# fetch_unit

fetch_unit/metal_stack.png
(3 px per um)
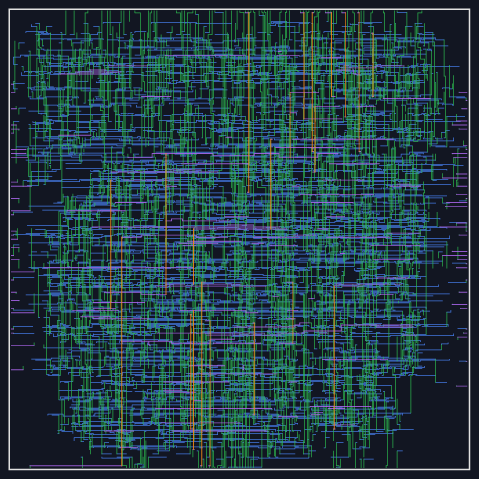

--- src/rtl/fetch_unit.sv ---
// Instruction-fetch stage with the IF/ID pipeline register for the in-order RISC-V core.
// Runs a single-outstanding request/valid handshake with instruction memory and handles stall, hold and redirect.
module fetch_unit #(
    parameter int              XLEN      = 32,
    parameter logic [XLEN-1:0] RESET_PC  = 32'h0000_0000,
    parameter logic [XLEN-1:0] NOP_INSTR = 32'h0000_0013
) (
    input  logic            clk,
    input  logic            rst,
    input  logic            halt_if,
    input  logic            halt_id,
    input  logic            taken_branch,
    input  logic [XLEN-1:0] branch_target,
    output logic            imem_req,
    output logic [XLEN-1:0] imem_addr,
    input  logic [XLEN-1:0] imem_rdata,
    input  logic            imem_valid,
    output logic [XLEN-1:0] if_id_pc,
    output logic [XLEN-1:0] if_id_instr,
    output logic            if_id_valid
);

    typedef enum logic [1:0] {
        S_IDLE  = 2'd0,
        S_FETCH = 2'd1,
        S_HOLD  = 2'd2,
        S_DROP  = 2'd3
    } state_e;

    state_e          state_q, state_d;
    logic [XLEN-1:0] pc_q, pc_d;
    logic            req_q, req_d;
    logic [XLEN-1:0] tgt_q, tgt_d;
    logic [XLEN-1:0] hold_instr_q, hold_instr_d;
    logic [XLEN-1:0] if_pc_q, if_pc_d;
    logic [XLEN-1:0] if_instr_q, if_instr_d;
    logic            if_valid_q, if_valid_d;

    logic            stall_s;
    logic            accept_s;
    logic [XLEN-1:0] target_s;
    logic [XLEN-1:0] pc_inc_s;

    assign stall_s  = halt_if | halt_id;
    assign accept_s = req_q & imem_valid;
    assign target_s = branch_target & ~{{(XLEN-2){1'b0}}, 2'b11};
    assign pc_inc_s = pc_q + {{(XLEN-3){1'b0}}, 3'd4};

    // Next-state, PC and IF/ID register update
    always_comb begin
        state_d      = state_q;
        pc_d         = pc_q;
        req_d        = req_q;
        tgt_d        = tgt_q;
        hold_instr_d = hold_instr_q;
        if_pc_d      = if_pc_q;
        if_instr_d   = if_instr_q;
        if_valid_d   = if_valid_q;

        if (taken_branch) begin
            if_pc_d    = {XLEN{1'b0}};
            if_instr_d = NOP_INSTR;
            if_valid_d = 1'b0;
        end else begin
            if_valid_d = if_valid_q;
        end

        case (state_q)
            S_IDLE: begin
                state_d = S_FETCH;
                req_d   = 1'b1;
                if (taken_branch) begin
                    pc_d = target_s;
                end else begin
                    pc_d = pc_q;
                end
            end
            S_FETCH: begin
                if (taken_branch) begin
                    if (accept_s) begin
                        pc_d = target_s;
                    end else begin
                        // the in-flight request must still complete before redirecting
                        tgt_d   = target_s;
                        state_d = S_DROP;
                    end
                end else if (accept_s) begin
                    if (stall_s) begin
                        hold_instr_d = imem_rdata;
                        req_d        = 1'b0;
                        state_d      = S_HOLD;
                    end else begin
                        if_pc_d    = pc_q;
                        if_instr_d = imem_rdata;
                        if_valid_d = 1'b1;
                        pc_d       = pc_inc_s;
                    end
                end else if (!stall_s) begin
                    if_instr_d = NOP_INSTR;
                    if_valid_d = 1'b0;
                end else begin
                    state_d = S_FETCH;
                end
            end
            S_DROP: begin
                if (accept_s) begin
                    pc_d    = taken_branch ? target_s : tgt_q;
                    state_d = S_FETCH;
                end else if (taken_branch) begin
                    tgt_d = target_s;
                end else begin
                    state_d = S_DROP;
                end
            end
            S_HOLD: begin
                // the held word belongs to pc_q, which was not advanced on entry
                if (taken_branch) begin
                    pc_d    = target_s;
                    req_d   = 1'b1;
                    state_d = S_FETCH;
                end else if (!stall_s) begin
                    if_pc_d    = pc_q;
                    if_instr_d = hold_instr_q;
                    if_valid_d = 1'b1;
                    pc_d       = pc_inc_s;
                    req_d      = 1'b1;
                    state_d    = S_FETCH;
                end else begin
                    state_d = S_HOLD;
                end
            end
            default: begin
                state_d = S_IDLE;
                req_d   = 1'b0;
            end
        endcase
    end

    // State registers with synchronous reset
    always_ff @(posedge clk) begin
        if (rst) begin
            state_q      <= S_IDLE;
            pc_q         <= RESET_PC;
            req_q        <= 1'b0;
            tgt_q        <= {XLEN{1'b0}};
            hold_instr_q <= {XLEN{1'b0}};
            if_pc_q      <= {XLEN{1'b0}};
            if_instr_q   <= NOP_INSTR;
            if_valid_q   <= 1'b0;
        end else begin
            state_q      <= state_d;
            pc_q         <= pc_d;
            req_q        <= req_d;
            tgt_q        <= tgt_d;
            hold_instr_q <= hold_instr_d;
            if_pc_q      <= if_pc_d;
            if_instr_q   <= if_instr_d;
            if_valid_q   <= if_valid_d;
        end
    end

    assign imem_req    = req_q;
    assign imem_addr   = pc_q;
    assign if_id_pc    = if_pc_q;
    assign if_id_instr = if_instr_q;
    assign if_id_valid = if_valid_q;

endmodule

--- config.mk ---
export PLATFORM = sky130hd
export DESIGN_NAME = fetch_unit
export DESIGN_NICKNAME = d
export VERILOG_FILES = /design/src/rtl/fetch_unit.sv
export SDC_FILE = /design/constraint.sdc
export NUM_CORES = 1
export LEC_CHECK = 0
export ABC_AREA = 1
export ABC_CLOCK_PERIOD_IN_PS = 3100
export CELL_PAD_IN_SITES_DETAIL_PLACEMENT = 1
export CELL_PAD_IN_SITES_GLOBAL_PLACEMENT = 1
export CORE_UTILIZATION = 41
export CTS_BUF_LIST = sky130_fd_sc_hd__clkbuf_2
export CTS_CLUSTER_SIZE = 30
export DETAILED_ROUTE_END_ITERATION = 8
export PLACE_DENSITY = 0.88
export SYNTH_ARGS = -nofsm -noshare
export SYNTH_HDL_FRONTEND = slang
export SYNTH_SLANG_ARGS = --single-unit
--- constraint.sdc ---
create_clock -name clk -period 3.1 [get_ports clk]
set_clock_uncertainty 0.05 [all_clocks]
set_input_delay 0.31 -clock clk [delete_from_list [all_inputs] [get_ports clk]]
set_output_delay 0.31 -clock clk [all_outputs]
set_load 0.01 [all_outputs]
# tetris_board_dp

File: src/rtl/tetris_pkg.sv
// Shared Tetris datapath definitions: FSM encoding, move codes, 2x2 mask layout
// and the fits/place helpers over a flattened row-major board (bit = r*W + c).
package tetris_pkg;

  typedef enum logic [2:0] {
    ST_GEN      = 3'd0,
    ST_MOVE     = 3'd1,
    ST_LAND     = 3'd2,
    ST_CLEAR    = 3'd3,
    ST_NEWBOARD = 3'd4,
    ST_OVER     = 3'd5
  } state_t;

  typedef enum logic [1:0] {
    MV_NONE  = 2'b00,
    MV_LEFT  = 2'b01,
    MV_RIGHT = 2'b10,
    MV_DROP  = 2'b11
  } move_t;

  localparam int unsigned MASK_TL = 0;
  localparam int unsigned MASK_TR = 1;
  localparam int unsigned MASK_BL = 2;
  localparam int unsigned MASK_BR = 3;

  // Helpers work on a board zero-extended to MAX_CELLS, so W*H must not exceed it.
  localparam int unsigned MAX_CELLS  = 1024;
  localparam int unsigned CELL_IDX_W = 10;
  typedef logic [MAX_CELLS-1:0] cells_t;

  function automatic int unsigned row_off(int unsigned k);
    return (k == MASK_BL || k == MASK_BR) ? 1 : 0;
  endfunction

  function automatic int unsigned col_off(int unsigned k);
    return (k == MASK_TR || k == MASK_BR) ? 1 : 0;
  endfunction

  function automatic logic [CELL_IDX_W-1:0] cell_idx(int unsigned r, int unsigned c,
                                                     int unsigned w);
    return CELL_IDX_W'(r * w + c);
  endfunction

  function automatic logic fits(logic [3:0] mask, int unsigned r, int unsigned c,
                                int unsigned w, int unsigned h, cells_t board);
    logic ok;
    ok = (r <= h - 2) && (c <= w - 2);
    for (int unsigned k = 0; k < 4; k++)
      if (mask[2'(k)] && board[cell_idx(r + row_off(k), c + col_off(k), w)]) ok = 1'b0;
    return ok;
  endfunction

  function automatic cells_t place(logic [3:0] mask, int unsigned r, int unsigned c,
                                   int unsigned w, cells_t board);
    cells_t b;
    b = board;
    for (int unsigned k = 0; k < 4; k++)
      if (mask[2'(k)]) b[cell_idx(r + row_off(k), c + col_off(k), w)] = 1'b1;
    return b;
  endfunction

endpackage

File: src/rtl/tetris_board_dp_row_clear.sv
// Combinational lowest-full-row finder; removes that row and shifts everything above it down.
module tetris_row_clear #(
  parameter int unsigned BOARD_W = 4,
  parameter int unsigned BOARD_H = 8
) (
  input  logic [BOARD_W*BOARD_H-1:0] board,
  output logic                       found,
  output logic [BOARD_W*BOARD_H-1:0] compacted
);

  logic [31:0] full_row;

  always_comb begin
    found    = 1'b0;
    full_row = '0;
    // Ascending scan, so the last hit is the lowest (highest-numbered) full row.
    for (int unsigned r = 0; r < BOARD_H; r++)
      if (&board[r*BOARD_W +: BOARD_W]) begin
        found    = 1'b1;
        full_row = r;
      end

    compacted = board;
    if (found) begin
      compacted[BOARD_W-1:0] = '0;
      for (int unsigned r = 1; r < BOARD_H; r++)
        if (r <= full_row) compacted[r*BOARD_W +: BOARD_W] = board[(r-1)*BOARD_W +: BOARD_W];
    end
  end

endmodule

File: src/rtl/tetris_board_dp.sv
// Single-clock Tetris datapath: committed board, one active 2x2 piece, line clearing
// and game-over detection, fed by an RNG over a valid/ready handshake.
module tetris_board_dp
  import tetris_pkg::*;
#(
  parameter int unsigned BOARD_W = 4,
  parameter int unsigned BOARD_H = 8,
  parameter int unsigned SCORE_W = 8
) (
  input  logic                       clka,
  input  logic                       restart,
  input  logic                       piece_valid,
  output logic                       piece_ready,
  input  logic [3:0]                 piece_shape,
  input  logic [1:0]                 move,
  input  logic                       tick,
  output logic [BOARD_W*BOARD_H-1:0] board_out,
  output logic [$clog2(BOARD_H)-1:0] piece_row,
  output logic [$clog2(BOARD_W)-1:0] piece_col,
  output logic [3:0]                 piece_mask,
  output logic [SCORE_W-1:0]         lines_cleared,
  output logic [2:0]                 state_out,
  output logic                       done,
  output logic                       game_over
);

  localparam int unsigned CELLS     = BOARD_W * BOARD_H;
  localparam int unsigned RW        = $clog2(BOARD_H);
  localparam int unsigned CW        = $clog2(BOARD_W);
  localparam int unsigned SPAWN_COL = (BOARD_W - 2) / 2;

  state_t             state, state_nxt;
  logic [CELLS-1:0]   board, board_nxt, compacted;
  logic [RW-1:0]      row, row_nxt;
  logic [CW-1:0]      col, col_nxt;
  logic [3:0]         mask, mask_nxt, shape;
  logic               drop, drop_nxt, found;
  logic [SCORE_W-1:0] lines, lines_nxt;
  logic [31:0]        r_cur, c_cur, c_new;
  cells_t             board_ext;

  tetris_row_clear #(.BOARD_W(BOARD_W), .BOARD_H(BOARD_H)) u_row_clear (
    .board     (board),
    .found     (found),
    .compacted (compacted)
  );

  always_ff @(posedge clka) begin
    if (restart) begin
      state <= ST_GEN;
      board <= '0;
      row   <= '0;
      col   <= '0;
      mask  <= '0;
      drop  <= 1'b0;
      lines <= '0;
    end else begin
      state <= state_nxt;
      board <= board_nxt;
      row   <= row_nxt;
      col   <= col_nxt;
      mask  <= mask_nxt;
      drop  <= drop_nxt;
      lines <= lines_nxt;
    end
  end

  always_comb begin
    state_nxt = state;
    board_nxt = board;
    row_nxt   = row;
    col_nxt   = col;
    mask_nxt  = mask;
    drop_nxt  = drop;
    lines_nxt = lines;
    r_cur     = 32'(row);
    c_cur     = 32'(col);
    c_new     = c_cur;
    board_ext = cells_t'(board);
    shape     = (piece_shape == 4'b0000) ? 4'b1111 : piece_shape;

    unique case (state)
      ST_GEN: begin
        if (piece_valid) begin
          row_nxt = '0;
          col_nxt = CW'(SPAWN_COL);
          if (fits(shape, 0, SPAWN_COL, BOARD_W, BOARD_H, board_ext)) begin
            mask_nxt  = shape;
            state_nxt = ST_MOVE;
          end else begin
            mask_nxt  = '0;
            state_nxt = ST_OVER;
          end
        end
      end
      ST_MOVE: begin
        if (drop) begin
          if (fits(mask, r_cur + 1, c_cur, BOARD_W, BOARD_H, board_ext)) row_nxt = row + 1'b1;
          else begin
            drop_nxt  = 1'b0;
            state_nxt = ST_LAND;
          end
        end else if (move == MV_DROP) begin
          drop_nxt = 1'b1;
        end else begin
          // Gravity is tested at the post-shift column within the same cycle.
          if (move == MV_LEFT && c_cur > 0 &&
              fits(mask, r_cur, c_cur - 1, BOARD_W, BOARD_H, board_ext))
            c_new = c_cur - 1;
          else if (move == MV_RIGHT &&
                   fits(mask, r_cur, c_cur + 1, BOARD_W, BOARD_H, board_ext))
            c_new = c_cur + 1;
          col_nxt = CW'(c_new);
          if (tick) begin
            if (fits(mask, r_cur + 1, c_new, BOARD_W, BOARD_H, board_ext)) row_nxt = row + 1'b1;
            else state_nxt = ST_LAND;
          end
        end
      end
      ST_LAND: begin
        board_nxt = CELLS'(place(mask, r_cur, c_cur, BOARD_W, board_ext));
        mask_nxt  = '0;
        state_nxt = ST_CLEAR;
      end
      ST_CLEAR: begin
        if (found) begin
          board_nxt = compacted;
          if (lines != '1) lines_nxt = lines + 1'b1;
        end else begin
          state_nxt = ST_NEWBOARD;
        end
      end
      ST_NEWBOARD: state_nxt = ST_GEN;
      ST_OVER:     state_nxt = ST_OVER;
      default:     state_nxt = ST_GEN;
    endcase
  end

  assign board_out     = board;
  assign piece_row     = row;
  assign piece_col     = col;
  assign piece_mask    = mask;
  assign lines_cleared = lines;
  assign state_out     = state;
  assign piece_ready   = (state == ST_GEN);
  assign done          = (state == ST_NEWBOARD);
  assign game_over     = (state == ST_OVER);

endmodule

File: config.mk
export PLATFORM = sky130hd
export DESIGN_NAME = tetris_board_dp
export DESIGN_NICKNAME = d
export VERILOG_FILES = /design/src/rtl/tetris_pkg.sv /design/src/rtl/tetris_board_dp_row_clear.sv /design/src/rtl/tetris_board_dp.sv
export SDC_FILE = /design/constraint.sdc
export NUM_CORES = 1
export LEC_CHECK = 0
export CORE_ASPECT_RATIO = 0.75
export CORE_MARGIN = 3
export CORE_UTILIZATION = 40
export CTS_CLUSTER_DIAMETER = 60
export DETAILED_ROUTE_END_ITERATION = 16
export SETUP_SLACK_MARGIN = 0.4
export SYNTH_ARGS = -nofsm -noshare
export SYNTH_HDL_FRONTEND = slang
export SYNTH_SLANG_ARGS = --single-unit
File: constraint.sdc
create_clock -name clka -period 8.5 [get_ports clka]
set_clock_uncertainty 0.2 [all_clocks]
set_input_delay 0.85 -clock clka [delete_from_list [all_inputs] [get_ports clka]]
set_output_delay 0.85 -clock clka [all_outputs]
set_load 0.005 [all_outputs]
# deinterleaver

File: src/rtl/deinterleaver.sv
// Block deinterleaver: accepts ROWS*COLS-symbol blocks in column-major order
// and emits each block in row-major order. Two ping-pong banks let one block
// fill while the other drains, giving one symbol per clock of throughput.
module deinterleaver #(
  parameter int WIDTH = 8,
  parameter int ROWS  = 4,
  parameter int COLS  = 8
) (
  input  logic             clk,
  input  logic             reset,
  input  logic             upstream_rdy,
  input  logic [WIDTH-1:0] upstream_data,
  output logic             upstream_acpt,
  output logic             downstream_rdy,
  output logic [WIDTH-1:0] downstream_data,
  input  logic             downstream_acpt
);

  localparam int N  = ROWS * COLS;
  localparam int RW = $clog2(ROWS);
  localparam int CW = $clog2(COLS);
  localparam int AW = $clog2(N);

  // Storage: two banks, each holding one block in row-major layout
  logic [WIDTH-1:0] r_mem [0:1][0:N-1];
  logic [1:0]       r_full;
  logic             r_wr_bank;
  logic             r_rd_bank;
  logic [RW-1:0]    r_wr_r;
  logic [CW-1:0]    r_wr_c;
  logic [AW-1:0]    r_rd_a;
  logic             r_v;
  logic [WIDTH-1:0] r_dout;

  logic             w_wr_en;
  logic             w_wr_r_end;
  logic             w_wr_c_end;
  logic             w_wr_last;
  logic [AW-1:0]    w_wr_addr;
  logic             w_load;
  logic             w_rd_last;
  logic             w_read;

  assign upstream_acpt   = ~r_full[r_wr_bank];
  assign downstream_rdy  = r_v;
  assign downstream_data = r_dout;

  assign w_wr_en    = upstream_rdy & upstream_acpt;
  assign w_wr_r_end = (r_wr_r == RW'(ROWS - 1));
  assign w_wr_c_end = (r_wr_c == CW'(COLS - 1));
  assign w_wr_last  = w_wr_en & w_wr_r_end & w_wr_c_end;
  // Column-major input lands at its row-major slot so the read side can scan linearly
  assign w_wr_addr  = AW'(32'(r_wr_r) * COLS + 32'(r_wr_c));

  assign w_load    = r_full[r_rd_bank] & (~r_v | downstream_acpt);
  assign w_rd_last = w_load & (r_rd_a == AW'(N - 1));
  assign w_read    = r_v & downstream_acpt;

  // Bank memory write; contents need no reset since full flags gate every read
  always_ff @(posedge clk) begin
    if (w_wr_en) begin
      r_mem[r_wr_bank][w_wr_addr] <= upstream_data;
    end
  end

  // Write-side row/column counters and write bank select
  always_ff @(posedge clk or posedge reset) begin
    if (reset) begin
      r_wr_r    <= '0;
      r_wr_c    <= '0;
      r_wr_bank <= 1'b0;
    end else if (w_wr_en) begin
      if (w_wr_r_end) begin
        r_wr_r <= '0;
        if (w_wr_c_end) begin
          r_wr_c    <= '0;
          r_wr_bank <= ~r_wr_bank;
        end else begin
          r_wr_c <= r_wr_c + 1'b1;
        end
      end else begin
        r_wr_r <= r_wr_r + 1'b1;
      end
    end
  end

  // Per-bank full flags; set and clear always address different banks on one edge
  always_ff @(posedge clk or posedge reset) begin
    if (reset) begin
      r_full <= '0;
    end else begin
      if (w_wr_last) begin
        r_full[r_wr_bank] <= 1'b1;
      end
      if (w_rd_last) begin
        r_full[r_rd_bank] <= 1'b0;
      end
    end
  end

  // Read pointer, read bank select and one-entry output register
  always_ff @(posedge clk or posedge reset) begin
    if (reset) begin
      r_rd_a    <= '0;
      r_rd_bank <= 1'b0;
      r_v       <= 1'b0;
      r_dout    <= '0;
    end else if (w_load) begin
      r_dout <= r_mem[r_rd_bank][r_rd_a];
      r_v    <= 1'b1;
      if (w_rd_last) begin
        r_rd_a    <= '0;
        r_rd_bank <= ~r_rd_bank;
      end else begin
        r_rd_a <= r_rd_a + 1'b1;
      end
    end else if (w_read) begin
      r_v <= 1'b0;
    end
  end

endmodule

File: config.mk
export PLATFORM = sky130hd
export DESIGN_NAME = deinterleaver
export DESIGN_NICKNAME = d
export VERILOG_FILES = /design/src/rtl/deinterleaver.sv
export SDC_FILE = /design/constraint.sdc
export NUM_CORES = 1
export LEC_CHECK = 0
export CAP_MARGIN = 20
export CORE_AREA = 2 2 187 235
export CTS_CLUSTER_SIZE = 30
export DETAILED_ROUTE_END_ITERATION = 10
export DIE_AREA = 0 0 189 237
export PLACE_DENSITY = 0.69
export SLEW_MARGIN = 10
export SYNTH_ARGS = -nofsm -noshare
export SYNTH_HDL_FRONTEND = slang
export SYNTH_SLANG_ARGS = --single-unit
File: constraint.sdc
create_clock -name clk -period 2.47 [get_ports clk]
set_input_delay 0.494 -clock clk [delete_from_list [all_inputs] [get_ports clk]]
set_output_delay 0.494 -clock clk [all_outputs]
set_load 0.005 [all_outputs]
# rect_compositor_flat

$ cat src/rtl/vga_pkg.sv
// vga_pkg: shared raster constants and named colours
// for the VGA pixel path.
package vga_pkg;

  localparam int H_ACTIVE    = 640;
  localparam int V_ACTIVE    = 480;
  localparam int DEF_COLOR_W = 3;

  localparam logic [2:0] COL_BLACK   = 3'b000;
  localparam logic [2:0] COL_BLUE    = 3'b001;
  localparam logic [2:0] COL_GREEN   = 3'b010;
  localparam logic [2:0] COL_CYAN    = 3'b011;
  localparam logic [2:0] COL_RED     = 3'b100;
  localparam logic [2:0] COL_MAGENTA = 3'b101;
  localparam logic [2:0] COL_YELLOW  = 3'b110;
  localparam logic [2:0] COL_WHITE   = 3'b111;

endpackage

$ cat src/rtl/rect_compositor_if.sv
// rect_compositor_if: object descriptors from game logic
// and collision results returned to it.
interface rect_compositor_if #(
  parameter int NUM_OBJ = 4,
  parameter int COORD_W = 11,
  parameter int SIZE_W  = 10,
  parameter int COLOR_W = 3
);

  logic [NUM_OBJ*COORD_W-1:0] obj_x;
  logic [NUM_OBJ*COORD_W-1:0] obj_y;
  logic [NUM_OBJ*SIZE_W-1:0]  obj_w;
  logic [NUM_OBJ*SIZE_W-1:0]  obj_h;
  logic [NUM_OBJ*COLOR_W-1:0] obj_color;
  logic [NUM_OBJ-1:0]         obj_en;
  logic [NUM_OBJ-1:0]         coll_flags;
  logic                       coll_valid;

  modport master (
    output obj_x, obj_y, obj_w, obj_h,
    output obj_color, obj_en,
    input  coll_flags, coll_valid
  );

  modport slave (
    input  obj_x, obj_y, obj_w, obj_h,
    input  obj_color, obj_en,
    output coll_flags, coll_valid
  );

endinterface

$ cat src/rtl/rect_hit.sv
// rect_hit: frame-shadowed geometry of one rectangle
// and its registered stage-1 coverage test.
module rect_hit #(
  parameter int COORD_W = 11,
  parameter int SIZE_W  = 10
) (
  input  logic               clk,
  input  logic               rst_n,
  input  logic               i_frame_tick,
  input  logic               i_pixel_tick,
  input  logic [9:0]         i_hpos,
  input  logic [9:0]         i_vpos,
  input  logic [COORD_W-1:0] i_x,
  input  logic [COORD_W-1:0] i_y,
  input  logic [SIZE_W-1:0]  i_w,
  input  logic [SIZE_W-1:0]  i_h,
  input  logic               i_en,
  output logic               o_hit
);

  localparam int AW = COORD_W + 1;
  localparam logic signed [AW-1:0] ONE = AW'(1);

  logic [COORD_W-1:0] r_x;
  logic [COORD_W-1:0] r_y;
  logic [SIZE_W-1:0]  r_w;
  logic [SIZE_W-1:0]  r_h;
  logic               r_en;

  logic signed [AW-1:0] w_px;
  logic signed [AW-1:0] w_py;
  logic signed [AW-1:0] w_x0;
  logic signed [AW-1:0] w_y0;
  logic signed [AW-1:0] w_x1;
  logic signed [AW-1:0] w_y1;
  logic                 w_in;

  // one extra bit keeps x+w-1 from wrapping
  assign w_px = {{(AW-10){1'b0}}, i_hpos};
  assign w_py = {{(AW-10){1'b0}}, i_vpos};
  assign w_x0 = {r_x[COORD_W-1], r_x};
  assign w_y0 = {r_y[COORD_W-1], r_y};
  assign w_x1 = w_x0
    + $signed({{(AW-SIZE_W){1'b0}}, r_w}) - ONE;
  assign w_y1 = w_y0
    + $signed({{(AW-SIZE_W){1'b0}}, r_h}) - ONE;

  assign w_in = r_en && (|r_w) && (|r_h)
    && (w_px >= w_x0) && (w_px <= w_x1)
    && (w_py >= w_y0) && (w_py <= w_y1);

  always_ff @(posedge clk or negedge rst_n) begin
    if (!rst_n) begin
      r_x   <= '0;
      r_y   <= '0;
      r_w   <= '0;
      r_h   <= '0;
      r_en  <= 1'b0;
      o_hit <= 1'b0;
    end else begin
      if (i_frame_tick) begin
        r_x  <= i_x;
        r_y  <= i_y;
        r_w  <= i_w;
        r_h  <= i_h;
        r_en <= i_en;
      end
      if (i_pixel_tick) begin
        o_hit <= w_in;
      end
    end
  end

endmodule

$ cat src/rtl/rect_compositor.sv
// rect_compositor: draws NUM_OBJ prioritised rectangles
// into the pixel stream and flags ball collisions.
module rect_compositor
  import vga_pkg::*;
#(
  parameter int NUM_OBJ = 4,
  parameter int COORD_W = 11,
  parameter int SIZE_W  = 10,
  parameter int COLOR_W = DEF_COLOR_W,
  parameter logic [COLOR_W-1:0] BG_COLOR = '0
) (
  input  logic               clk,
  input  logic               rst_n,
  input  logic               pixel_tick,
  input  logic               frame_tick,
  input  logic               active,
  input  logic [9:0]         hpos,
  input  logic [9:0]         vpos,
  rect_compositor_if.slave   gl,
  output logic [COLOR_W-1:0] pixel
);

  localparam logic [NUM_OBJ-1:0] BALL = NUM_OBJ'(1);

  logic [NUM_OBJ-1:0]         w_hit;
  logic [COLOR_W-1:0]         w_color;
  logic [NUM_OBJ*COLOR_W-1:0] r_color;
  logic [COLOR_W-1:0]         r_pixel;
  logic                       r_act_d;
  logic [NUM_OBJ-1:0]         r_acc;
  logic [NUM_OBJ-1:0]         r_coll_flags;
  logic                       r_coll_valid;

  for (genvar i = 0; i < NUM_OBJ; i++) begin : g_obj
    rect_hit #(
      .COORD_W (COORD_W),
      .SIZE_W  (SIZE_W)
    ) u_hit (
      .clk          (clk),
      .rst_n        (rst_n),
      .i_frame_tick (frame_tick),
      .i_pixel_tick (pixel_tick),
      .i_hpos       (hpos),
      .i_vpos       (vpos),
      .i_x          (gl.obj_x[i*COORD_W +: COORD_W]),
      .i_y          (gl.obj_y[i*COORD_W +: COORD_W]),
      .i_w          (gl.obj_w[i*SIZE_W +: SIZE_W]),
      .i_h          (gl.obj_h[i*SIZE_W +: SIZE_W]),
      .i_en         (gl.obj_en[i]),
      .o_hit        (w_hit[i])
    );
  end

  // lowest index wins: scan downwards so it lands last
  always_comb begin
    w_color = BG_COLOR;
    for (int i = NUM_OBJ - 1; i >= 0; i--) begin
      if (w_hit[i]) begin
        w_color = r_color[i*COLOR_W +: COLOR_W];
      end
    end
  end

  always_ff @(posedge clk or negedge rst_n) begin
    if (!rst_n) begin
      r_color      <= '0;
      r_pixel      <= '0;
      r_act_d      <= 1'b0;
      r_acc        <= '0;
      r_coll_flags <= '0;
      r_coll_valid <= 1'b0;
    end else begin
      r_coll_valid <= frame_tick;
      if (frame_tick) begin
        r_color      <= gl.obj_color;
        r_coll_flags <= r_acc;
        r_acc        <= '0;
      end else if (pixel_tick && r_act_d && w_hit[0]) begin
        r_acc <= r_acc | (w_hit & ~BALL);
      end
      if (pixel_tick) begin
        r_act_d <= active;
        r_pixel <= r_act_d ? w_color : '0;
      end
    end
  end

  assign pixel         = r_pixel;
  assign gl.coll_flags = r_coll_flags;
  assign gl.coll_valid = r_coll_valid;

endmodule

$ cat src/flat_wrapper.sv
// flat-port wrapper written by rule: the top's interface ports become plain ports
module rect_compositor_flat import vga_pkg::*;
#(
  parameter int NUM_OBJ = 4,
  parameter int COORD_W = 11,
  parameter int SIZE_W  = 10,
  parameter int COLOR_W = DEF_COLOR_W,
  parameter logic [COLOR_W-1:0] BG_COLOR = '0
)
  (clk, rst_n, pixel_tick, frame_tick, active, hpos, vpos, pixel, gl_obj_x, gl_obj_y, gl_obj_w, gl_obj_h, gl_obj_color, gl_obj_en, gl_coll_flags, gl_coll_valid);
  rect_compositor_if #(.NUM_OBJ(NUM_OBJ), .COORD_W(COORD_W), .SIZE_W(SIZE_W), .COLOR_W(COLOR_W)) gl_i ();
  input  logic clk;
  input  logic rst_n;
  input  logic pixel_tick;
  input  logic frame_tick;
  input  logic active;
  input  logic [9:0] hpos;
  input  logic [9:0] vpos;
  output logic [COLOR_W-1:0] pixel;
  input wire logic [$bits(gl_i.obj_x)-1:0] gl_obj_x;
  input wire logic [$bits(gl_i.obj_y)-1:0] gl_obj_y;
  input wire logic [$bits(gl_i.obj_w)-1:0] gl_obj_w;
  input wire logic [$bits(gl_i.obj_h)-1:0] gl_obj_h;
  input wire logic [$bits(gl_i.obj_color)-1:0] gl_obj_color;
  input wire logic [$bits(gl_i.obj_en)-1:0] gl_obj_en;
  output wire logic [$bits(gl_i.coll_flags)-1:0] gl_coll_flags;
  output wire logic [$bits(gl_i.coll_valid)-1:0] gl_coll_valid;
  assign gl_i.obj_x = gl_obj_x;
  assign gl_i.obj_y = gl_obj_y;
  assign gl_i.obj_w = gl_obj_w;
  assign gl_i.obj_h = gl_obj_h;
  assign gl_i.obj_color = gl_obj_color;
  assign gl_i.obj_en = gl_obj_en;
  assign gl_coll_flags = gl_i.coll_flags;
  assign gl_coll_valid = gl_i.coll_valid;
  rect_compositor #(.NUM_OBJ(NUM_OBJ), .COORD_W(COORD_W), .SIZE_W(SIZE_W), .COLOR_W(COLOR_W), .BG_COLOR(BG_COLOR)) u_core (.clk(clk), .rst_n(rst_n), .pixel_tick(pixel_tick), .frame_tick(frame_tick), .active(active), .hpos(hpos), .vpos(vpos), .gl(gl_i), .pixel(pixel));
endmodule
$ cat config.mk
export PLATFORM = sky130hd
export DESIGN_NAME = rect_compositor_flat
export DESIGN_NICKNAME = d
export VERILOG_FILES = /design/src/rtl/vga_pkg.sv /design/src/rtl/rect_compositor_if.sv /design/src/rtl/rect_hit.sv /design/src/rtl/rect_compositor.sv /design/src/flat_wrapper.sv
export SDC_FILE = /design/constraint.sdc
export NUM_CORES = 1
export LEC_CHECK = 0
export CORE_MARGIN = 5
export CORE_UTILIZATION = 35
export CTS_BUF_LIST = sky130_fd_sc_hd__clkbuf_16
export DETAILED_ROUTE_END_ITERATION = 16
export SYNTH_ARGS = -nofsm -noshare
export SYNTH_HDL_FRONTEND = slang
export SYNTH_SLANG_ARGS = --single-unit
$ cat constraint.sdc
create_clock -name clk -period 3.5 [get_ports clk]
set_input_delay 0.7 -clock clk [delete_from_list [all_inputs] [get_ports clk]]
set_output_delay 0.7 -clock clk [all_outputs]
set_load 0.05 [all_outputs]

==> notes/layouts.md <==
Pictures saved along the way, in no particular order.

Power grid.
panel A
(1.5 px per um) Pins as bars on the die edge.
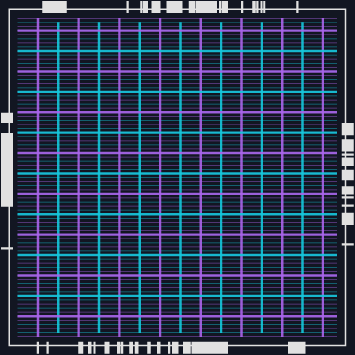
panel B
(2 px per um) Pins as bars on the die edge.
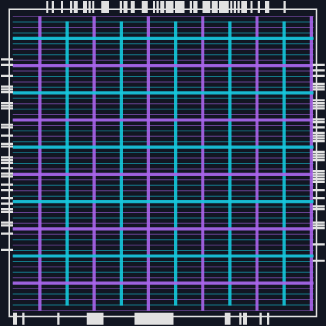
panel C
(1.5 px per um) Pins as bars on the die edge.
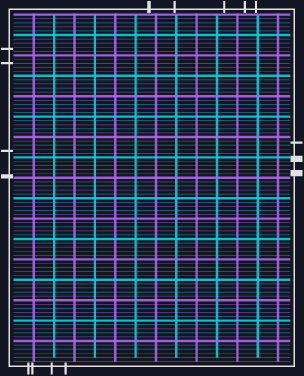
panel D
(2 px per um) Pins as bars on the die edge.
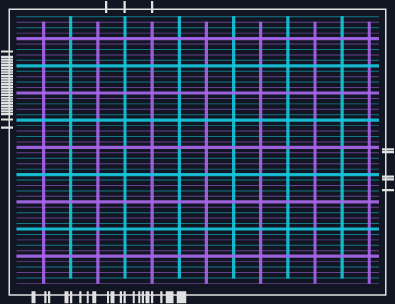
Panel B is fetch_unit.
Panel D is tetris_board_dp.
Panel C is deinterleaver.
Panel A is rect_compositor_flat.
The one with the most pins is panel A.
The one with the fewest pins is panel C.

rect_compositor_flat/metal_stack.png
(2 px per um)
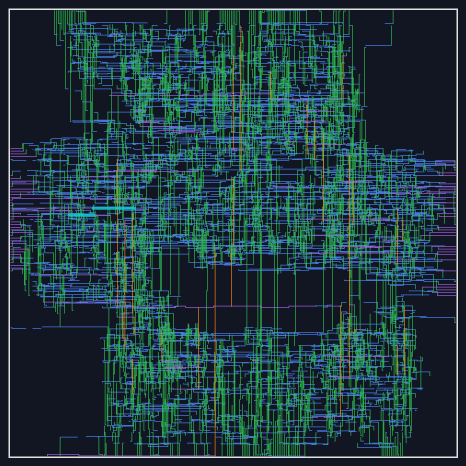
cyan -> met5  # wire length 32.2 um
purple -> met3  # wire length 1790 um
orange -> met4  # wire length 967 um
blue -> met1  # wire length 21.0 mm
green -> met2  # wire length 22.5 mm
average wire per cell in the routed design: 16.8 um
gr usage total: 18.3%
final routed wirelength across all metal layers: 46.2 mm
via count: 13659

==> Changelog: implementation, rect_compositor_flat <==
### Metrics

* Startpoint Class: register
* Met3 Wirelength at 1.79 mm
* Logic depth of the worst register-to-register path at 19
* Cell type of the slowest stage on the worst timing path: sky130_fd_sc_hd__dfrtp_1
* Violations in the final reports: setup timing
* Share of async-settable or async-resettable flops after synthesis at 100%
* Peak per-stage delay on the critical path at 0.38 ns
* Headroom to the max-slew limit at 56.0%
* Fraction of met2 tracks used by global routing at 31.3%
* Final HPWL from detailed placement at 37.0 mm
* Power in the clock group at 2.07 mW
* Initial DRC Count at 586
* Outcome: complete, but fails checks
* Share of final-layout standard cells stronger than drive strength 1 at 11.0%
* Fraction of the cycle the final worst path needs at 101%
* Antenna violation net count after detailed routing at 0
* H-tree lvl count at 4
* First-pass GRT wire length at 73.1 mm
* Worst setup slack after layout at -0.0429 ns
* Yosys adder share at 26.2%
* Area Overhead vs Synth at 28.4%
* Peak supply drop at 0.236 mV
* Instance area after placement at 19200 sq um
* Critical path destination: u_core.g_obj[2].u_hit.o_hit
* Setup violation total in the final timing report at 1
* Reg2reg end: u_core.g_obj[2].u_hit.o_hit
* TritonCTS clock tree: done
* P_leak at 10.0 nW
## rect_compositor_flat: area by class of cell
cell class                 count  area [sq um]
antenna                        1          2.50
inverter                     355          1330
clock buffer                  17           425
tap                          600           751
clock inverter                15           164
timing repair buffer         307          2920
fill                        4441         24800
multi-input combinational   1263          9850
sequential                   199          4980
## rect_compositor_flat: cells by family after synthesis
group	count (synthesis)
muxes	21
xor gates and xnor gates	51
AOI/OAI and AO/OA	452
other	1
DFF	199
and+or+nand+nor	410
buffers and inverters	399
adders and majority gates	328
## rect_compositor_flat: synthesized netlist by cell type, drive strengths merged, types with 21 or more instances
library cell	n	area, sq um
a211oi	21	163
ha	320	4000
nor2	53	206
nand2b	21	131
xor2	32	280
nand2	208	781
dfrtp	199	4980
nand4	23	144
a21o	25	188
a21oi	81	405
nor2b	27	169
inv	355	1330
o21ai	229	1150
clkbuf	41	154
## rect_compositor_flat: what timing repair did
item                                    in CTS  in global routing
endpoints found under the setup margin       4                  4
pin swaps                                   14                 76
buffers inserted                             3                 24
resized                                     19                 80
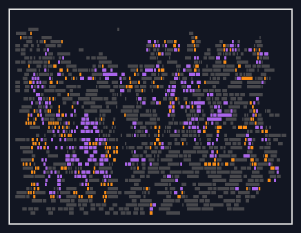
tetris_board_dp/gate_families.png
(1.5 px per um)
orange -> NOR gates  # cells 213, most used nor2_1
purple -> inverting AOI/OAI gates  # cells 274, most used a21oi_1
Post-Layout Cell Count: 1583
share of cell area taken by multi-input logic gates: 72.7%
most instantiated logic cell after routing: sky130_fd_sc_hd__nor2_1

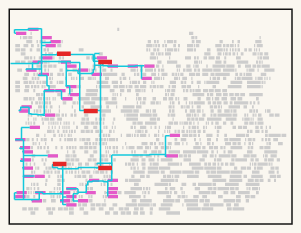
tetris_board_dp/clock_map.png
(1.5 px per um)
red -> cells driving clock nets  # count 5
cyan -> clock wires  # length 830 um
magenta -> flip-flops  # count 53
routed clock nets = 6

==> Changelog: implementation, tetris_board_dp <==
### Metrics

* Core utilization of the finished layout at 46.6%
* H-tree lvl count at 2
* Logic depth of the worst register-to-register path at 32
* GR peak layer: met1
* Instance area after placement at 10900 sq um
* Mean area per synthesized cell at 8.21 sq um
* Cell internal pwr at 1.14 mW
* Die Y at 142 um
* Design Power at 2.39 mW
* Simple-Gate Area Share at 22.1%
* Share of async-settable or async-resettable flops after synthesis at 0%
* Routability Congestion at 1.08
* Cell Rows at 49
* M3 GR Usage at 11.2%
* Number of clock buffers in the layout at 6
* Post-layout min period at 7.83 ns
* Chip area in the Yosys report at 9880 sq um
* Via count at 10924
* Mi-comb count at 999
* Cell type of the slowest stage on the worst timing path: sky130_fd_sc_hd__fa_2
* Comb pwr share at 78.2%
* Synthesized cell area at 9880 sq um
* Gr usage total at 31.3%
* Number of cells upsized or downsized after cts at 3
* Maximum number of pins on one net before global-route repair at 54
* Average wire per cell in the routed design at 27.2 um
* Outcome: complete, no violations
tetris_board_dp: Yosys cell counts, drive strengths merged (35+ instances only):
cell    number
a21oi       87
nor3        60
inv         48
nor2       112
mux2i       44
nand2      106
clkbuf      63
buf         35
nand3       46
o21ai       52
mux4        72
ha          59
dfxtp       53
tetris_board_dp: power groups by stage:
stage	logic [mW]	clock network, mW	registers, mW
3_5_place_dp	1.73	0	0.299
5_1_grt	2.01	0.236	0.298
2_1_floorplan	1.48	0	0.288
6_report	1.87	0.226	0.295
4_1_cts	1.75	0.229	0.293
3_3_place_gp	1.73	0	0.299
tetris_board_dp: sequential cells by signal, indices dropped and copies added, names as in the netlist:
register	flops
board_out	32
lines_cleared	8
piece_mask	4
piece_row	3
state_out	3
piece_col	2
drop	1
tetris_board_dp: worst max-delay path: cells and delay by family (launching register included):
kind | cells | cell delay (ns)
AND-OR/OR-AND | 10 | 1.71
buffers and inverters | 5 | 0.56
AND/OR/NAND/NOR | 7 | 1.18
adder cells (fa/ha/maj) | 6 | 1.94
multiplexers | 4 | 1.73
flip-flops | 1 | 0.37
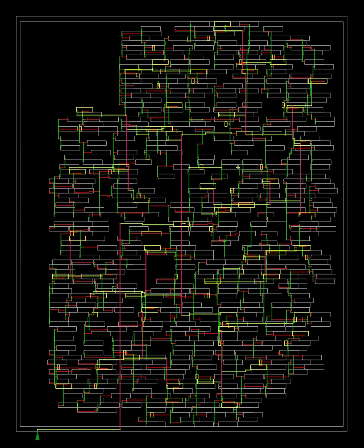
deinterleaver/final_clocks.png
number of clock buffers in the layout: 57
power in the clock group: 6.87 mW
CTS Buf Count: 48
Layout Skew: 0.0263 ns

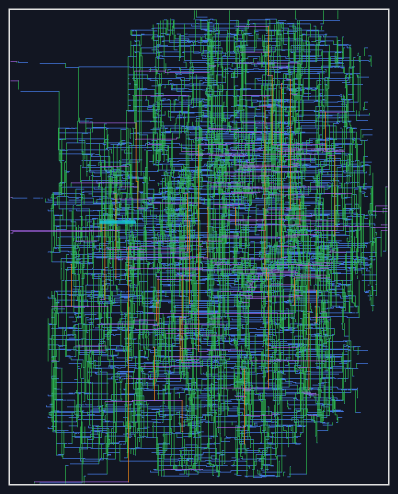
deinterleaver/metal_stack.png
(2 px per um)
cyan -> met5  # wire length 16.6 um
green -> met2  # wire length 23.7 mm
blue -> met1  # wire length 18700 um
purple -> met3  # wire length 2640 um
orange -> met4  # wire length 1180 um

==> Changelog: implementation, deinterleaver <==
### Metrics

* Outcome: complete, no violations
* Gr usage total at 21.3%
* Antenna diodes at 0
* Total routed wire length on the met1 layer at 18.7 mm
* Flip-flops with a built-in enable at 512
* Tool warnings at 32
* Starting density of the core at 49.6%
* Library cell occupying the most area in the post-synthesis netlist: sky130_fd_sc_hd__edfxtp_1
* Invs w/o clock at 5
* Routability Congestion at 0.844
* Routed length on met2 at 23.7 mm
* P_leak at 7.84 nW
* Count of buffers not belonging to the clock network in the layout at 168
* Most instantiated logic cell after routing: sky130_fd_sc_hd__edfxtp_1
* Maximum root-to-sink buffer count at 3
-- deinterleaver: logic make-up (layout without fill, tap and decap cells) --
family	count (synthesis)	after routing	synth area share, %
AOI/OAI and AO/OA	109	109	4.08
xor gates and xnor gates	2	2	0.0829
adders and majority gates	11	11	0.651
buffers and inverters	64	258	1.86
DFF	535	535	75.4
muxes	194	194	14.6
and+or+nand+nor	159	159	3.24
-- deinterleaver: path summary, 6_finish.rpt --
kind                       slack [ns]        startpoint  depth (start not counted)            endpoint
max in group asynchronous        1.86             reset                          3           r_wr_bank
min reg2reg                      0.56         r_wr_c[1]                          2           r_wr_c[1]
min                              0.30             reset                          3  downstream_data[3]
min in group clk                 0.45  upstream_data[4]                          2       r_mem[0][180]
max                               0.1         r_rd_bank                          6  downstream_data[1]
max reg2reg                       0.1         r_rd_bank                          6  downstream_data[1]
-- deinterleaver: state kept, by name (all words and copies together), names as in the netlist --
signal and cells:
r_wr_r 2, downstream_data 8, downstream_rdy 1, r_rd_bank 1
r_wr_bank 1, r_mem 512, r_rd_a 5, r_wr_c 3
r_full 2
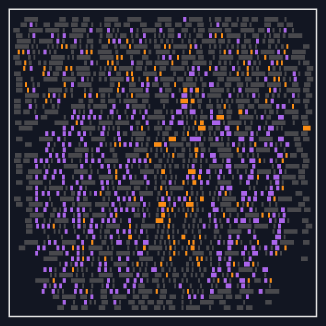
fetch_unit/gate_families.png
(2 px per um)
orange -> NOR gates  # cells 173, most used nor2_1, where widely spread
purple -> inverting AOI/OAI gates  # cells 427, most used a21oi_1, where widely spread

## Picture notes: fetch_unit/metal_stack.png
green -> met2  # wire length 16400 um
orange -> met4  # wire length 821 um
blue -> met1  # wire length 16100 um
purple -> met3  # wire length 1850 um
gr usage total: 30.1%
average wire per cell in the routed design: 18.7 um
final routed wirelength across all metal layers: 35.2 mm

==> Changelog: implementation, fetch_unit <==
### Metrics

* Number of cells upsized or downsized after cts at 0
* Warnings, synthesis at 0
* Switching pwr at 2.37 mW
* Type of destination of the critical path: output port
* Peak clock frequency supported by timing at 0.412 GHz
* Post-layout instance area at 11500 sq um
* Drt first pass iters at 5
* Sequential cell fraction of total power at 45.4%
* Antenna diodes at 1
* P_leak at 4.15 nW
* M3 GR Usage at 4.73%
* Number of max-capacitance violations reported at 0
* Top Consumer: registers
* Outcome: complete, no violations
* Simple-Gate Area Share at 29.4%
* Chip area in the Yosys report at 9340 sq um
* Synthesized cell area at 9340 sq um
* Maximum number of pins on one net before global-route repair at 72
* Most instantiated logic cell after routing: sky130_fd_sc_hd__nand2_1
* TritonCTS clock tree: done
* Type of the worst min-delay path: input port to register
* Die X at 153 um
* Flop share of the area at 28.5%
* Area fraction in mux cells at 0%
* Switching fraction of total power at 41.5%
* DP Cell Count at 1833
* Floorplan net count at 1540
* Headroom to the max-slew limit at 38.1%
* Met3 Wirelength at 1.85 mm
fetch_unit: path summary, 6_finish.rpt:
path	from	to	slack, ns	cells after the start
setup / recovery	imem_addr[4]	imem_addr[4]	0.67	1
hold / removal	imem_rdata[3]	hold_instr_q[3]	0.05	3
setup reg to reg	state_q[0]	if_id_instr[20]	0.72	7
hold reg to reg	if_id_instr[29]	if_id_instr[29]	0.43	2
fetch_unit: Yosys cell counts, drive strengths merged:
master | n | share of area, %
nand2 | 388 | 16
a21oi | 191 | 11
nor2 | 168 | 7.7
o21ai | 166 | 8.9
dfxtp | 164 | 35
nand3 | 95 | 5.1
inv | 93 | 3.8
clkbuf | 54 | 2.2
buf | 52 | 3.0
a31oi | 32 | 2.1
o221ai | 28 | 2.6
a32o | 6 | 0.64
ha | 5 | 0.67
or2 | 4 | 0.27
nor3 | 3 | 0.16
a211oi | 2 | 0.16
a221oi | 2 | 0.19
nand3b | 2 | 0.16
nor4 | 2 | 0.13
o2111ai | 2 | 0.19
o22ai | 2 | 0.13
a2111oi | 1 | 0.094
nand4 | 1 | 0.067
o21a | 1 | 0.080
o31ai | 1 | 0.080

# multicycle_ctrl_flat

multicycle_ctrl_flat/pdn.png
(4 px per um) Pins as bars on the die edge.
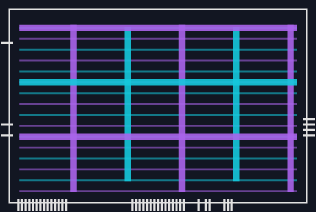

[src/rtl/multicycle_ctrl_if.sv]
// Instruction/data memory handshake bundle for multicycle_ctrl.
//   imem_req   : instruction fetch request (controller -> imem)
//   imem_ready : instruction word valid this cycle (imem -> controller)
//   dmem_req   : data read request (controller -> dmem)
//   dmem_ready : data read complete this cycle (dmem -> controller)
// master = controller side, slave = memory side.
interface multicycle_ctrl_if;
  logic imem_req;
  logic imem_ready;
  logic dmem_req;
  logic dmem_ready;

  modport master (output imem_req, output dmem_req,
                  input  imem_ready, input dmem_ready);
  modport slave  (input  imem_req, input dmem_req,
                  output imem_ready, output dmem_ready);
endinterface

[src/rtl/multicycle_ctrl.sv]
// multicycle_ctrl: FETCH/DECODE/EXEC|MEM/WB sequencer for the 8-bit datapath.
// Decodes Instr[15:11], drives datapath controls plus PC/IR write strobes,
// supervises memory waits with a timeout and halts on HALT or a fault.
//
// Ports:
//   clk, reset       clock, synchronous active-high reset
//   mem              imem/dmem handshake (multicycle_ctrl_if.master)
//   Instr[15:0]      IR contents, stable after IRWrite
//   ALUFlags[3:0]    {N,Z,C,V}, sampled in EXEC
//   IRWrite/PCWrite  one-cycle load strobes
//   PCSrc            0 = PC+4, 1 = Instr[7:0]
//   RegWrite(2)      register write strobes (2 = MUL high byte)
//   ALUSrc/ALUControl/LM/ImmSrc/LI  decode controls, held DECODE..WB
//   halted, fault    sticky status
// Optional macro MULTICYCLE_CTRL_PERF_EN adds retired[CNT_W-1:0] (PCWrite
// count, wrapping) and stall[CNT_W-1:0] (ready-low wait cycles, saturating).
module multicycle_ctrl #(
  parameter int MEM_TIMEOUT = 16,
  parameter int CNT_W       = 8
) (
  input  logic                clk,
  input  logic                reset,
  multicycle_ctrl_if.master   mem,
  input  logic [15:0]         Instr,
  input  logic [3:0]          ALUFlags,
  output logic                IRWrite,
  output logic                PCWrite,
  output logic                PCSrc,
  output logic                RegWrite,
  output logic                RegWrite2,
  output logic                ALUSrc,
  output logic [4:0]          ALUControl,
  output logic                LM,
  output logic                ImmSrc,
  output logic                LI,
  output logic                halted,
  output logic                fault
`ifdef MULTICYCLE_CTRL_PERF_EN
  ,
  output logic [CNT_W-1:0]    retired,
  output logic [CNT_W-1:0]    stall
`endif
);

  localparam logic [4:0] OP_ALU_MAX = 5'h17;
  localparam logic [4:0] OP_ADDI    = 5'h18;
  localparam logic [4:0] OP_LI      = 5'h19;
  localparam logic [4:0] OP_LM      = 5'h1A;
  localparam logic [4:0] OP_B       = 5'h1B;
  localparam logic [4:0] OP_BZ      = 5'h1C;
  localparam logic [4:0] OP_MUL     = 5'h1D;
  localparam logic [4:0] OP_HALT    = 5'h1F;

  typedef enum logic [2:0] {
    S_FETCH, S_DECODE, S_EXEC, S_MEM, S_WB, S_HALT
  } state_t;

  state_t           state_q, state_d;
  logic [CNT_W-1:0] cnt_q, cnt_d, cnt_inc;
  logic             fault_q, fault_d;
  logic             zflag_q, zflag_d;
  logic             timeout;

  logic [4:0] op;
  logic       d_alusrc, d_lm, d_imm, d_li, d_rw, d_rw2;
  logic [4:0] d_aluctl;
  logic       dec_en;

  assign op = Instr[15:11];

  // Operand fields and the other flags belong to the datapath.
  logic unused_bits;
  assign unused_bits = ^{Instr[10:0], ALUFlags[3], ALUFlags[1:0]};

  // Opcode decode table; only exposed on the ports from DECODE through WB.
  always_comb begin
    d_alusrc = 1'b0;
    d_aluctl = '0;
    d_lm     = 1'b0;
    d_imm    = 1'b0;
    d_li     = 1'b0;
    d_rw     = 1'b0;
    d_rw2    = 1'b0;
    if (op <= OP_ALU_MAX) begin
      d_aluctl = op;
      d_rw     = 1'b1;
    end else begin
      case (op)
        OP_ADDI: begin d_alusrc = 1'b1; d_rw = 1'b1; end
        OP_LI:   begin
          d_li = 1'b1; d_alusrc = 1'b1; d_imm = 1'b1;
          d_aluctl = 5'h17; d_rw = 1'b1;
        end
        OP_LM:   begin d_lm = 1'b1; d_rw = 1'b1; end
        OP_MUL:  begin d_aluctl = 5'h1D; d_rw = 1'b1; d_rw2 = 1'b1; end
        default: ;
      endcase
    end
  end

  // Saturating wait counter; the cycle in which it reaches MEM_TIMEOUT with
  // ready still low is the last permitted wait cycle.
  assign cnt_inc = (&cnt_q) ? cnt_q : cnt_q + CNT_W'(1);
  assign timeout = (cnt_inc >= CNT_W'(MEM_TIMEOUT));

  // State register
  always_ff @(posedge clk) begin
    if (reset) state_q <= S_FETCH;
    else       state_q <= state_d;
  end

  always_ff @(posedge clk) begin
    if (reset) begin
      cnt_q   <= '0;
      fault_q <= 1'b0;
      zflag_q <= 1'b0;
    end else begin
      cnt_q   <= cnt_d;
      fault_q <= fault_d;
      zflag_q <= zflag_d;
    end
  end

  // Next-state logic
  always_comb begin
    state_d = state_q;
    cnt_d   = cnt_q;
    fault_d = fault_q;
    zflag_d = zflag_q;
    case (state_q)
      S_FETCH: begin
        if (mem.imem_ready) state_d = S_DECODE;
        else begin
          cnt_d = cnt_inc;
          if (timeout) begin fault_d = 1'b1; state_d = S_HALT; end
        end
      end
      S_DECODE: begin
        cnt_d = '0;
        if (op == OP_HALT)    state_d = S_HALT;
        else if (op == OP_LM) state_d = S_MEM;
        else                  state_d = S_EXEC;
      end
      S_EXEC: begin
        zflag_d = ALUFlags[2];
        state_d = S_WB;
      end
      S_MEM: begin
        if (mem.dmem_ready) state_d = S_WB;
        else begin
          cnt_d = cnt_inc;
          if (timeout) begin fault_d = 1'b1; state_d = S_HALT; end
        end
      end
      S_WB: begin
        // Clear here too so MEM waits never eat into the next fetch budget.
        cnt_d   = '0;
        state_d = S_FETCH;
      end
      S_HALT:  state_d = S_HALT;
      default: state_d = S_FETCH;
    endcase
  end

  // Output logic; reset forces every output low in the cycles it is held.
  always_comb begin
    mem.imem_req = 1'b0;
    mem.dmem_req = 1'b0;
    IRWrite      = 1'b0;
    PCWrite      = 1'b0;
    PCSrc        = 1'b0;
    RegWrite     = 1'b0;
    RegWrite2    = 1'b0;
    ALUSrc       = 1'b0;
    ALUControl   = '0;
    LM           = 1'b0;
    ImmSrc       = 1'b0;
    LI           = 1'b0;
    halted       = 1'b0;
    fault        = fault_q;
    dec_en       = 1'b0;
    case (state_q)
      S_FETCH: begin
        mem.imem_req = 1'b1;
        IRWrite      = mem.imem_ready;
      end
      S_DECODE, S_EXEC: dec_en = 1'b1;
      S_MEM: begin
        dec_en       = 1'b1;
        mem.dmem_req = 1'b1;
      end
      S_WB: begin
        dec_en    = 1'b1;
        PCWrite   = 1'b1;
        PCSrc     = (op == OP_B) || ((op == OP_BZ) && zflag_q);
        RegWrite  = d_rw;
        RegWrite2 = d_rw2;
      end
      S_HALT:  halted = 1'b1;
      default: ;
    endcase
    if (dec_en) begin
      ALUSrc     = d_alusrc;
      ALUControl = d_aluctl;
      LM         = d_lm;
      ImmSrc     = d_imm;
      LI         = d_li;
    end
    if (reset) begin
      mem.imem_req = 1'b0;
      mem.dmem_req = 1'b0;
      IRWrite      = 1'b0;
      PCWrite      = 1'b0;
      PCSrc        = 1'b0;
      RegWrite     = 1'b0;
      RegWrite2    = 1'b0;
      ALUSrc       = 1'b0;
      ALUControl   = '0;
      LM           = 1'b0;
      ImmSrc       = 1'b0;
      LI           = 1'b0;
      halted       = 1'b0;
      fault        = 1'b0;
    end
  end

`ifdef MULTICYCLE_CTRL_PERF_EN
  logic [CNT_W-1:0] retired_q, stall_q;
  logic             stall_cyc;

  assign stall_cyc = ((state_q == S_FETCH) && !mem.imem_ready) ||
                     ((state_q == S_MEM)   && !mem.dmem_ready);

  always_ff @(posedge clk) begin
    if (reset) begin
      retired_q <= '0;
      stall_q   <= '0;
    end else begin
      if (PCWrite)                retired_q <= retired_q + CNT_W'(1);
      if (stall_cyc && !(&stall_q)) stall_q <= stall_q + CNT_W'(1);
    end
  end

  assign retired = retired_q;
  assign stall   = stall_q;
`endif

endmodule

[src/flat_wrapper.sv]
// flat-port wrapper written by rule: the top's interface ports become plain ports
module multicycle_ctrl_flat 
#(
  parameter int MEM_TIMEOUT = 16,
  parameter int CNT_W       = 8
)
  (clk, reset, Instr, ALUFlags, IRWrite, PCWrite, PCSrc, RegWrite, RegWrite2, ALUSrc, ALUControl, LM, ImmSrc, LI, halted, fault, mem_imem_req, mem_dmem_req, mem_imem_ready, mem_dmem_ready);
  multicycle_ctrl_if mem_i ();
  input  logic clk;
  input  logic reset;
  input  logic [15:0] Instr;
  input  logic [3:0] ALUFlags;
  output logic IRWrite;
  output logic PCWrite;
  output logic PCSrc;
  output logic RegWrite;
  output logic RegWrite2;
  output logic ALUSrc;
  output logic [4:0] ALUControl;
  output logic LM;
  output logic ImmSrc;
  output logic LI;
  output logic halted;
  output logic fault;
  output wire logic [$bits(mem_i.imem_req)-1:0] mem_imem_req;
  output wire logic [$bits(mem_i.dmem_req)-1:0] mem_dmem_req;
  input wire logic [$bits(mem_i.imem_ready)-1:0] mem_imem_ready;
  input wire logic [$bits(mem_i.dmem_ready)-1:0] mem_dmem_ready;
  assign mem_imem_req = mem_i.imem_req;
  assign mem_dmem_req = mem_i.dmem_req;
  assign mem_i.imem_ready = mem_imem_ready;
  assign mem_i.dmem_ready = mem_dmem_ready;
  multicycle_ctrl #(.MEM_TIMEOUT(MEM_TIMEOUT), .CNT_W(CNT_W)) u_core (.clk(clk), .reset(reset), .mem(mem_i), .Instr(Instr), .ALUFlags(ALUFlags), .IRWrite(IRWrite), .PCWrite(PCWrite), .PCSrc(PCSrc), .RegWrite(RegWrite), .RegWrite2(RegWrite2), .ALUSrc(ALUSrc), .ALUControl(ALUControl), .LM(LM), .ImmSrc(ImmSrc), .LI(LI), .halted(halted), .fault(fault));
endmodule
[config.mk]
export PLATFORM = sky130hd
export DESIGN_NAME = multicycle_ctrl_flat
export DESIGN_NICKNAME = d
export VERILOG_FILES = /design/src/rtl/multicycle_ctrl_if.sv /design/src/rtl/multicycle_ctrl.sv /design/src/flat_wrapper.sv
export SDC_FILE = /design/constraint.sdc
export NUM_CORES = 1
export LEC_CHECK = 0
export CAP_MARGIN = 20
export CORE_AREA = 2 2 72 46
export CTS_CLUSTER_DIAMETER = 60
export DETAILED_ROUTE_END_ITERATION = 8
export DIE_AREA = 0 0 74 48
export GPL_TIMING_DRIVEN = 0
export PLACE_DENSITY = 0.71
export SYNTH_ARGS = -nofsm -noshare
export SYNTH_HDL_FRONTEND = slang
export SYNTH_SLANG_ARGS = --single-unit
[constraint.sdc]
create_clock -name clk -period 2.3 [get_ports clk]
set_input_delay 0.46 -clock clk [delete_from_list [all_inputs] [get_ports clk]]
set_output_delay 0.46 -clock clk [all_outputs]
set_load 0.01 [all_outputs]
# booth_seq_multiplier_param

**src/rtl/booth_seq_multiplier_param.sv**
```systemverilog
// rtl/booth_seq_multiplier_param.sv - parametrised radix-2 Booth sequential multiplier
//
// Purpose: multiplies two WIDTH-bit operands, signed or unsigned per operation,
// one Booth step per clock. Fixed latency; product is held until the next completion.
//
// Ports:
//   clk          rising-edge clock
//   reset        synchronous active-high reset
//   start        request a multiply (sampled only while idle)
//   signed_mode  1 = two's complement operands, 0 = unsigned (sampled with start)
//   M            multiplicand (sampled with start)
//   Q            multiplier (sampled with start)
//   busy         high while an operation is in progress
//   done         one-cycle pulse when P is newly valid
//   P            2*WIDTH-bit product register

module booth_seq_multiplier_param #(
  parameter int WIDTH = 8
) (
  input  logic                 clk,
  input  logic                 reset,
  input  logic                 start,
  input  logic                 signed_mode,
  input  logic [WIDTH-1:0]     M,
  input  logic [WIDTH-1:0]     Q,
  output logic                 busy,
  output logic                 done,
  output logic [2*WIDTH-1:0]   P
);

  // One guard bit lets unsigned operands run through the same signed Booth datapath.
  localparam int N  = WIDTH + 1;
  localparam int CW = $clog2(N + 1);

  localparam logic [0:0] ST_IDLE = 1'b0;
  localparam logic [0:0] ST_RUN  = 1'b1;

  logic [0:0]           state_q, state_d;
  logic [N-1:0]         a_q, a_d;
  logic [N-1:0]         qr_q, qr_d;
  logic [N-1:0]         mr_q, mr_d;
  logic                 qm1_q, qm1_d;
  logic [CW-1:0]        cnt_q, cnt_d;
  logic                 busy_q, busy_d;
  logic                 done_q, done_d;
  logic [2*WIDTH-1:0]   p_q, p_d;
  logic [N-1:0]         sum;

  always_comb begin
    state_d = state_q;
    a_d     = a_q;
    qr_d    = qr_q;
    mr_d    = mr_q;
    qm1_d   = qm1_q;
    cnt_d   = cnt_q;
    busy_d  = busy_q;
    done_d  = 1'b0;
    p_d     = p_q;
    sum     = a_q;

    case (state_q)
      ST_IDLE: begin
        if (start) begin
          mr_d    = {signed_mode & M[WIDTH-1], M};
          qr_d    = {signed_mode & Q[WIDTH-1], Q};
          a_d     = '0;
          qm1_d   = 1'b0;
          cnt_d   = CW'(N);
          busy_d  = 1'b1;
          state_d = ST_RUN;
        end
      end

      default: begin
        case ({qr_q[0], qm1_q})
          2'b01:   sum = a_q + mr_q;
          2'b10:   sum = a_q - mr_q;
          default: sum = a_q;
        endcase

        // Arithmetic right shift of {sum, qr, qm1} by one bit.
        a_d   = {sum[N-1], sum[N-1:1]};
        qr_d  = {sum[0], qr_q[N-1:1]};
        qm1_d = qr_q[0];
        cnt_d = cnt_q - CW'(1);

        if (cnt_q == CW'(1)) begin
          // Top two bits of the 2N-bit result are sign copies; drop them.
          p_d     = {a_d[N-3:0], qr_d};
          done_d  = 1'b1;
          busy_d  = 1'b0;
          state_d = ST_IDLE;
        end
      end
    endcase
  end

  always_ff @(posedge clk) begin
    if (reset) begin
      state_q <= ST_IDLE;
      a_q     <= '0;
      qr_q    <= '0;
      mr_q    <= '0;
      qm1_q   <= 1'b0;
      cnt_q   <= '0;
      busy_q  <= 1'b0;
      done_q  <= 1'b0;
      p_q     <= '0;
    end else begin
      state_q <= state_d;
      a_q     <= a_d;
      qr_q    <= qr_d;
      mr_q    <= mr_d;
      qm1_q   <= qm1_d;
      cnt_q   <= cnt_d;
      busy_q  <= busy_d;
      done_q  <= done_d;
      p_q     <= p_d;
    end
  end

  assign busy = busy_q;
  assign done = done_q;
  assign P    = p_q;

endmodule

```
**config.mk**
```make
export PLATFORM = sky130hd
export DESIGN_NAME = booth_seq_multiplier_param
export DESIGN_NICKNAME = d
export VERILOG_FILES = /design/src/rtl/booth_seq_multiplier_param.sv
export SDC_FILE = /design/constraint.sdc
export NUM_CORES = 1
export LEC_CHECK = 0
export ABC_CLOCK_PERIOD_IN_PS = 2300
export CORE_UTILIZATION = 30
export CTS_BUF_LIST = sky130_fd_sc_hd__clkbuf_8
export DETAILED_ROUTE_END_ITERATION = 8
export PLACE_DENSITY = 0.62
export SKIP_CTS_REPAIR_TIMING = 1
export SLEW_MARGIN = 15
export SYNTH_ARGS = -nofsm -noshare
export SYNTH_HDL_FRONTEND = slang
export SYNTH_SLANG_ARGS = --single-unit
```
**constraint.sdc**
```tcl
create_clock -name clk -period 2.3 [get_ports clk]
set_input_delay 0.23 -clock clk [delete_from_list [all_inputs] [get_ports clk]]
set_output_delay 0.23 -clock clk [all_outputs]
set_load 0.02 [all_outputs]
```
# conv_engine

[src/rtl/conv_engine.sv]
// Sequential 3x3-over-4x4 valid-region correlation engine with a registered valid/ready result port.
// Optional build macro CONV_SAT_EN clamps out_data to 2^DATA_W-1; the accumulator stays full width.
module conv_engine #(
   parameter int unsigned DATA_W = 8,
   parameter int unsigned ACC_W  = 20
) (
   input  logic              clk,
   input  logic              rst,
   input  logic              start,
   input  logic [DATA_W-1:0] i00,
   input  logic [DATA_W-1:0] i01,
   input  logic [DATA_W-1:0] i02,
   input  logic [DATA_W-1:0] i03,
   input  logic [DATA_W-1:0] i10,
   input  logic [DATA_W-1:0] i11,
   input  logic [DATA_W-1:0] i12,
   input  logic [DATA_W-1:0] i13,
   input  logic [DATA_W-1:0] i20,
   input  logic [DATA_W-1:0] i21,
   input  logic [DATA_W-1:0] i22,
   input  logic [DATA_W-1:0] i23,
   input  logic [DATA_W-1:0] i30,
   input  logic [DATA_W-1:0] i31,
   input  logic [DATA_W-1:0] i32,
   input  logic [DATA_W-1:0] i33,
   input  logic [DATA_W-1:0] f00,
   input  logic [DATA_W-1:0] f01,
   input  logic [DATA_W-1:0] f02,
   input  logic [DATA_W-1:0] f10,
   input  logic [DATA_W-1:0] f11,
   input  logic [DATA_W-1:0] f12,
   input  logic [DATA_W-1:0] f20,
   input  logic [DATA_W-1:0] f21,
   input  logic [DATA_W-1:0] f22,
   output logic              out_valid,
   input  logic              out_ready,
   output logic [ACC_W-1:0]  out_data,
   output logic              out_row,
   output logic              out_col,
   output logic              busy,
   output logic              done
);

   localparam int unsigned PROD_W = 2 * DATA_W;

   typedef enum logic [1:0] {
      IDLE = 2'd0,
      MAC  = 2'd1,
      OUT  = 2'd2
   } state_t;

   state_t state_q, state_d;

   logic [ACC_W-1:0]  acc_q, acc_d;
   logic [1:0]        m_q, m_d;
   logic [1:0]        n_q, n_d;
   logic [1:0]        pix_q, pix_d;
   logic              out_valid_d;
   logic [ACC_W-1:0]  out_data_d;
   logic              out_row_d;
   logic              out_col_d;
   logic              busy_d;
   logic              done_d;
   logic              snap_c;

   logic [DATA_W-1:0] img_in [16];
   logic [DATA_W-1:0] flt_in [9];
   logic [DATA_W-1:0] img_q  [16];
   logic [DATA_W-1:0] flt_q  [9];

   logic [1:0]        row_c;
   logic [1:0]        col_c;
   logic [3:0]        img_idx_c;
   logic [3:0]        flt_idx_c;
   logic [PROD_W-1:0] prod_c;
   logic [ACC_W-1:0]  acc_sum_c;
   logic [ACC_W-1:0]  result_c;

   // Flattened operand views, row-major.
   assign img_in = '{i00, i01, i02, i03, i10, i11, i12, i13,
                     i20, i21, i22, i23, i30, i31, i32, i33};
   assign flt_in = '{f00, f01, f02, f10, f11, f12, f20, f21, f22};

   // Current tap: image(r+m, c+n) * filter(m, n), with (r, c) taken from the pixel index.
   assign row_c     = {1'b0, pix_q[1]} + m_q;
   assign col_c     = {1'b0, pix_q[0]} + n_q;
   assign img_idx_c = {row_c, col_c};
   assign flt_idx_c = 4'(m_q) * 4'd3 + 4'(n_q);
   assign prod_c    = img_q[img_idx_c] * flt_q[flt_idx_c];
   assign acc_sum_c = acc_q + ACC_W'(prod_c);

`ifdef CONV_SAT_EN
   localparam logic [ACC_W-1:0] SAT_MAX = ACC_W'({DATA_W{1'b1}});
   assign result_c = (acc_sum_c > SAT_MAX) ? SAT_MAX : acc_sum_c;
`else
   assign result_c = acc_sum_c;
`endif

   // Next-state and next-output logic.
   always_comb begin
      state_d     = state_q;
      acc_d       = acc_q;
      m_d         = m_q;
      n_d         = n_q;
      pix_d       = pix_q;
      out_valid_d = out_valid;
      out_data_d  = out_data;
      out_row_d   = out_row;
      out_col_d   = out_col;
      busy_d      = busy;
      done_d      = 1'b0;
      snap_c      = 1'b0;

      case (state_q)
         IDLE: begin
            if (start) begin
               snap_c  = 1'b1;
               state_d = MAC;
               acc_d   = '0;
               m_d     = 2'd0;
               n_d     = 2'd0;
               pix_d   = 2'd0;
               busy_d  = 1'b1;
            end
         end
         MAC: begin
            acc_d = acc_sum_c;
            if (n_q == 2'd2) begin
               n_d = 2'd0;
               if (m_q == 2'd2) begin
                  m_d         = 2'd0;
                  state_d     = OUT;
                  out_valid_d = 1'b1;
                  out_data_d  = result_c;
                  out_row_d   = pix_q[1];
                  out_col_d   = pix_q[0];
               end else begin
                  m_d = m_q + 2'd1;
               end
            end else begin
               n_d = n_q + 2'd1;
            end
         end
         OUT: begin
            if (out_ready) begin
               out_valid_d = 1'b0;
               acc_d       = '0;
               if (pix_q == 2'd3) begin
                  state_d = IDLE;
                  busy_d  = 1'b0;
                  done_d  = 1'b1;
               end else begin
                  pix_d   = pix_q + 2'd1;
                  state_d = MAC;
               end
            end
         end
         default: begin
            state_d = IDLE;
         end
      endcase
   end

   // State, datapath and output registers.
   always_ff @(posedge clk) begin
      if (rst) begin
         state_q   <= IDLE;
         acc_q     <= '0;
         m_q       <= 2'd0;
         n_q       <= 2'd0;
         pix_q     <= 2'd0;
         out_valid <= 1'b0;
         out_data  <= '0;
         out_row   <= 1'b0;
         out_col   <= 1'b0;
         busy      <= 1'b0;
         done      <= 1'b0;
      end else begin
         state_q   <= state_d;
         acc_q     <= acc_d;
         m_q       <= m_d;
         n_q       <= n_d;
         pix_q     <= pix_d;
         out_valid <= out_valid_d;
         out_data  <= out_data_d;
         out_row   <= out_row_d;
         out_col   <= out_col_d;
         busy      <= busy_d;
         done      <= done_d;
      end
   end

   // Operand snapshot, taken only when a computation is accepted.
   always_ff @(posedge clk) begin
      if (rst) begin
         for (int i = 0; i < 16; i++) img_q[i] <= '0;
         for (int i = 0; i < 9; i++)  flt_q[i] <= '0;
      end else if (snap_c) begin
         for (int i = 0; i < 16; i++) img_q[i] <= img_in[i];
         for (int i = 0; i < 9; i++)  flt_q[i] <= flt_in[i];
      end
   end

endmodule

[config.mk]
export PLATFORM = sky130hd
export DESIGN_NAME = conv_engine
export DESIGN_NICKNAME = d
export VERILOG_FILES = /design/src/rtl/conv_engine.sv
export SDC_FILE = /design/constraint.sdc
export NUM_CORES = 1
export LEC_CHECK = 0
export CAP_MARGIN = 10
export CORE_UTILIZATION = 35
export CTS_CLUSTER_DIAMETER = 40
export CTS_CLUSTER_SIZE = 30
export DETAILED_ROUTE_END_ITERATION = 10
export PLACE_DENSITY = 0.61
export SETUP_SLACK_MARGIN = 0.1
export SKIP_CTS_REPAIR_TIMING = 1
export SLEW_MARGIN = 10
export SYNTH_ARGS = -nofsm -noshare
export SYNTH_HDL_FRONTEND = slang
export SYNTH_SLANG_ARGS = --single-unit
[constraint.sdc]
create_clock -name clk -period 7.75 [get_ports clk]
set_input_delay 0.775 -clock clk [delete_from_list [all_inputs] [get_ports clk]]
set_output_delay 0.775 -clock clk [all_outputs]
set_load 0.005 [all_outputs]
# soc_rst_seq

`src/rtl/soc_rst_seq_pkg.sv`:
```
// Shared types and default constants for the Cheshire FPGA reset sequencer.
// Imported by the sequencer top and its button debouncer.
package soc_rst_seq_pkg;

  typedef enum logic [2:0] {
    ST_WAIT_CALIB = 3'd0,
    ST_HOLD       = 3'd1,
    ST_PERIPH     = 3'd2,
    ST_RUN        = 3'd3,
    ST_BTN_WAIT   = 3'd4
  } rst_seq_state_e;

  localparam int unsigned DefSyncStages         = 2;
  localparam int unsigned DefDebounceCycles     = 50000;
  localparam int unsigned DefHoldCycles         = 64;
  localparam int unsigned DefPeriphLeadCycles   = 16;
  localparam int unsigned DefCalibTimeoutCycles = 2 ** 24;

  // Counter width for a given limit; a limit of 1 still needs one bit.
  function automatic int unsigned cnt_width(input int unsigned limit);
    return (limit > 1) ? $clog2(limit) : 1;
  endfunction

endpackage

```
`src/rtl/soc_rst_seq_btn_debounce.sv`:
```
// Synchronizes the bouncing board button and accepts a new level only after
// it has disagreed with the current debounced level for DebounceCycles cycles.
module btn_debounce
  import soc_rst_seq_pkg::*;
#(
  parameter int unsigned SyncStages     = DefSyncStages,
  parameter int unsigned DebounceCycles = DefDebounceCycles
) (
  input  logic soc_clk,
  input  logic rst_n,
  input  logic i_btn,
  output logic o_btn_db
);

  localparam int unsigned         CntW    = cnt_width(DebounceCycles);
  localparam logic [CntW-1:0]     CntLast = CntW'(DebounceCycles - 1);

  logic            w_btn_sync;
  logic            r_btn_db;
  logic [CntW-1:0] r_cnt;

  sync #(
    .STAGES     (SyncStages),
    .ResetValue (1'b0)
  ) u_btn_sync (
    .clk_i    (soc_clk),
    .rst_ni   (rst_n),
    .serial_i (i_btn),
    .serial_o (w_btn_sync)
  );

  // Any cycle of agreement restarts the stability window.
  always_ff @(posedge soc_clk or negedge rst_n) begin
    if (!rst_n) begin
      r_btn_db <= 1'b0;
      r_cnt    <= '0;
    end else if (w_btn_sync == r_btn_db) begin
      r_cnt <= '0;
    end else if (r_cnt == CntLast) begin
      r_btn_db <= ~r_btn_db;
      r_cnt    <= '0;
    end else begin
      r_cnt <= r_cnt + 1'b1;
    end
  end

  assign o_btn_db = r_btn_db;

endmodule

```
`src/rtl/sync.sv`:
```
// Multi-flop synchronizer with the common_cells interface.
// STAGES must be at least 2.
module sync #(
  parameter int unsigned STAGES     = 2,
  parameter logic        ResetValue = 1'b0
) (
  input  logic clk_i,
  input  logic rst_ni,
  input  logic serial_i,
  output logic serial_o
);

  logic [STAGES-1:0] r_sync_q;

  always_ff @(posedge clk_i or negedge rst_ni) begin
    if (!rst_ni) begin
      r_sync_q <= {STAGES{ResetValue}};
    end else begin
      r_sync_q <= {r_sync_q[STAGES-2:0], serial_i};
    end
  end

  assign serial_o = r_sync_q[STAGES-1];

endmodule

```
`src/rtl/soc_rst_seq.sv`:
```
// Reset sequencer: holds the SoC in reset until DRAM calibration, releases
// peripherals ahead of the core, and re-sequences on button press or calib loss.
module soc_rst_seq
  import soc_rst_seq_pkg::*;
#(
  parameter int unsigned SyncStages         = DefSyncStages,
  parameter int unsigned DebounceCycles     = DefDebounceCycles,
  parameter int unsigned HoldCycles         = DefHoldCycles,
  parameter int unsigned PeriphLeadCycles   = DefPeriphLeadCycles,
  parameter int unsigned CalibTimeoutCycles = DefCalibTimeoutCycles
) (
  input  logic       soc_clk,
  input  logic       rst_n,
  input  logic       test_mode_i,
  input  logic       calib_done_i,
  input  logic       btn_i,
  output logic       periph_rst_no,
  output logic       soc_rst_no,
  output logic       calib_err_o,
  output logic [7:0] reseq_cnt_o,
  output logic [2:0] state_o
);

  localparam int unsigned HoldW = cnt_width(HoldCycles);
  localparam int unsigned LeadW = cnt_width(PeriphLeadCycles);
  localparam int unsigned CalW  = cnt_width(CalibTimeoutCycles);
  localparam int unsigned HlW   = (HoldW > LeadW) ? HoldW : LeadW;
  localparam int unsigned CntW  = (HlW > CalW) ? HlW : CalW;

  localparam logic [CntW-1:0] HoldLast = CntW'(HoldCycles - 1);
  localparam logic [CntW-1:0] LeadLast = CntW'(PeriphLeadCycles - 1);
  localparam logic [CntW-1:0] CalLast  = CntW'(CalibTimeoutCycles - 1);

  rst_seq_state_e  r_state, w_state_d;
  logic [CntW-1:0] r_cnt, w_cnt_d;
  logic            r_periph_rst_n, r_soc_rst_n, r_calib_err, w_calib_err_d;
  logic [7:0]      r_reseq_cnt, w_reseq_cnt_d;
  logic            r_btn_db_q;
  logic            w_calib_sync, w_btn_db, w_btn_rise, w_btn_fall, w_abort;

  sync #(
    .STAGES     (SyncStages),
    .ResetValue (1'b0)
  ) u_calib_sync (
    .clk_i    (soc_clk),
    .rst_ni   (rst_n),
    .serial_i (calib_done_i),
    .serial_o (w_calib_sync)
  );

  btn_debounce #(
    .SyncStages     (SyncStages),
    .DebounceCycles (DebounceCycles)
  ) u_btn_debounce (
    .soc_clk  (soc_clk),
    .rst_n    (rst_n),
    .i_btn    (btn_i),
    .o_btn_db (w_btn_db)
  );

  assign w_btn_rise = w_btn_db & ~r_btn_db_q;
  assign w_btn_fall = ~w_btn_db & r_btn_db_q;

  always_comb begin
    w_state_d     = r_state;
    w_cnt_d       = r_cnt;
    w_calib_err_d = r_calib_err;
    w_abort       = 1'b0;
    case (r_state)
      ST_WAIT_CALIB: begin
        if (w_calib_sync) begin
          w_state_d = ST_HOLD;
          w_cnt_d   = '0;
        end else if (r_cnt == CalLast) begin
          w_calib_err_d = 1'b1;
        end else begin
          w_cnt_d = r_cnt + 1'b1;
        end
      end
      ST_HOLD: begin
        if (r_cnt == HoldLast) begin
          w_state_d = ST_PERIPH;
          w_cnt_d   = '0;
        end else begin
          w_cnt_d = r_cnt + 1'b1;
        end
      end
      ST_PERIPH: begin
        if (r_cnt == LeadLast) begin
          w_state_d = ST_RUN;
          w_cnt_d   = '0;
        end else begin
          w_cnt_d = r_cnt + 1'b1;
        end
      end
      ST_RUN: begin
        w_state_d = ST_RUN;
      end
      ST_BTN_WAIT: begin
        if (w_btn_fall) begin
          w_state_d = ST_HOLD;
          w_cnt_d   = '0;
        end
      end
      default: begin
        w_state_d = ST_WAIT_CALIB;
        w_cnt_d   = '0;
      end
    endcase

    // Aborts override the normal progression; calib loss wins over the button.
    if (r_state != ST_WAIT_CALIB) begin
      if (!w_calib_sync) begin
        w_state_d = ST_WAIT_CALIB;
        w_cnt_d   = '0;
        w_abort   = (r_state == ST_HOLD) || (r_state == ST_PERIPH) || (r_state == ST_RUN);
      end else if (w_btn_rise && (r_state != ST_BTN_WAIT)) begin
        w_state_d = ST_BTN_WAIT;
        w_cnt_d   = '0;
        w_abort   = (r_state == ST_HOLD) || (r_state == ST_PERIPH) || (r_state == ST_RUN);
      end
    end

    w_reseq_cnt_d = (w_abort && (r_reseq_cnt != 8'hFF)) ? r_reseq_cnt + 8'd1 : r_reseq_cnt;
  end

  // Reset outputs are decoded from the next state so they change on the transition edge.
  always_ff @(posedge soc_clk or negedge rst_n) begin
    if (!rst_n) begin
      r_state        <= ST_WAIT_CALIB;
      r_cnt          <= '0;
      r_periph_rst_n <= 1'b0;
      r_soc_rst_n    <= 1'b0;
      r_calib_err    <= 1'b0;
      r_reseq_cnt    <= 8'd0;
      r_btn_db_q     <= 1'b0;
    end else begin
      r_state        <= w_state_d;
      r_cnt          <= w_cnt_d;
      r_periph_rst_n <= (w_state_d == ST_PERIPH) || (w_state_d == ST_RUN);
      r_soc_rst_n    <= (w_state_d == ST_RUN);
      r_calib_err    <= w_calib_err_d;
      r_reseq_cnt    <= w_reseq_cnt_d;
      r_btn_db_q     <= w_btn_db;
    end
  end

  assign periph_rst_no = test_mode_i ? rst_n : r_periph_rst_n;
  assign soc_rst_no    = test_mode_i ? rst_n : r_soc_rst_n;
  assign calib_err_o   = r_calib_err;
  assign reseq_cnt_o   = r_reseq_cnt;
  assign state_o       = r_state;

endmodule

```
`config.mk`:
```
export PLATFORM = sky130hd
export DESIGN_NAME = soc_rst_seq
export DESIGN_NICKNAME = d
export VERILOG_FILES = /design/src/rtl/soc_rst_seq_pkg.sv /design/src/rtl/soc_rst_seq_btn_debounce.sv /design/src/rtl/sync.sv /design/src/rtl/soc_rst_seq.sv
export SDC_FILE = /design/constraint.sdc
export NUM_CORES = 1
export LEC_CHECK = 0
export ABC_AREA = 0
export CORE_MARGIN = 10
export CORE_UTILIZATION = 33
export DETAILED_ROUTE_END_ITERATION = 12
export PLACE_DENSITY = 0.54
export SKIP_CTS_REPAIR_TIMING = 1
export SLEW_MARGIN = 20
export SYNTH_ARGS = -nofsm -noshare
export SYNTH_HDL_FRONTEND = slang
export SYNTH_HIERARCHICAL = 1
export SYNTH_SLANG_ARGS = --single-unit
```
`constraint.sdc`:
```
create_clock -name soc_clk -period 2.3 [get_ports soc_clk]
set_input_delay 0.345 -clock soc_clk [delete_from_list [all_inputs] [get_ports soc_clk]]
set_output_delay 0.345 -clock soc_clk [all_outputs]
set_load 0.02 [all_outputs]
```
multicycle_ctrl_flat/gate_families.png
(4 px per um)
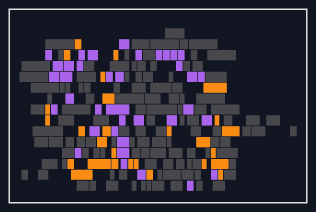
purple -> inverting AOI/OAI gates  # cells 37, most used a21oi_1
orange -> NOR gates  # cells 27, most used nor2_1

About multicycle_ctrl_flat/pdn.png:
purple -> VSS
cyan -> VDD
rows = 15
met1 rails = 16
signal pins = 42
met5 straps = 3
met4 straps = 5

==> Changelog: implementation, multicycle_ctrl_flat <==
### Metrics

* Cell Rows at 15
* Sequential area share after synthesis at 24.6%
* Buffers plus inverters on the worst setup path at 4
* Post-layout instance area at 1470 sq um
* Largest fanout of any net on the critical path at 7
* Outcome: complete, no violations
* Register with the most flip-flops: u_core.cnt_q
* Number of filler instances in the final layout at 266
* Layout Skew at 0.00212 ns
* Via-per-instance ratio at 5.57
* Worst Min Path Start: u_core.fault_q
* Warnings, synthesis at 0
* Combinational group power at 202 uW
* Via count at 1236
* Reg2reg end: u_core.cnt_q[6]
* CORE AREA at 2830 sq um
* P_leak at 0.626 nW
* Setup violation total in the final timing report at 0
[multicycle_ctrl_flat: repair_timing]
action,4_1_cts,5_1_grt
setup buffers,0,5
gates resized,32,23
pin swaps,1,3
endpoints found under the setup margin,15,12
[multicycle_ctrl_flat: metal layers]
metal | GRT usage [%] | vias up | wire [um]
met5 | 0 | - | 0
met4 | 2.18 | 0 | 0
met3 | 5.05 | 0 | 251
met2 | 28.6 | 46 | 1460
met1 | 26.5 | 590 | 1560
li1 | - | 600 | -
[multicycle_ctrl_flat: through the flow]
step | hold slack, ns | util, % | instances
detailed placement | 0.471 | 47.3 | 213
CTS | 0.478 | 49.6 | 217
global route | 0.481 | 51.9 | 222
finish | 0.469 | 51.9 | 222
floorplan | 0.432 | - | 148
global placement | 0.442 | 47.3 | 213
[multicycle_ctrl_flat: final cells by class]
cell class / instances / area [sq um] / share of cell area, %
plain buffers: 11 / 81.3 / 5.53
clock buffers: 4 / 45.0 / 3.06
inverters: 8 / 30.0 / 2.04
multi-input cells: 116 / 764 / 52.0
flip-flops and latches: 13 / 263 / 17.9
well taps: 42 / 52.6 / 3.57
repair buffers: 28 / 235 / 16.0
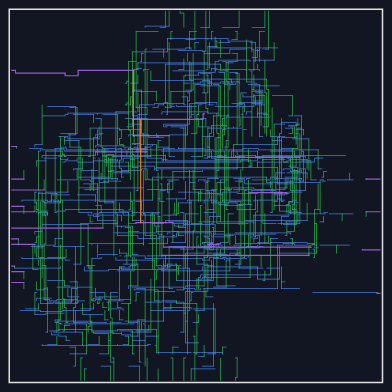
booth_seq_multiplier_param/metal_stack.png
(4 px per um)
blue -> met1  # wire length 2860 um
orange -> met4  # wire length 42.2 um
green -> met2  # wire length 2940 um
purple -> met3  # wire length 266 um
final routed wirelength across all metal layers: 6.11 mm
via count: 2240
average wire per cell in the routed design: 13.7 um
gr usage total: 14.9%

==> Changelog: implementation, booth_seq_multiplier_param <==
### Metrics

* Violations in the final reports: setup timing
* Post-layout instance area at 3290 sq um
* Peak per-stage delay on the critical path at 0.40 ns
* Design Power at 2.08 mW
* Share of the synthesized area in the top cell type at 40.3%
* Logic depth of the worst register-to-register path at 9
* Total clock sinks at 50
* Total routed wire length on the met1 layer at 2.86 mm
* Number of max-capacitance violations reported at 0
* Setup violation total in the final timing report at 1
* Worst setup slack after layout at -0.0139 ns
* Clock root buffer: sky130_fd_sc_hd__clkbuf_8
* Data required time of the worst path at 2.50 ns
* Arrival time at the worst endpoint at 2.52 ns
* Buffers plus inverters on the worst setup path at 0
* CP cell instances: or3_4, nor3_4, a21oi_2, xnor2_1, ha_2, or3_1, a211o_1, o2111ai_2, o21ai_1
* Synthesized cell area at 2480 sq um
* Via-per-instance ratio at 5.01
* Fraction of met1 tracks used by global routing at 20.3%
* Outcome: complete, but fails checks
* Routability Congestion at 0.854
* Port Buf Inserts at 37
* Transition time of the tightest slew-check pin at 0.369 ns
* Number of stages on the worst hold path at 2
* Top cells by count: sky130_fd_sc_hd__dfxtp_1, sky130_fd_sc_hd__nor2_1, sky130_fd_sc_hd__a21oi_1, sky130_fd_sc_hd__nand2_1
* Type of the worst min-delay path: register to register
* GRT overflow at 0
* Sequential area share after synthesis at 40.3%
* CORE AREA at 7850 sq um
-- booth_seq_multiplier_param: cells by family (layout without fill, tap and decap cells) --
group                    count (synthesis)  in the layout  synth area share, %
AND/OR/NAND/NOR                         99             99                 18.0
AND-OR/OR-AND                           80             80                 20.9
flip-flops                              50             50                 40.3
buffers and inverters                   29             79                 4.74
adder cells (fa/ha/maj)                 13             13                 6.86
multiplexers                            13             13                 5.30
XOR/XNOR                                11             11                 3.88
-- booth_seq_multiplier_param: power breakdown --
group          internal [mW]  switching [mW]
Clock                  0.228           0.330
Combinational          0.275           0.301
Sequential             0.906          0.0353
Total                   1.41           0.667
-- booth_seq_multiplier_param: final timing paths --
path	slack, ns	end	start
worst min register to register	0.45	P[14]	P[14]
worst min-delay path	0.45	P[14]	P[14]
worst max register to register	-0.01	a_q[6]	mr_q[2]
worst max-delay path	-0.01	a_q[6]	mr_q[2]
-- booth_seq_multiplier_param: metrics by stage --
stage | instances | utilization (%) | setup TNS, ns
after floorplan | 295 | - | 0
after global placement | 436 | 38.8 | -0.0732
after detailed placement | 436 | 38.8 | -0.237
after CTS | 444 | 40.0 | -0.345
after global routing | 447 | 41.9 | -0.846
final | 447 | 41.9 | -0.0139
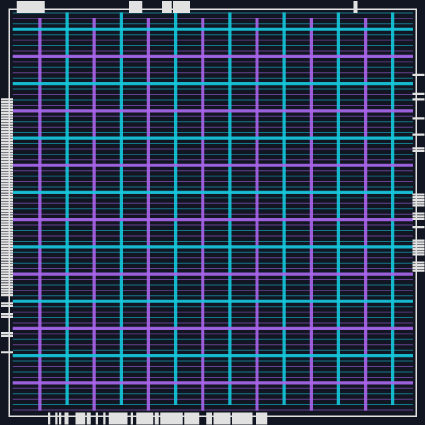
conv_engine/pdn.png
(2 px per um) Pins as bars on the die edge.
cyan -> VDD
purple -> VSS
met1 rails = 74
rows = 73
signal pins = 229
met5 straps = 14
Die Y: 203 um
Die X: 203 um
CORE AREA: 39700 sq um

==> Changelog: implementation, conv_engine <==
### Metrics

* Outcome: complete, no violations
* Number of max-capacitance violations reported at 0
* CP cell instances: inv_1, fa_1, inv_1, ha_1, inv_1, fa_1, mux2i_1, a21oi_1, and2_1, fa_1, fa_1, fa_1, inv_1, fa_1, inv_1, ha_1, a211oi_2, nor2_2, a221oi_4, a21oi_1, or2_1, o311ai_1
* Fraction of the cycle the final worst path needs at 93.6%
* Total routed wire length on the met1 layer at 16.2 mm
* GRT overflow at 0
* Cell type of the slowest stage on the worst timing path: sky130_fd_sc_hd__fa_1
* Largest fanout of any net on the critical path at 8
* Setup_tns at 0 ns
* Initial antenna violation count at 2
* Peak clock frequency supported by timing at 0.138 GHz
* First-pass GRT wire length at 56.0 mm
* Arrival time at the worst endpoint at 7.69 ns
* Number of stages on the worst setup path at 22
* Unrepaired setup endpoints after global routing: no
* TritonCTS clock tree: done
* Clock root buffer: sky130_fd_sc_hd__clkbuf_16
* Worst Min Path Start: out_data[1]
* Average wire per cell in the routed design at 17.0 um
* Clock latency reported for the late side of the worst-skew pair at 0.56 ns
* Buffers plus inverters on the worst setup path at 5
* Most common cell in the netlist: sky130_fd_sc_hd__edfxtp_1
* Instance area after placement at 16900 sq um
* Final HPWL from detailed placement at 25.4 mm
* Cell Rows at 73
* Transition time of the tightest slew-check pin at 1.11 ns
* H-tree lvl count at 2
* P_leak at 7.30 nW
* Port Buf Inserts at 228
[conv_engine: flip-flops by register name (all words and copies together), names as in the netlist, 2 cells and up]
name and flops:
img_q 128, m_q 2, flt_q 72, pix_q 2
acc_q 20, out_data 20, state_q 2, n_q 2
[conv_engine: cells by family after synthesis]
logic type,Yosys count,synth area share [%]
AND-OR/OR-AND,133,6.72
XOR/XNOR,11,0.736
adder cells (fa/ha/maj),101,11.7
buffers and inverters,176,4.99
flip-flops,253,50.1
multiplexers,38,4.13
AND/OR/NAND/NOR,591,21.6
[conv_engine: power by group]
part           leakage [nW]  total (mW)  switching [mW]  internal, mW
registers              2.58        1.61          0.0342          1.58
clock network         0.739        2.01           0.664          1.34
logic                  3.98       0.929           0.539         0.390
[conv_engine: area by class of cell]
class | instances | area [sq um]
fill | 3717 | 21300
antenna | 2 | 5.00
clock buffer | 46 | 1080
timing repair buffer | 239 | 2410
multi-input combinational | 874 | 6400
sequential | 253 | 7070
tap | 525 | 657
inverter | 109 | 409
clock inverter | 28 | 443
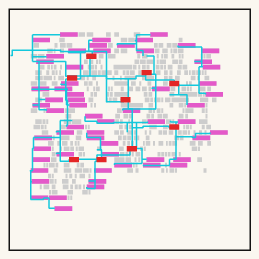
soc_rst_seq/clock_map.png
(2 px per um)
magenta -> flip-flops  # count 60
cyan -> clock wires  # length 918 um
red -> cells driving clock nets  # count 9
routed clock nets = 10
Layout Skew: 0.0117 ns
power in the clock group: 898 uW
part of the total power dissipated in the clock network: 34.4%
clock latency reported for the late side of the worst-skew pair: 0.35 ns

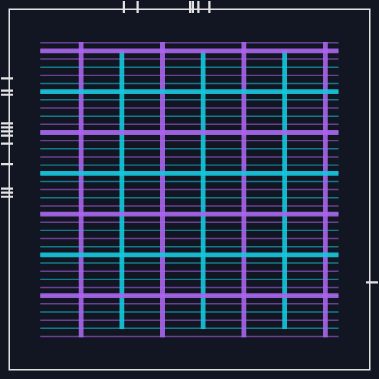
soc_rst_seq/pdn.png
(3 px per um) Pins as bars on the die edge.
cyan -> VDD
purple -> VSS
signal pins = 19
met1 rails = 37
met4 straps = 7

==> Changelog: implementation, soc_rst_seq <==
### Metrics

* Outcome: complete, no violations
* Final HPWL from detailed placement at 5.53 mm
* Worst setup slack after layout at 0.0453 ns
* Peak per-stage delay on the critical path at 0.56 ns
* Number of clock buffers in the layout at 10
* Buffers plus inverters on the worst setup path at 1
* Count of buffers not belonging to the clock network in the layout at 58
* Dominant cell type by count on the critical path: sky130_fd_sc_hd__or4_4
* Largest fanout of any net on the critical path at 8
* Io pins at 19
* Total routed wire length on the met1 layer at 3.94 mm
* Final routed wirelength across all metal layers at 8.08 mm
* Peak supply drop at 0.672 mV
* Die Y at 120 um
* Headroom to the max-slew limit at 49.3%
* Cell area power density at 624 nW/um^2
* Number of filler instances in the final layout at 997
* Yosys adder share at 1.14%
* Multi-input gate area in the final layout at 1750 sq um
* Average wire per cell in the routed design at 14.3 um
* Floorplan net count at 376
[soc_rst_seq: synthesized netlist by cell type (8+ instances only)]
cell type,count,area share [%]
sky130_fd_sc_hd__inv_1,11,1.3
sky130_fd_sc_hd__xnor2_1,14,3.7
sky130_fd_sc_hd__nand2_1,53,6.1
sky130_fd_sc_hd__nand3_1,18,2.7
sky130_fd_sc_hd__xor2_1,10,2.7
sky130_fd_sc_hd__dfrtp_1,60,46
sky130_fd_sc_hd__nand4_1,15,2.9
sky130_fd_sc_hd__nor2_1,46,5.3
sky130_fd_sc_hd__o21ai_0,11,1.7
sky130_fd_sc_hd__o22ai_1,11,2.1
sky130_fd_sc_hd__nor3_1,14,2.1
sky130_fd_sc_hd__a21oi_1,8,1.2
sky130_fd_sc_hd__nor4_1,10,1.9
[soc_rst_seq: stage by stage]
step	power (mW)	hold slack [ns]	std cells	setup TNS (ns)	instance area [sq um]
floorplan	1.47	0.0494	368	-0.102	3290
global placement	1.72	0.332	542	0	3840
detailed placement	1.72	0.337	542	-0.00696	3840
CTS	2.63	0.281	558	-0.000635	4030
global route	2.74	0.320	563	-0.0735	4180
finish	2.61	0.247	563	0	4180


==> notes/layouts.md <==
Pictures saved along the way, in no particular order.

The clock network.
shot_01.png
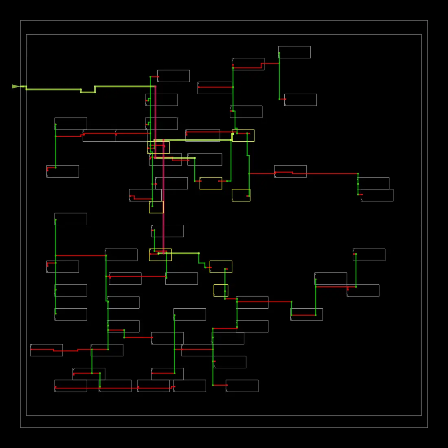
shot_02.png
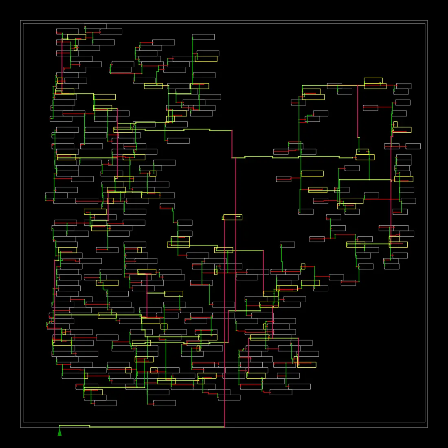
shot_03.png
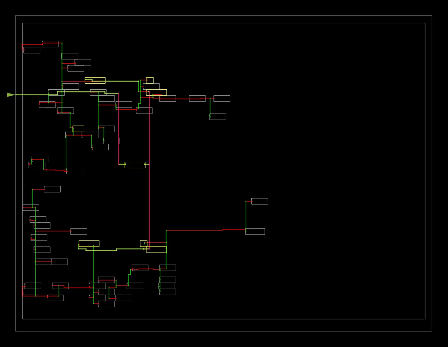
shot_04.png
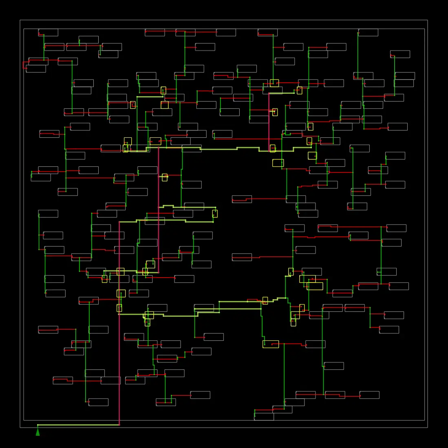
shot_05.png
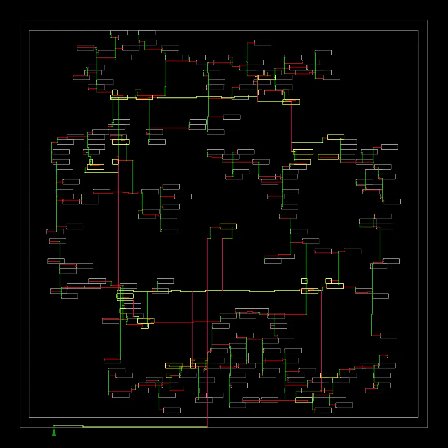
shot_06.png
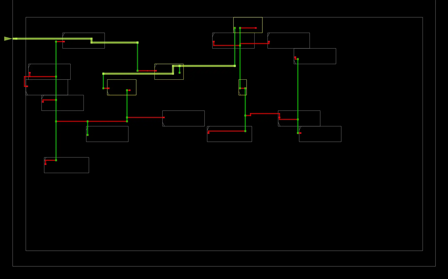
- shot_02.png = conv_engine
- shot_01.png = booth_seq_multiplier_param
- shot_05.png = rect_compositor_flat
- shot_04.png = fetch_unit
- shot_06.png = multicycle_ctrl_flat
- shot_03.png = tetris_board_dp


==> screenshots <==
Clock distribution.
(a)
(4 px per um)
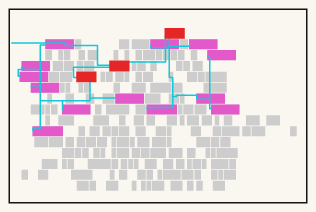
(b)
(1 px per um)
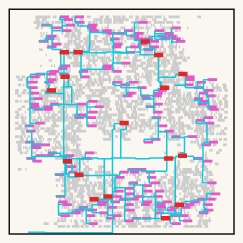
(c)
(3 px per um)
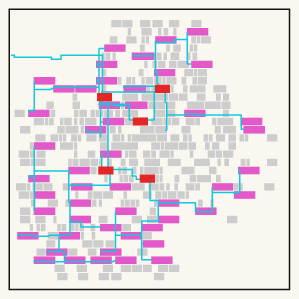
(d)
(1.5 px per um)
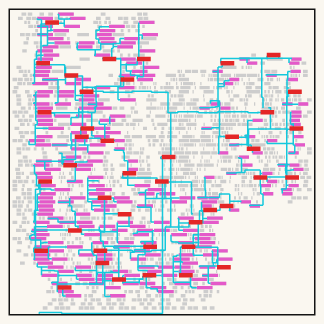
(e)
(1 px per um)
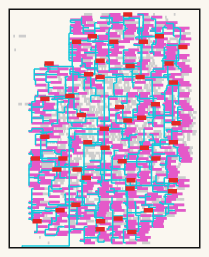
(f)
(2 px per um)
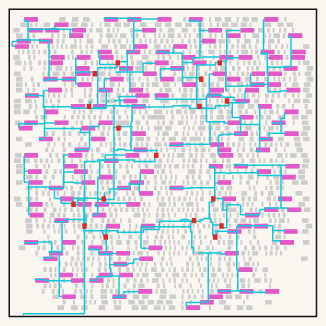
- smallest die: (a)
- fewest sequential cells: (a)
(c) comes from booth_seq_multiplier_param.
(e) comes from deinterleaver.
(a) comes from multicycle_ctrl_flat.
(b) comes from rect_compositor_flat.
(f) comes from fetch_unit.
(d) comes from conv_engine.

Power figures rest on the tool's default switching activity, not on a simulated workload.
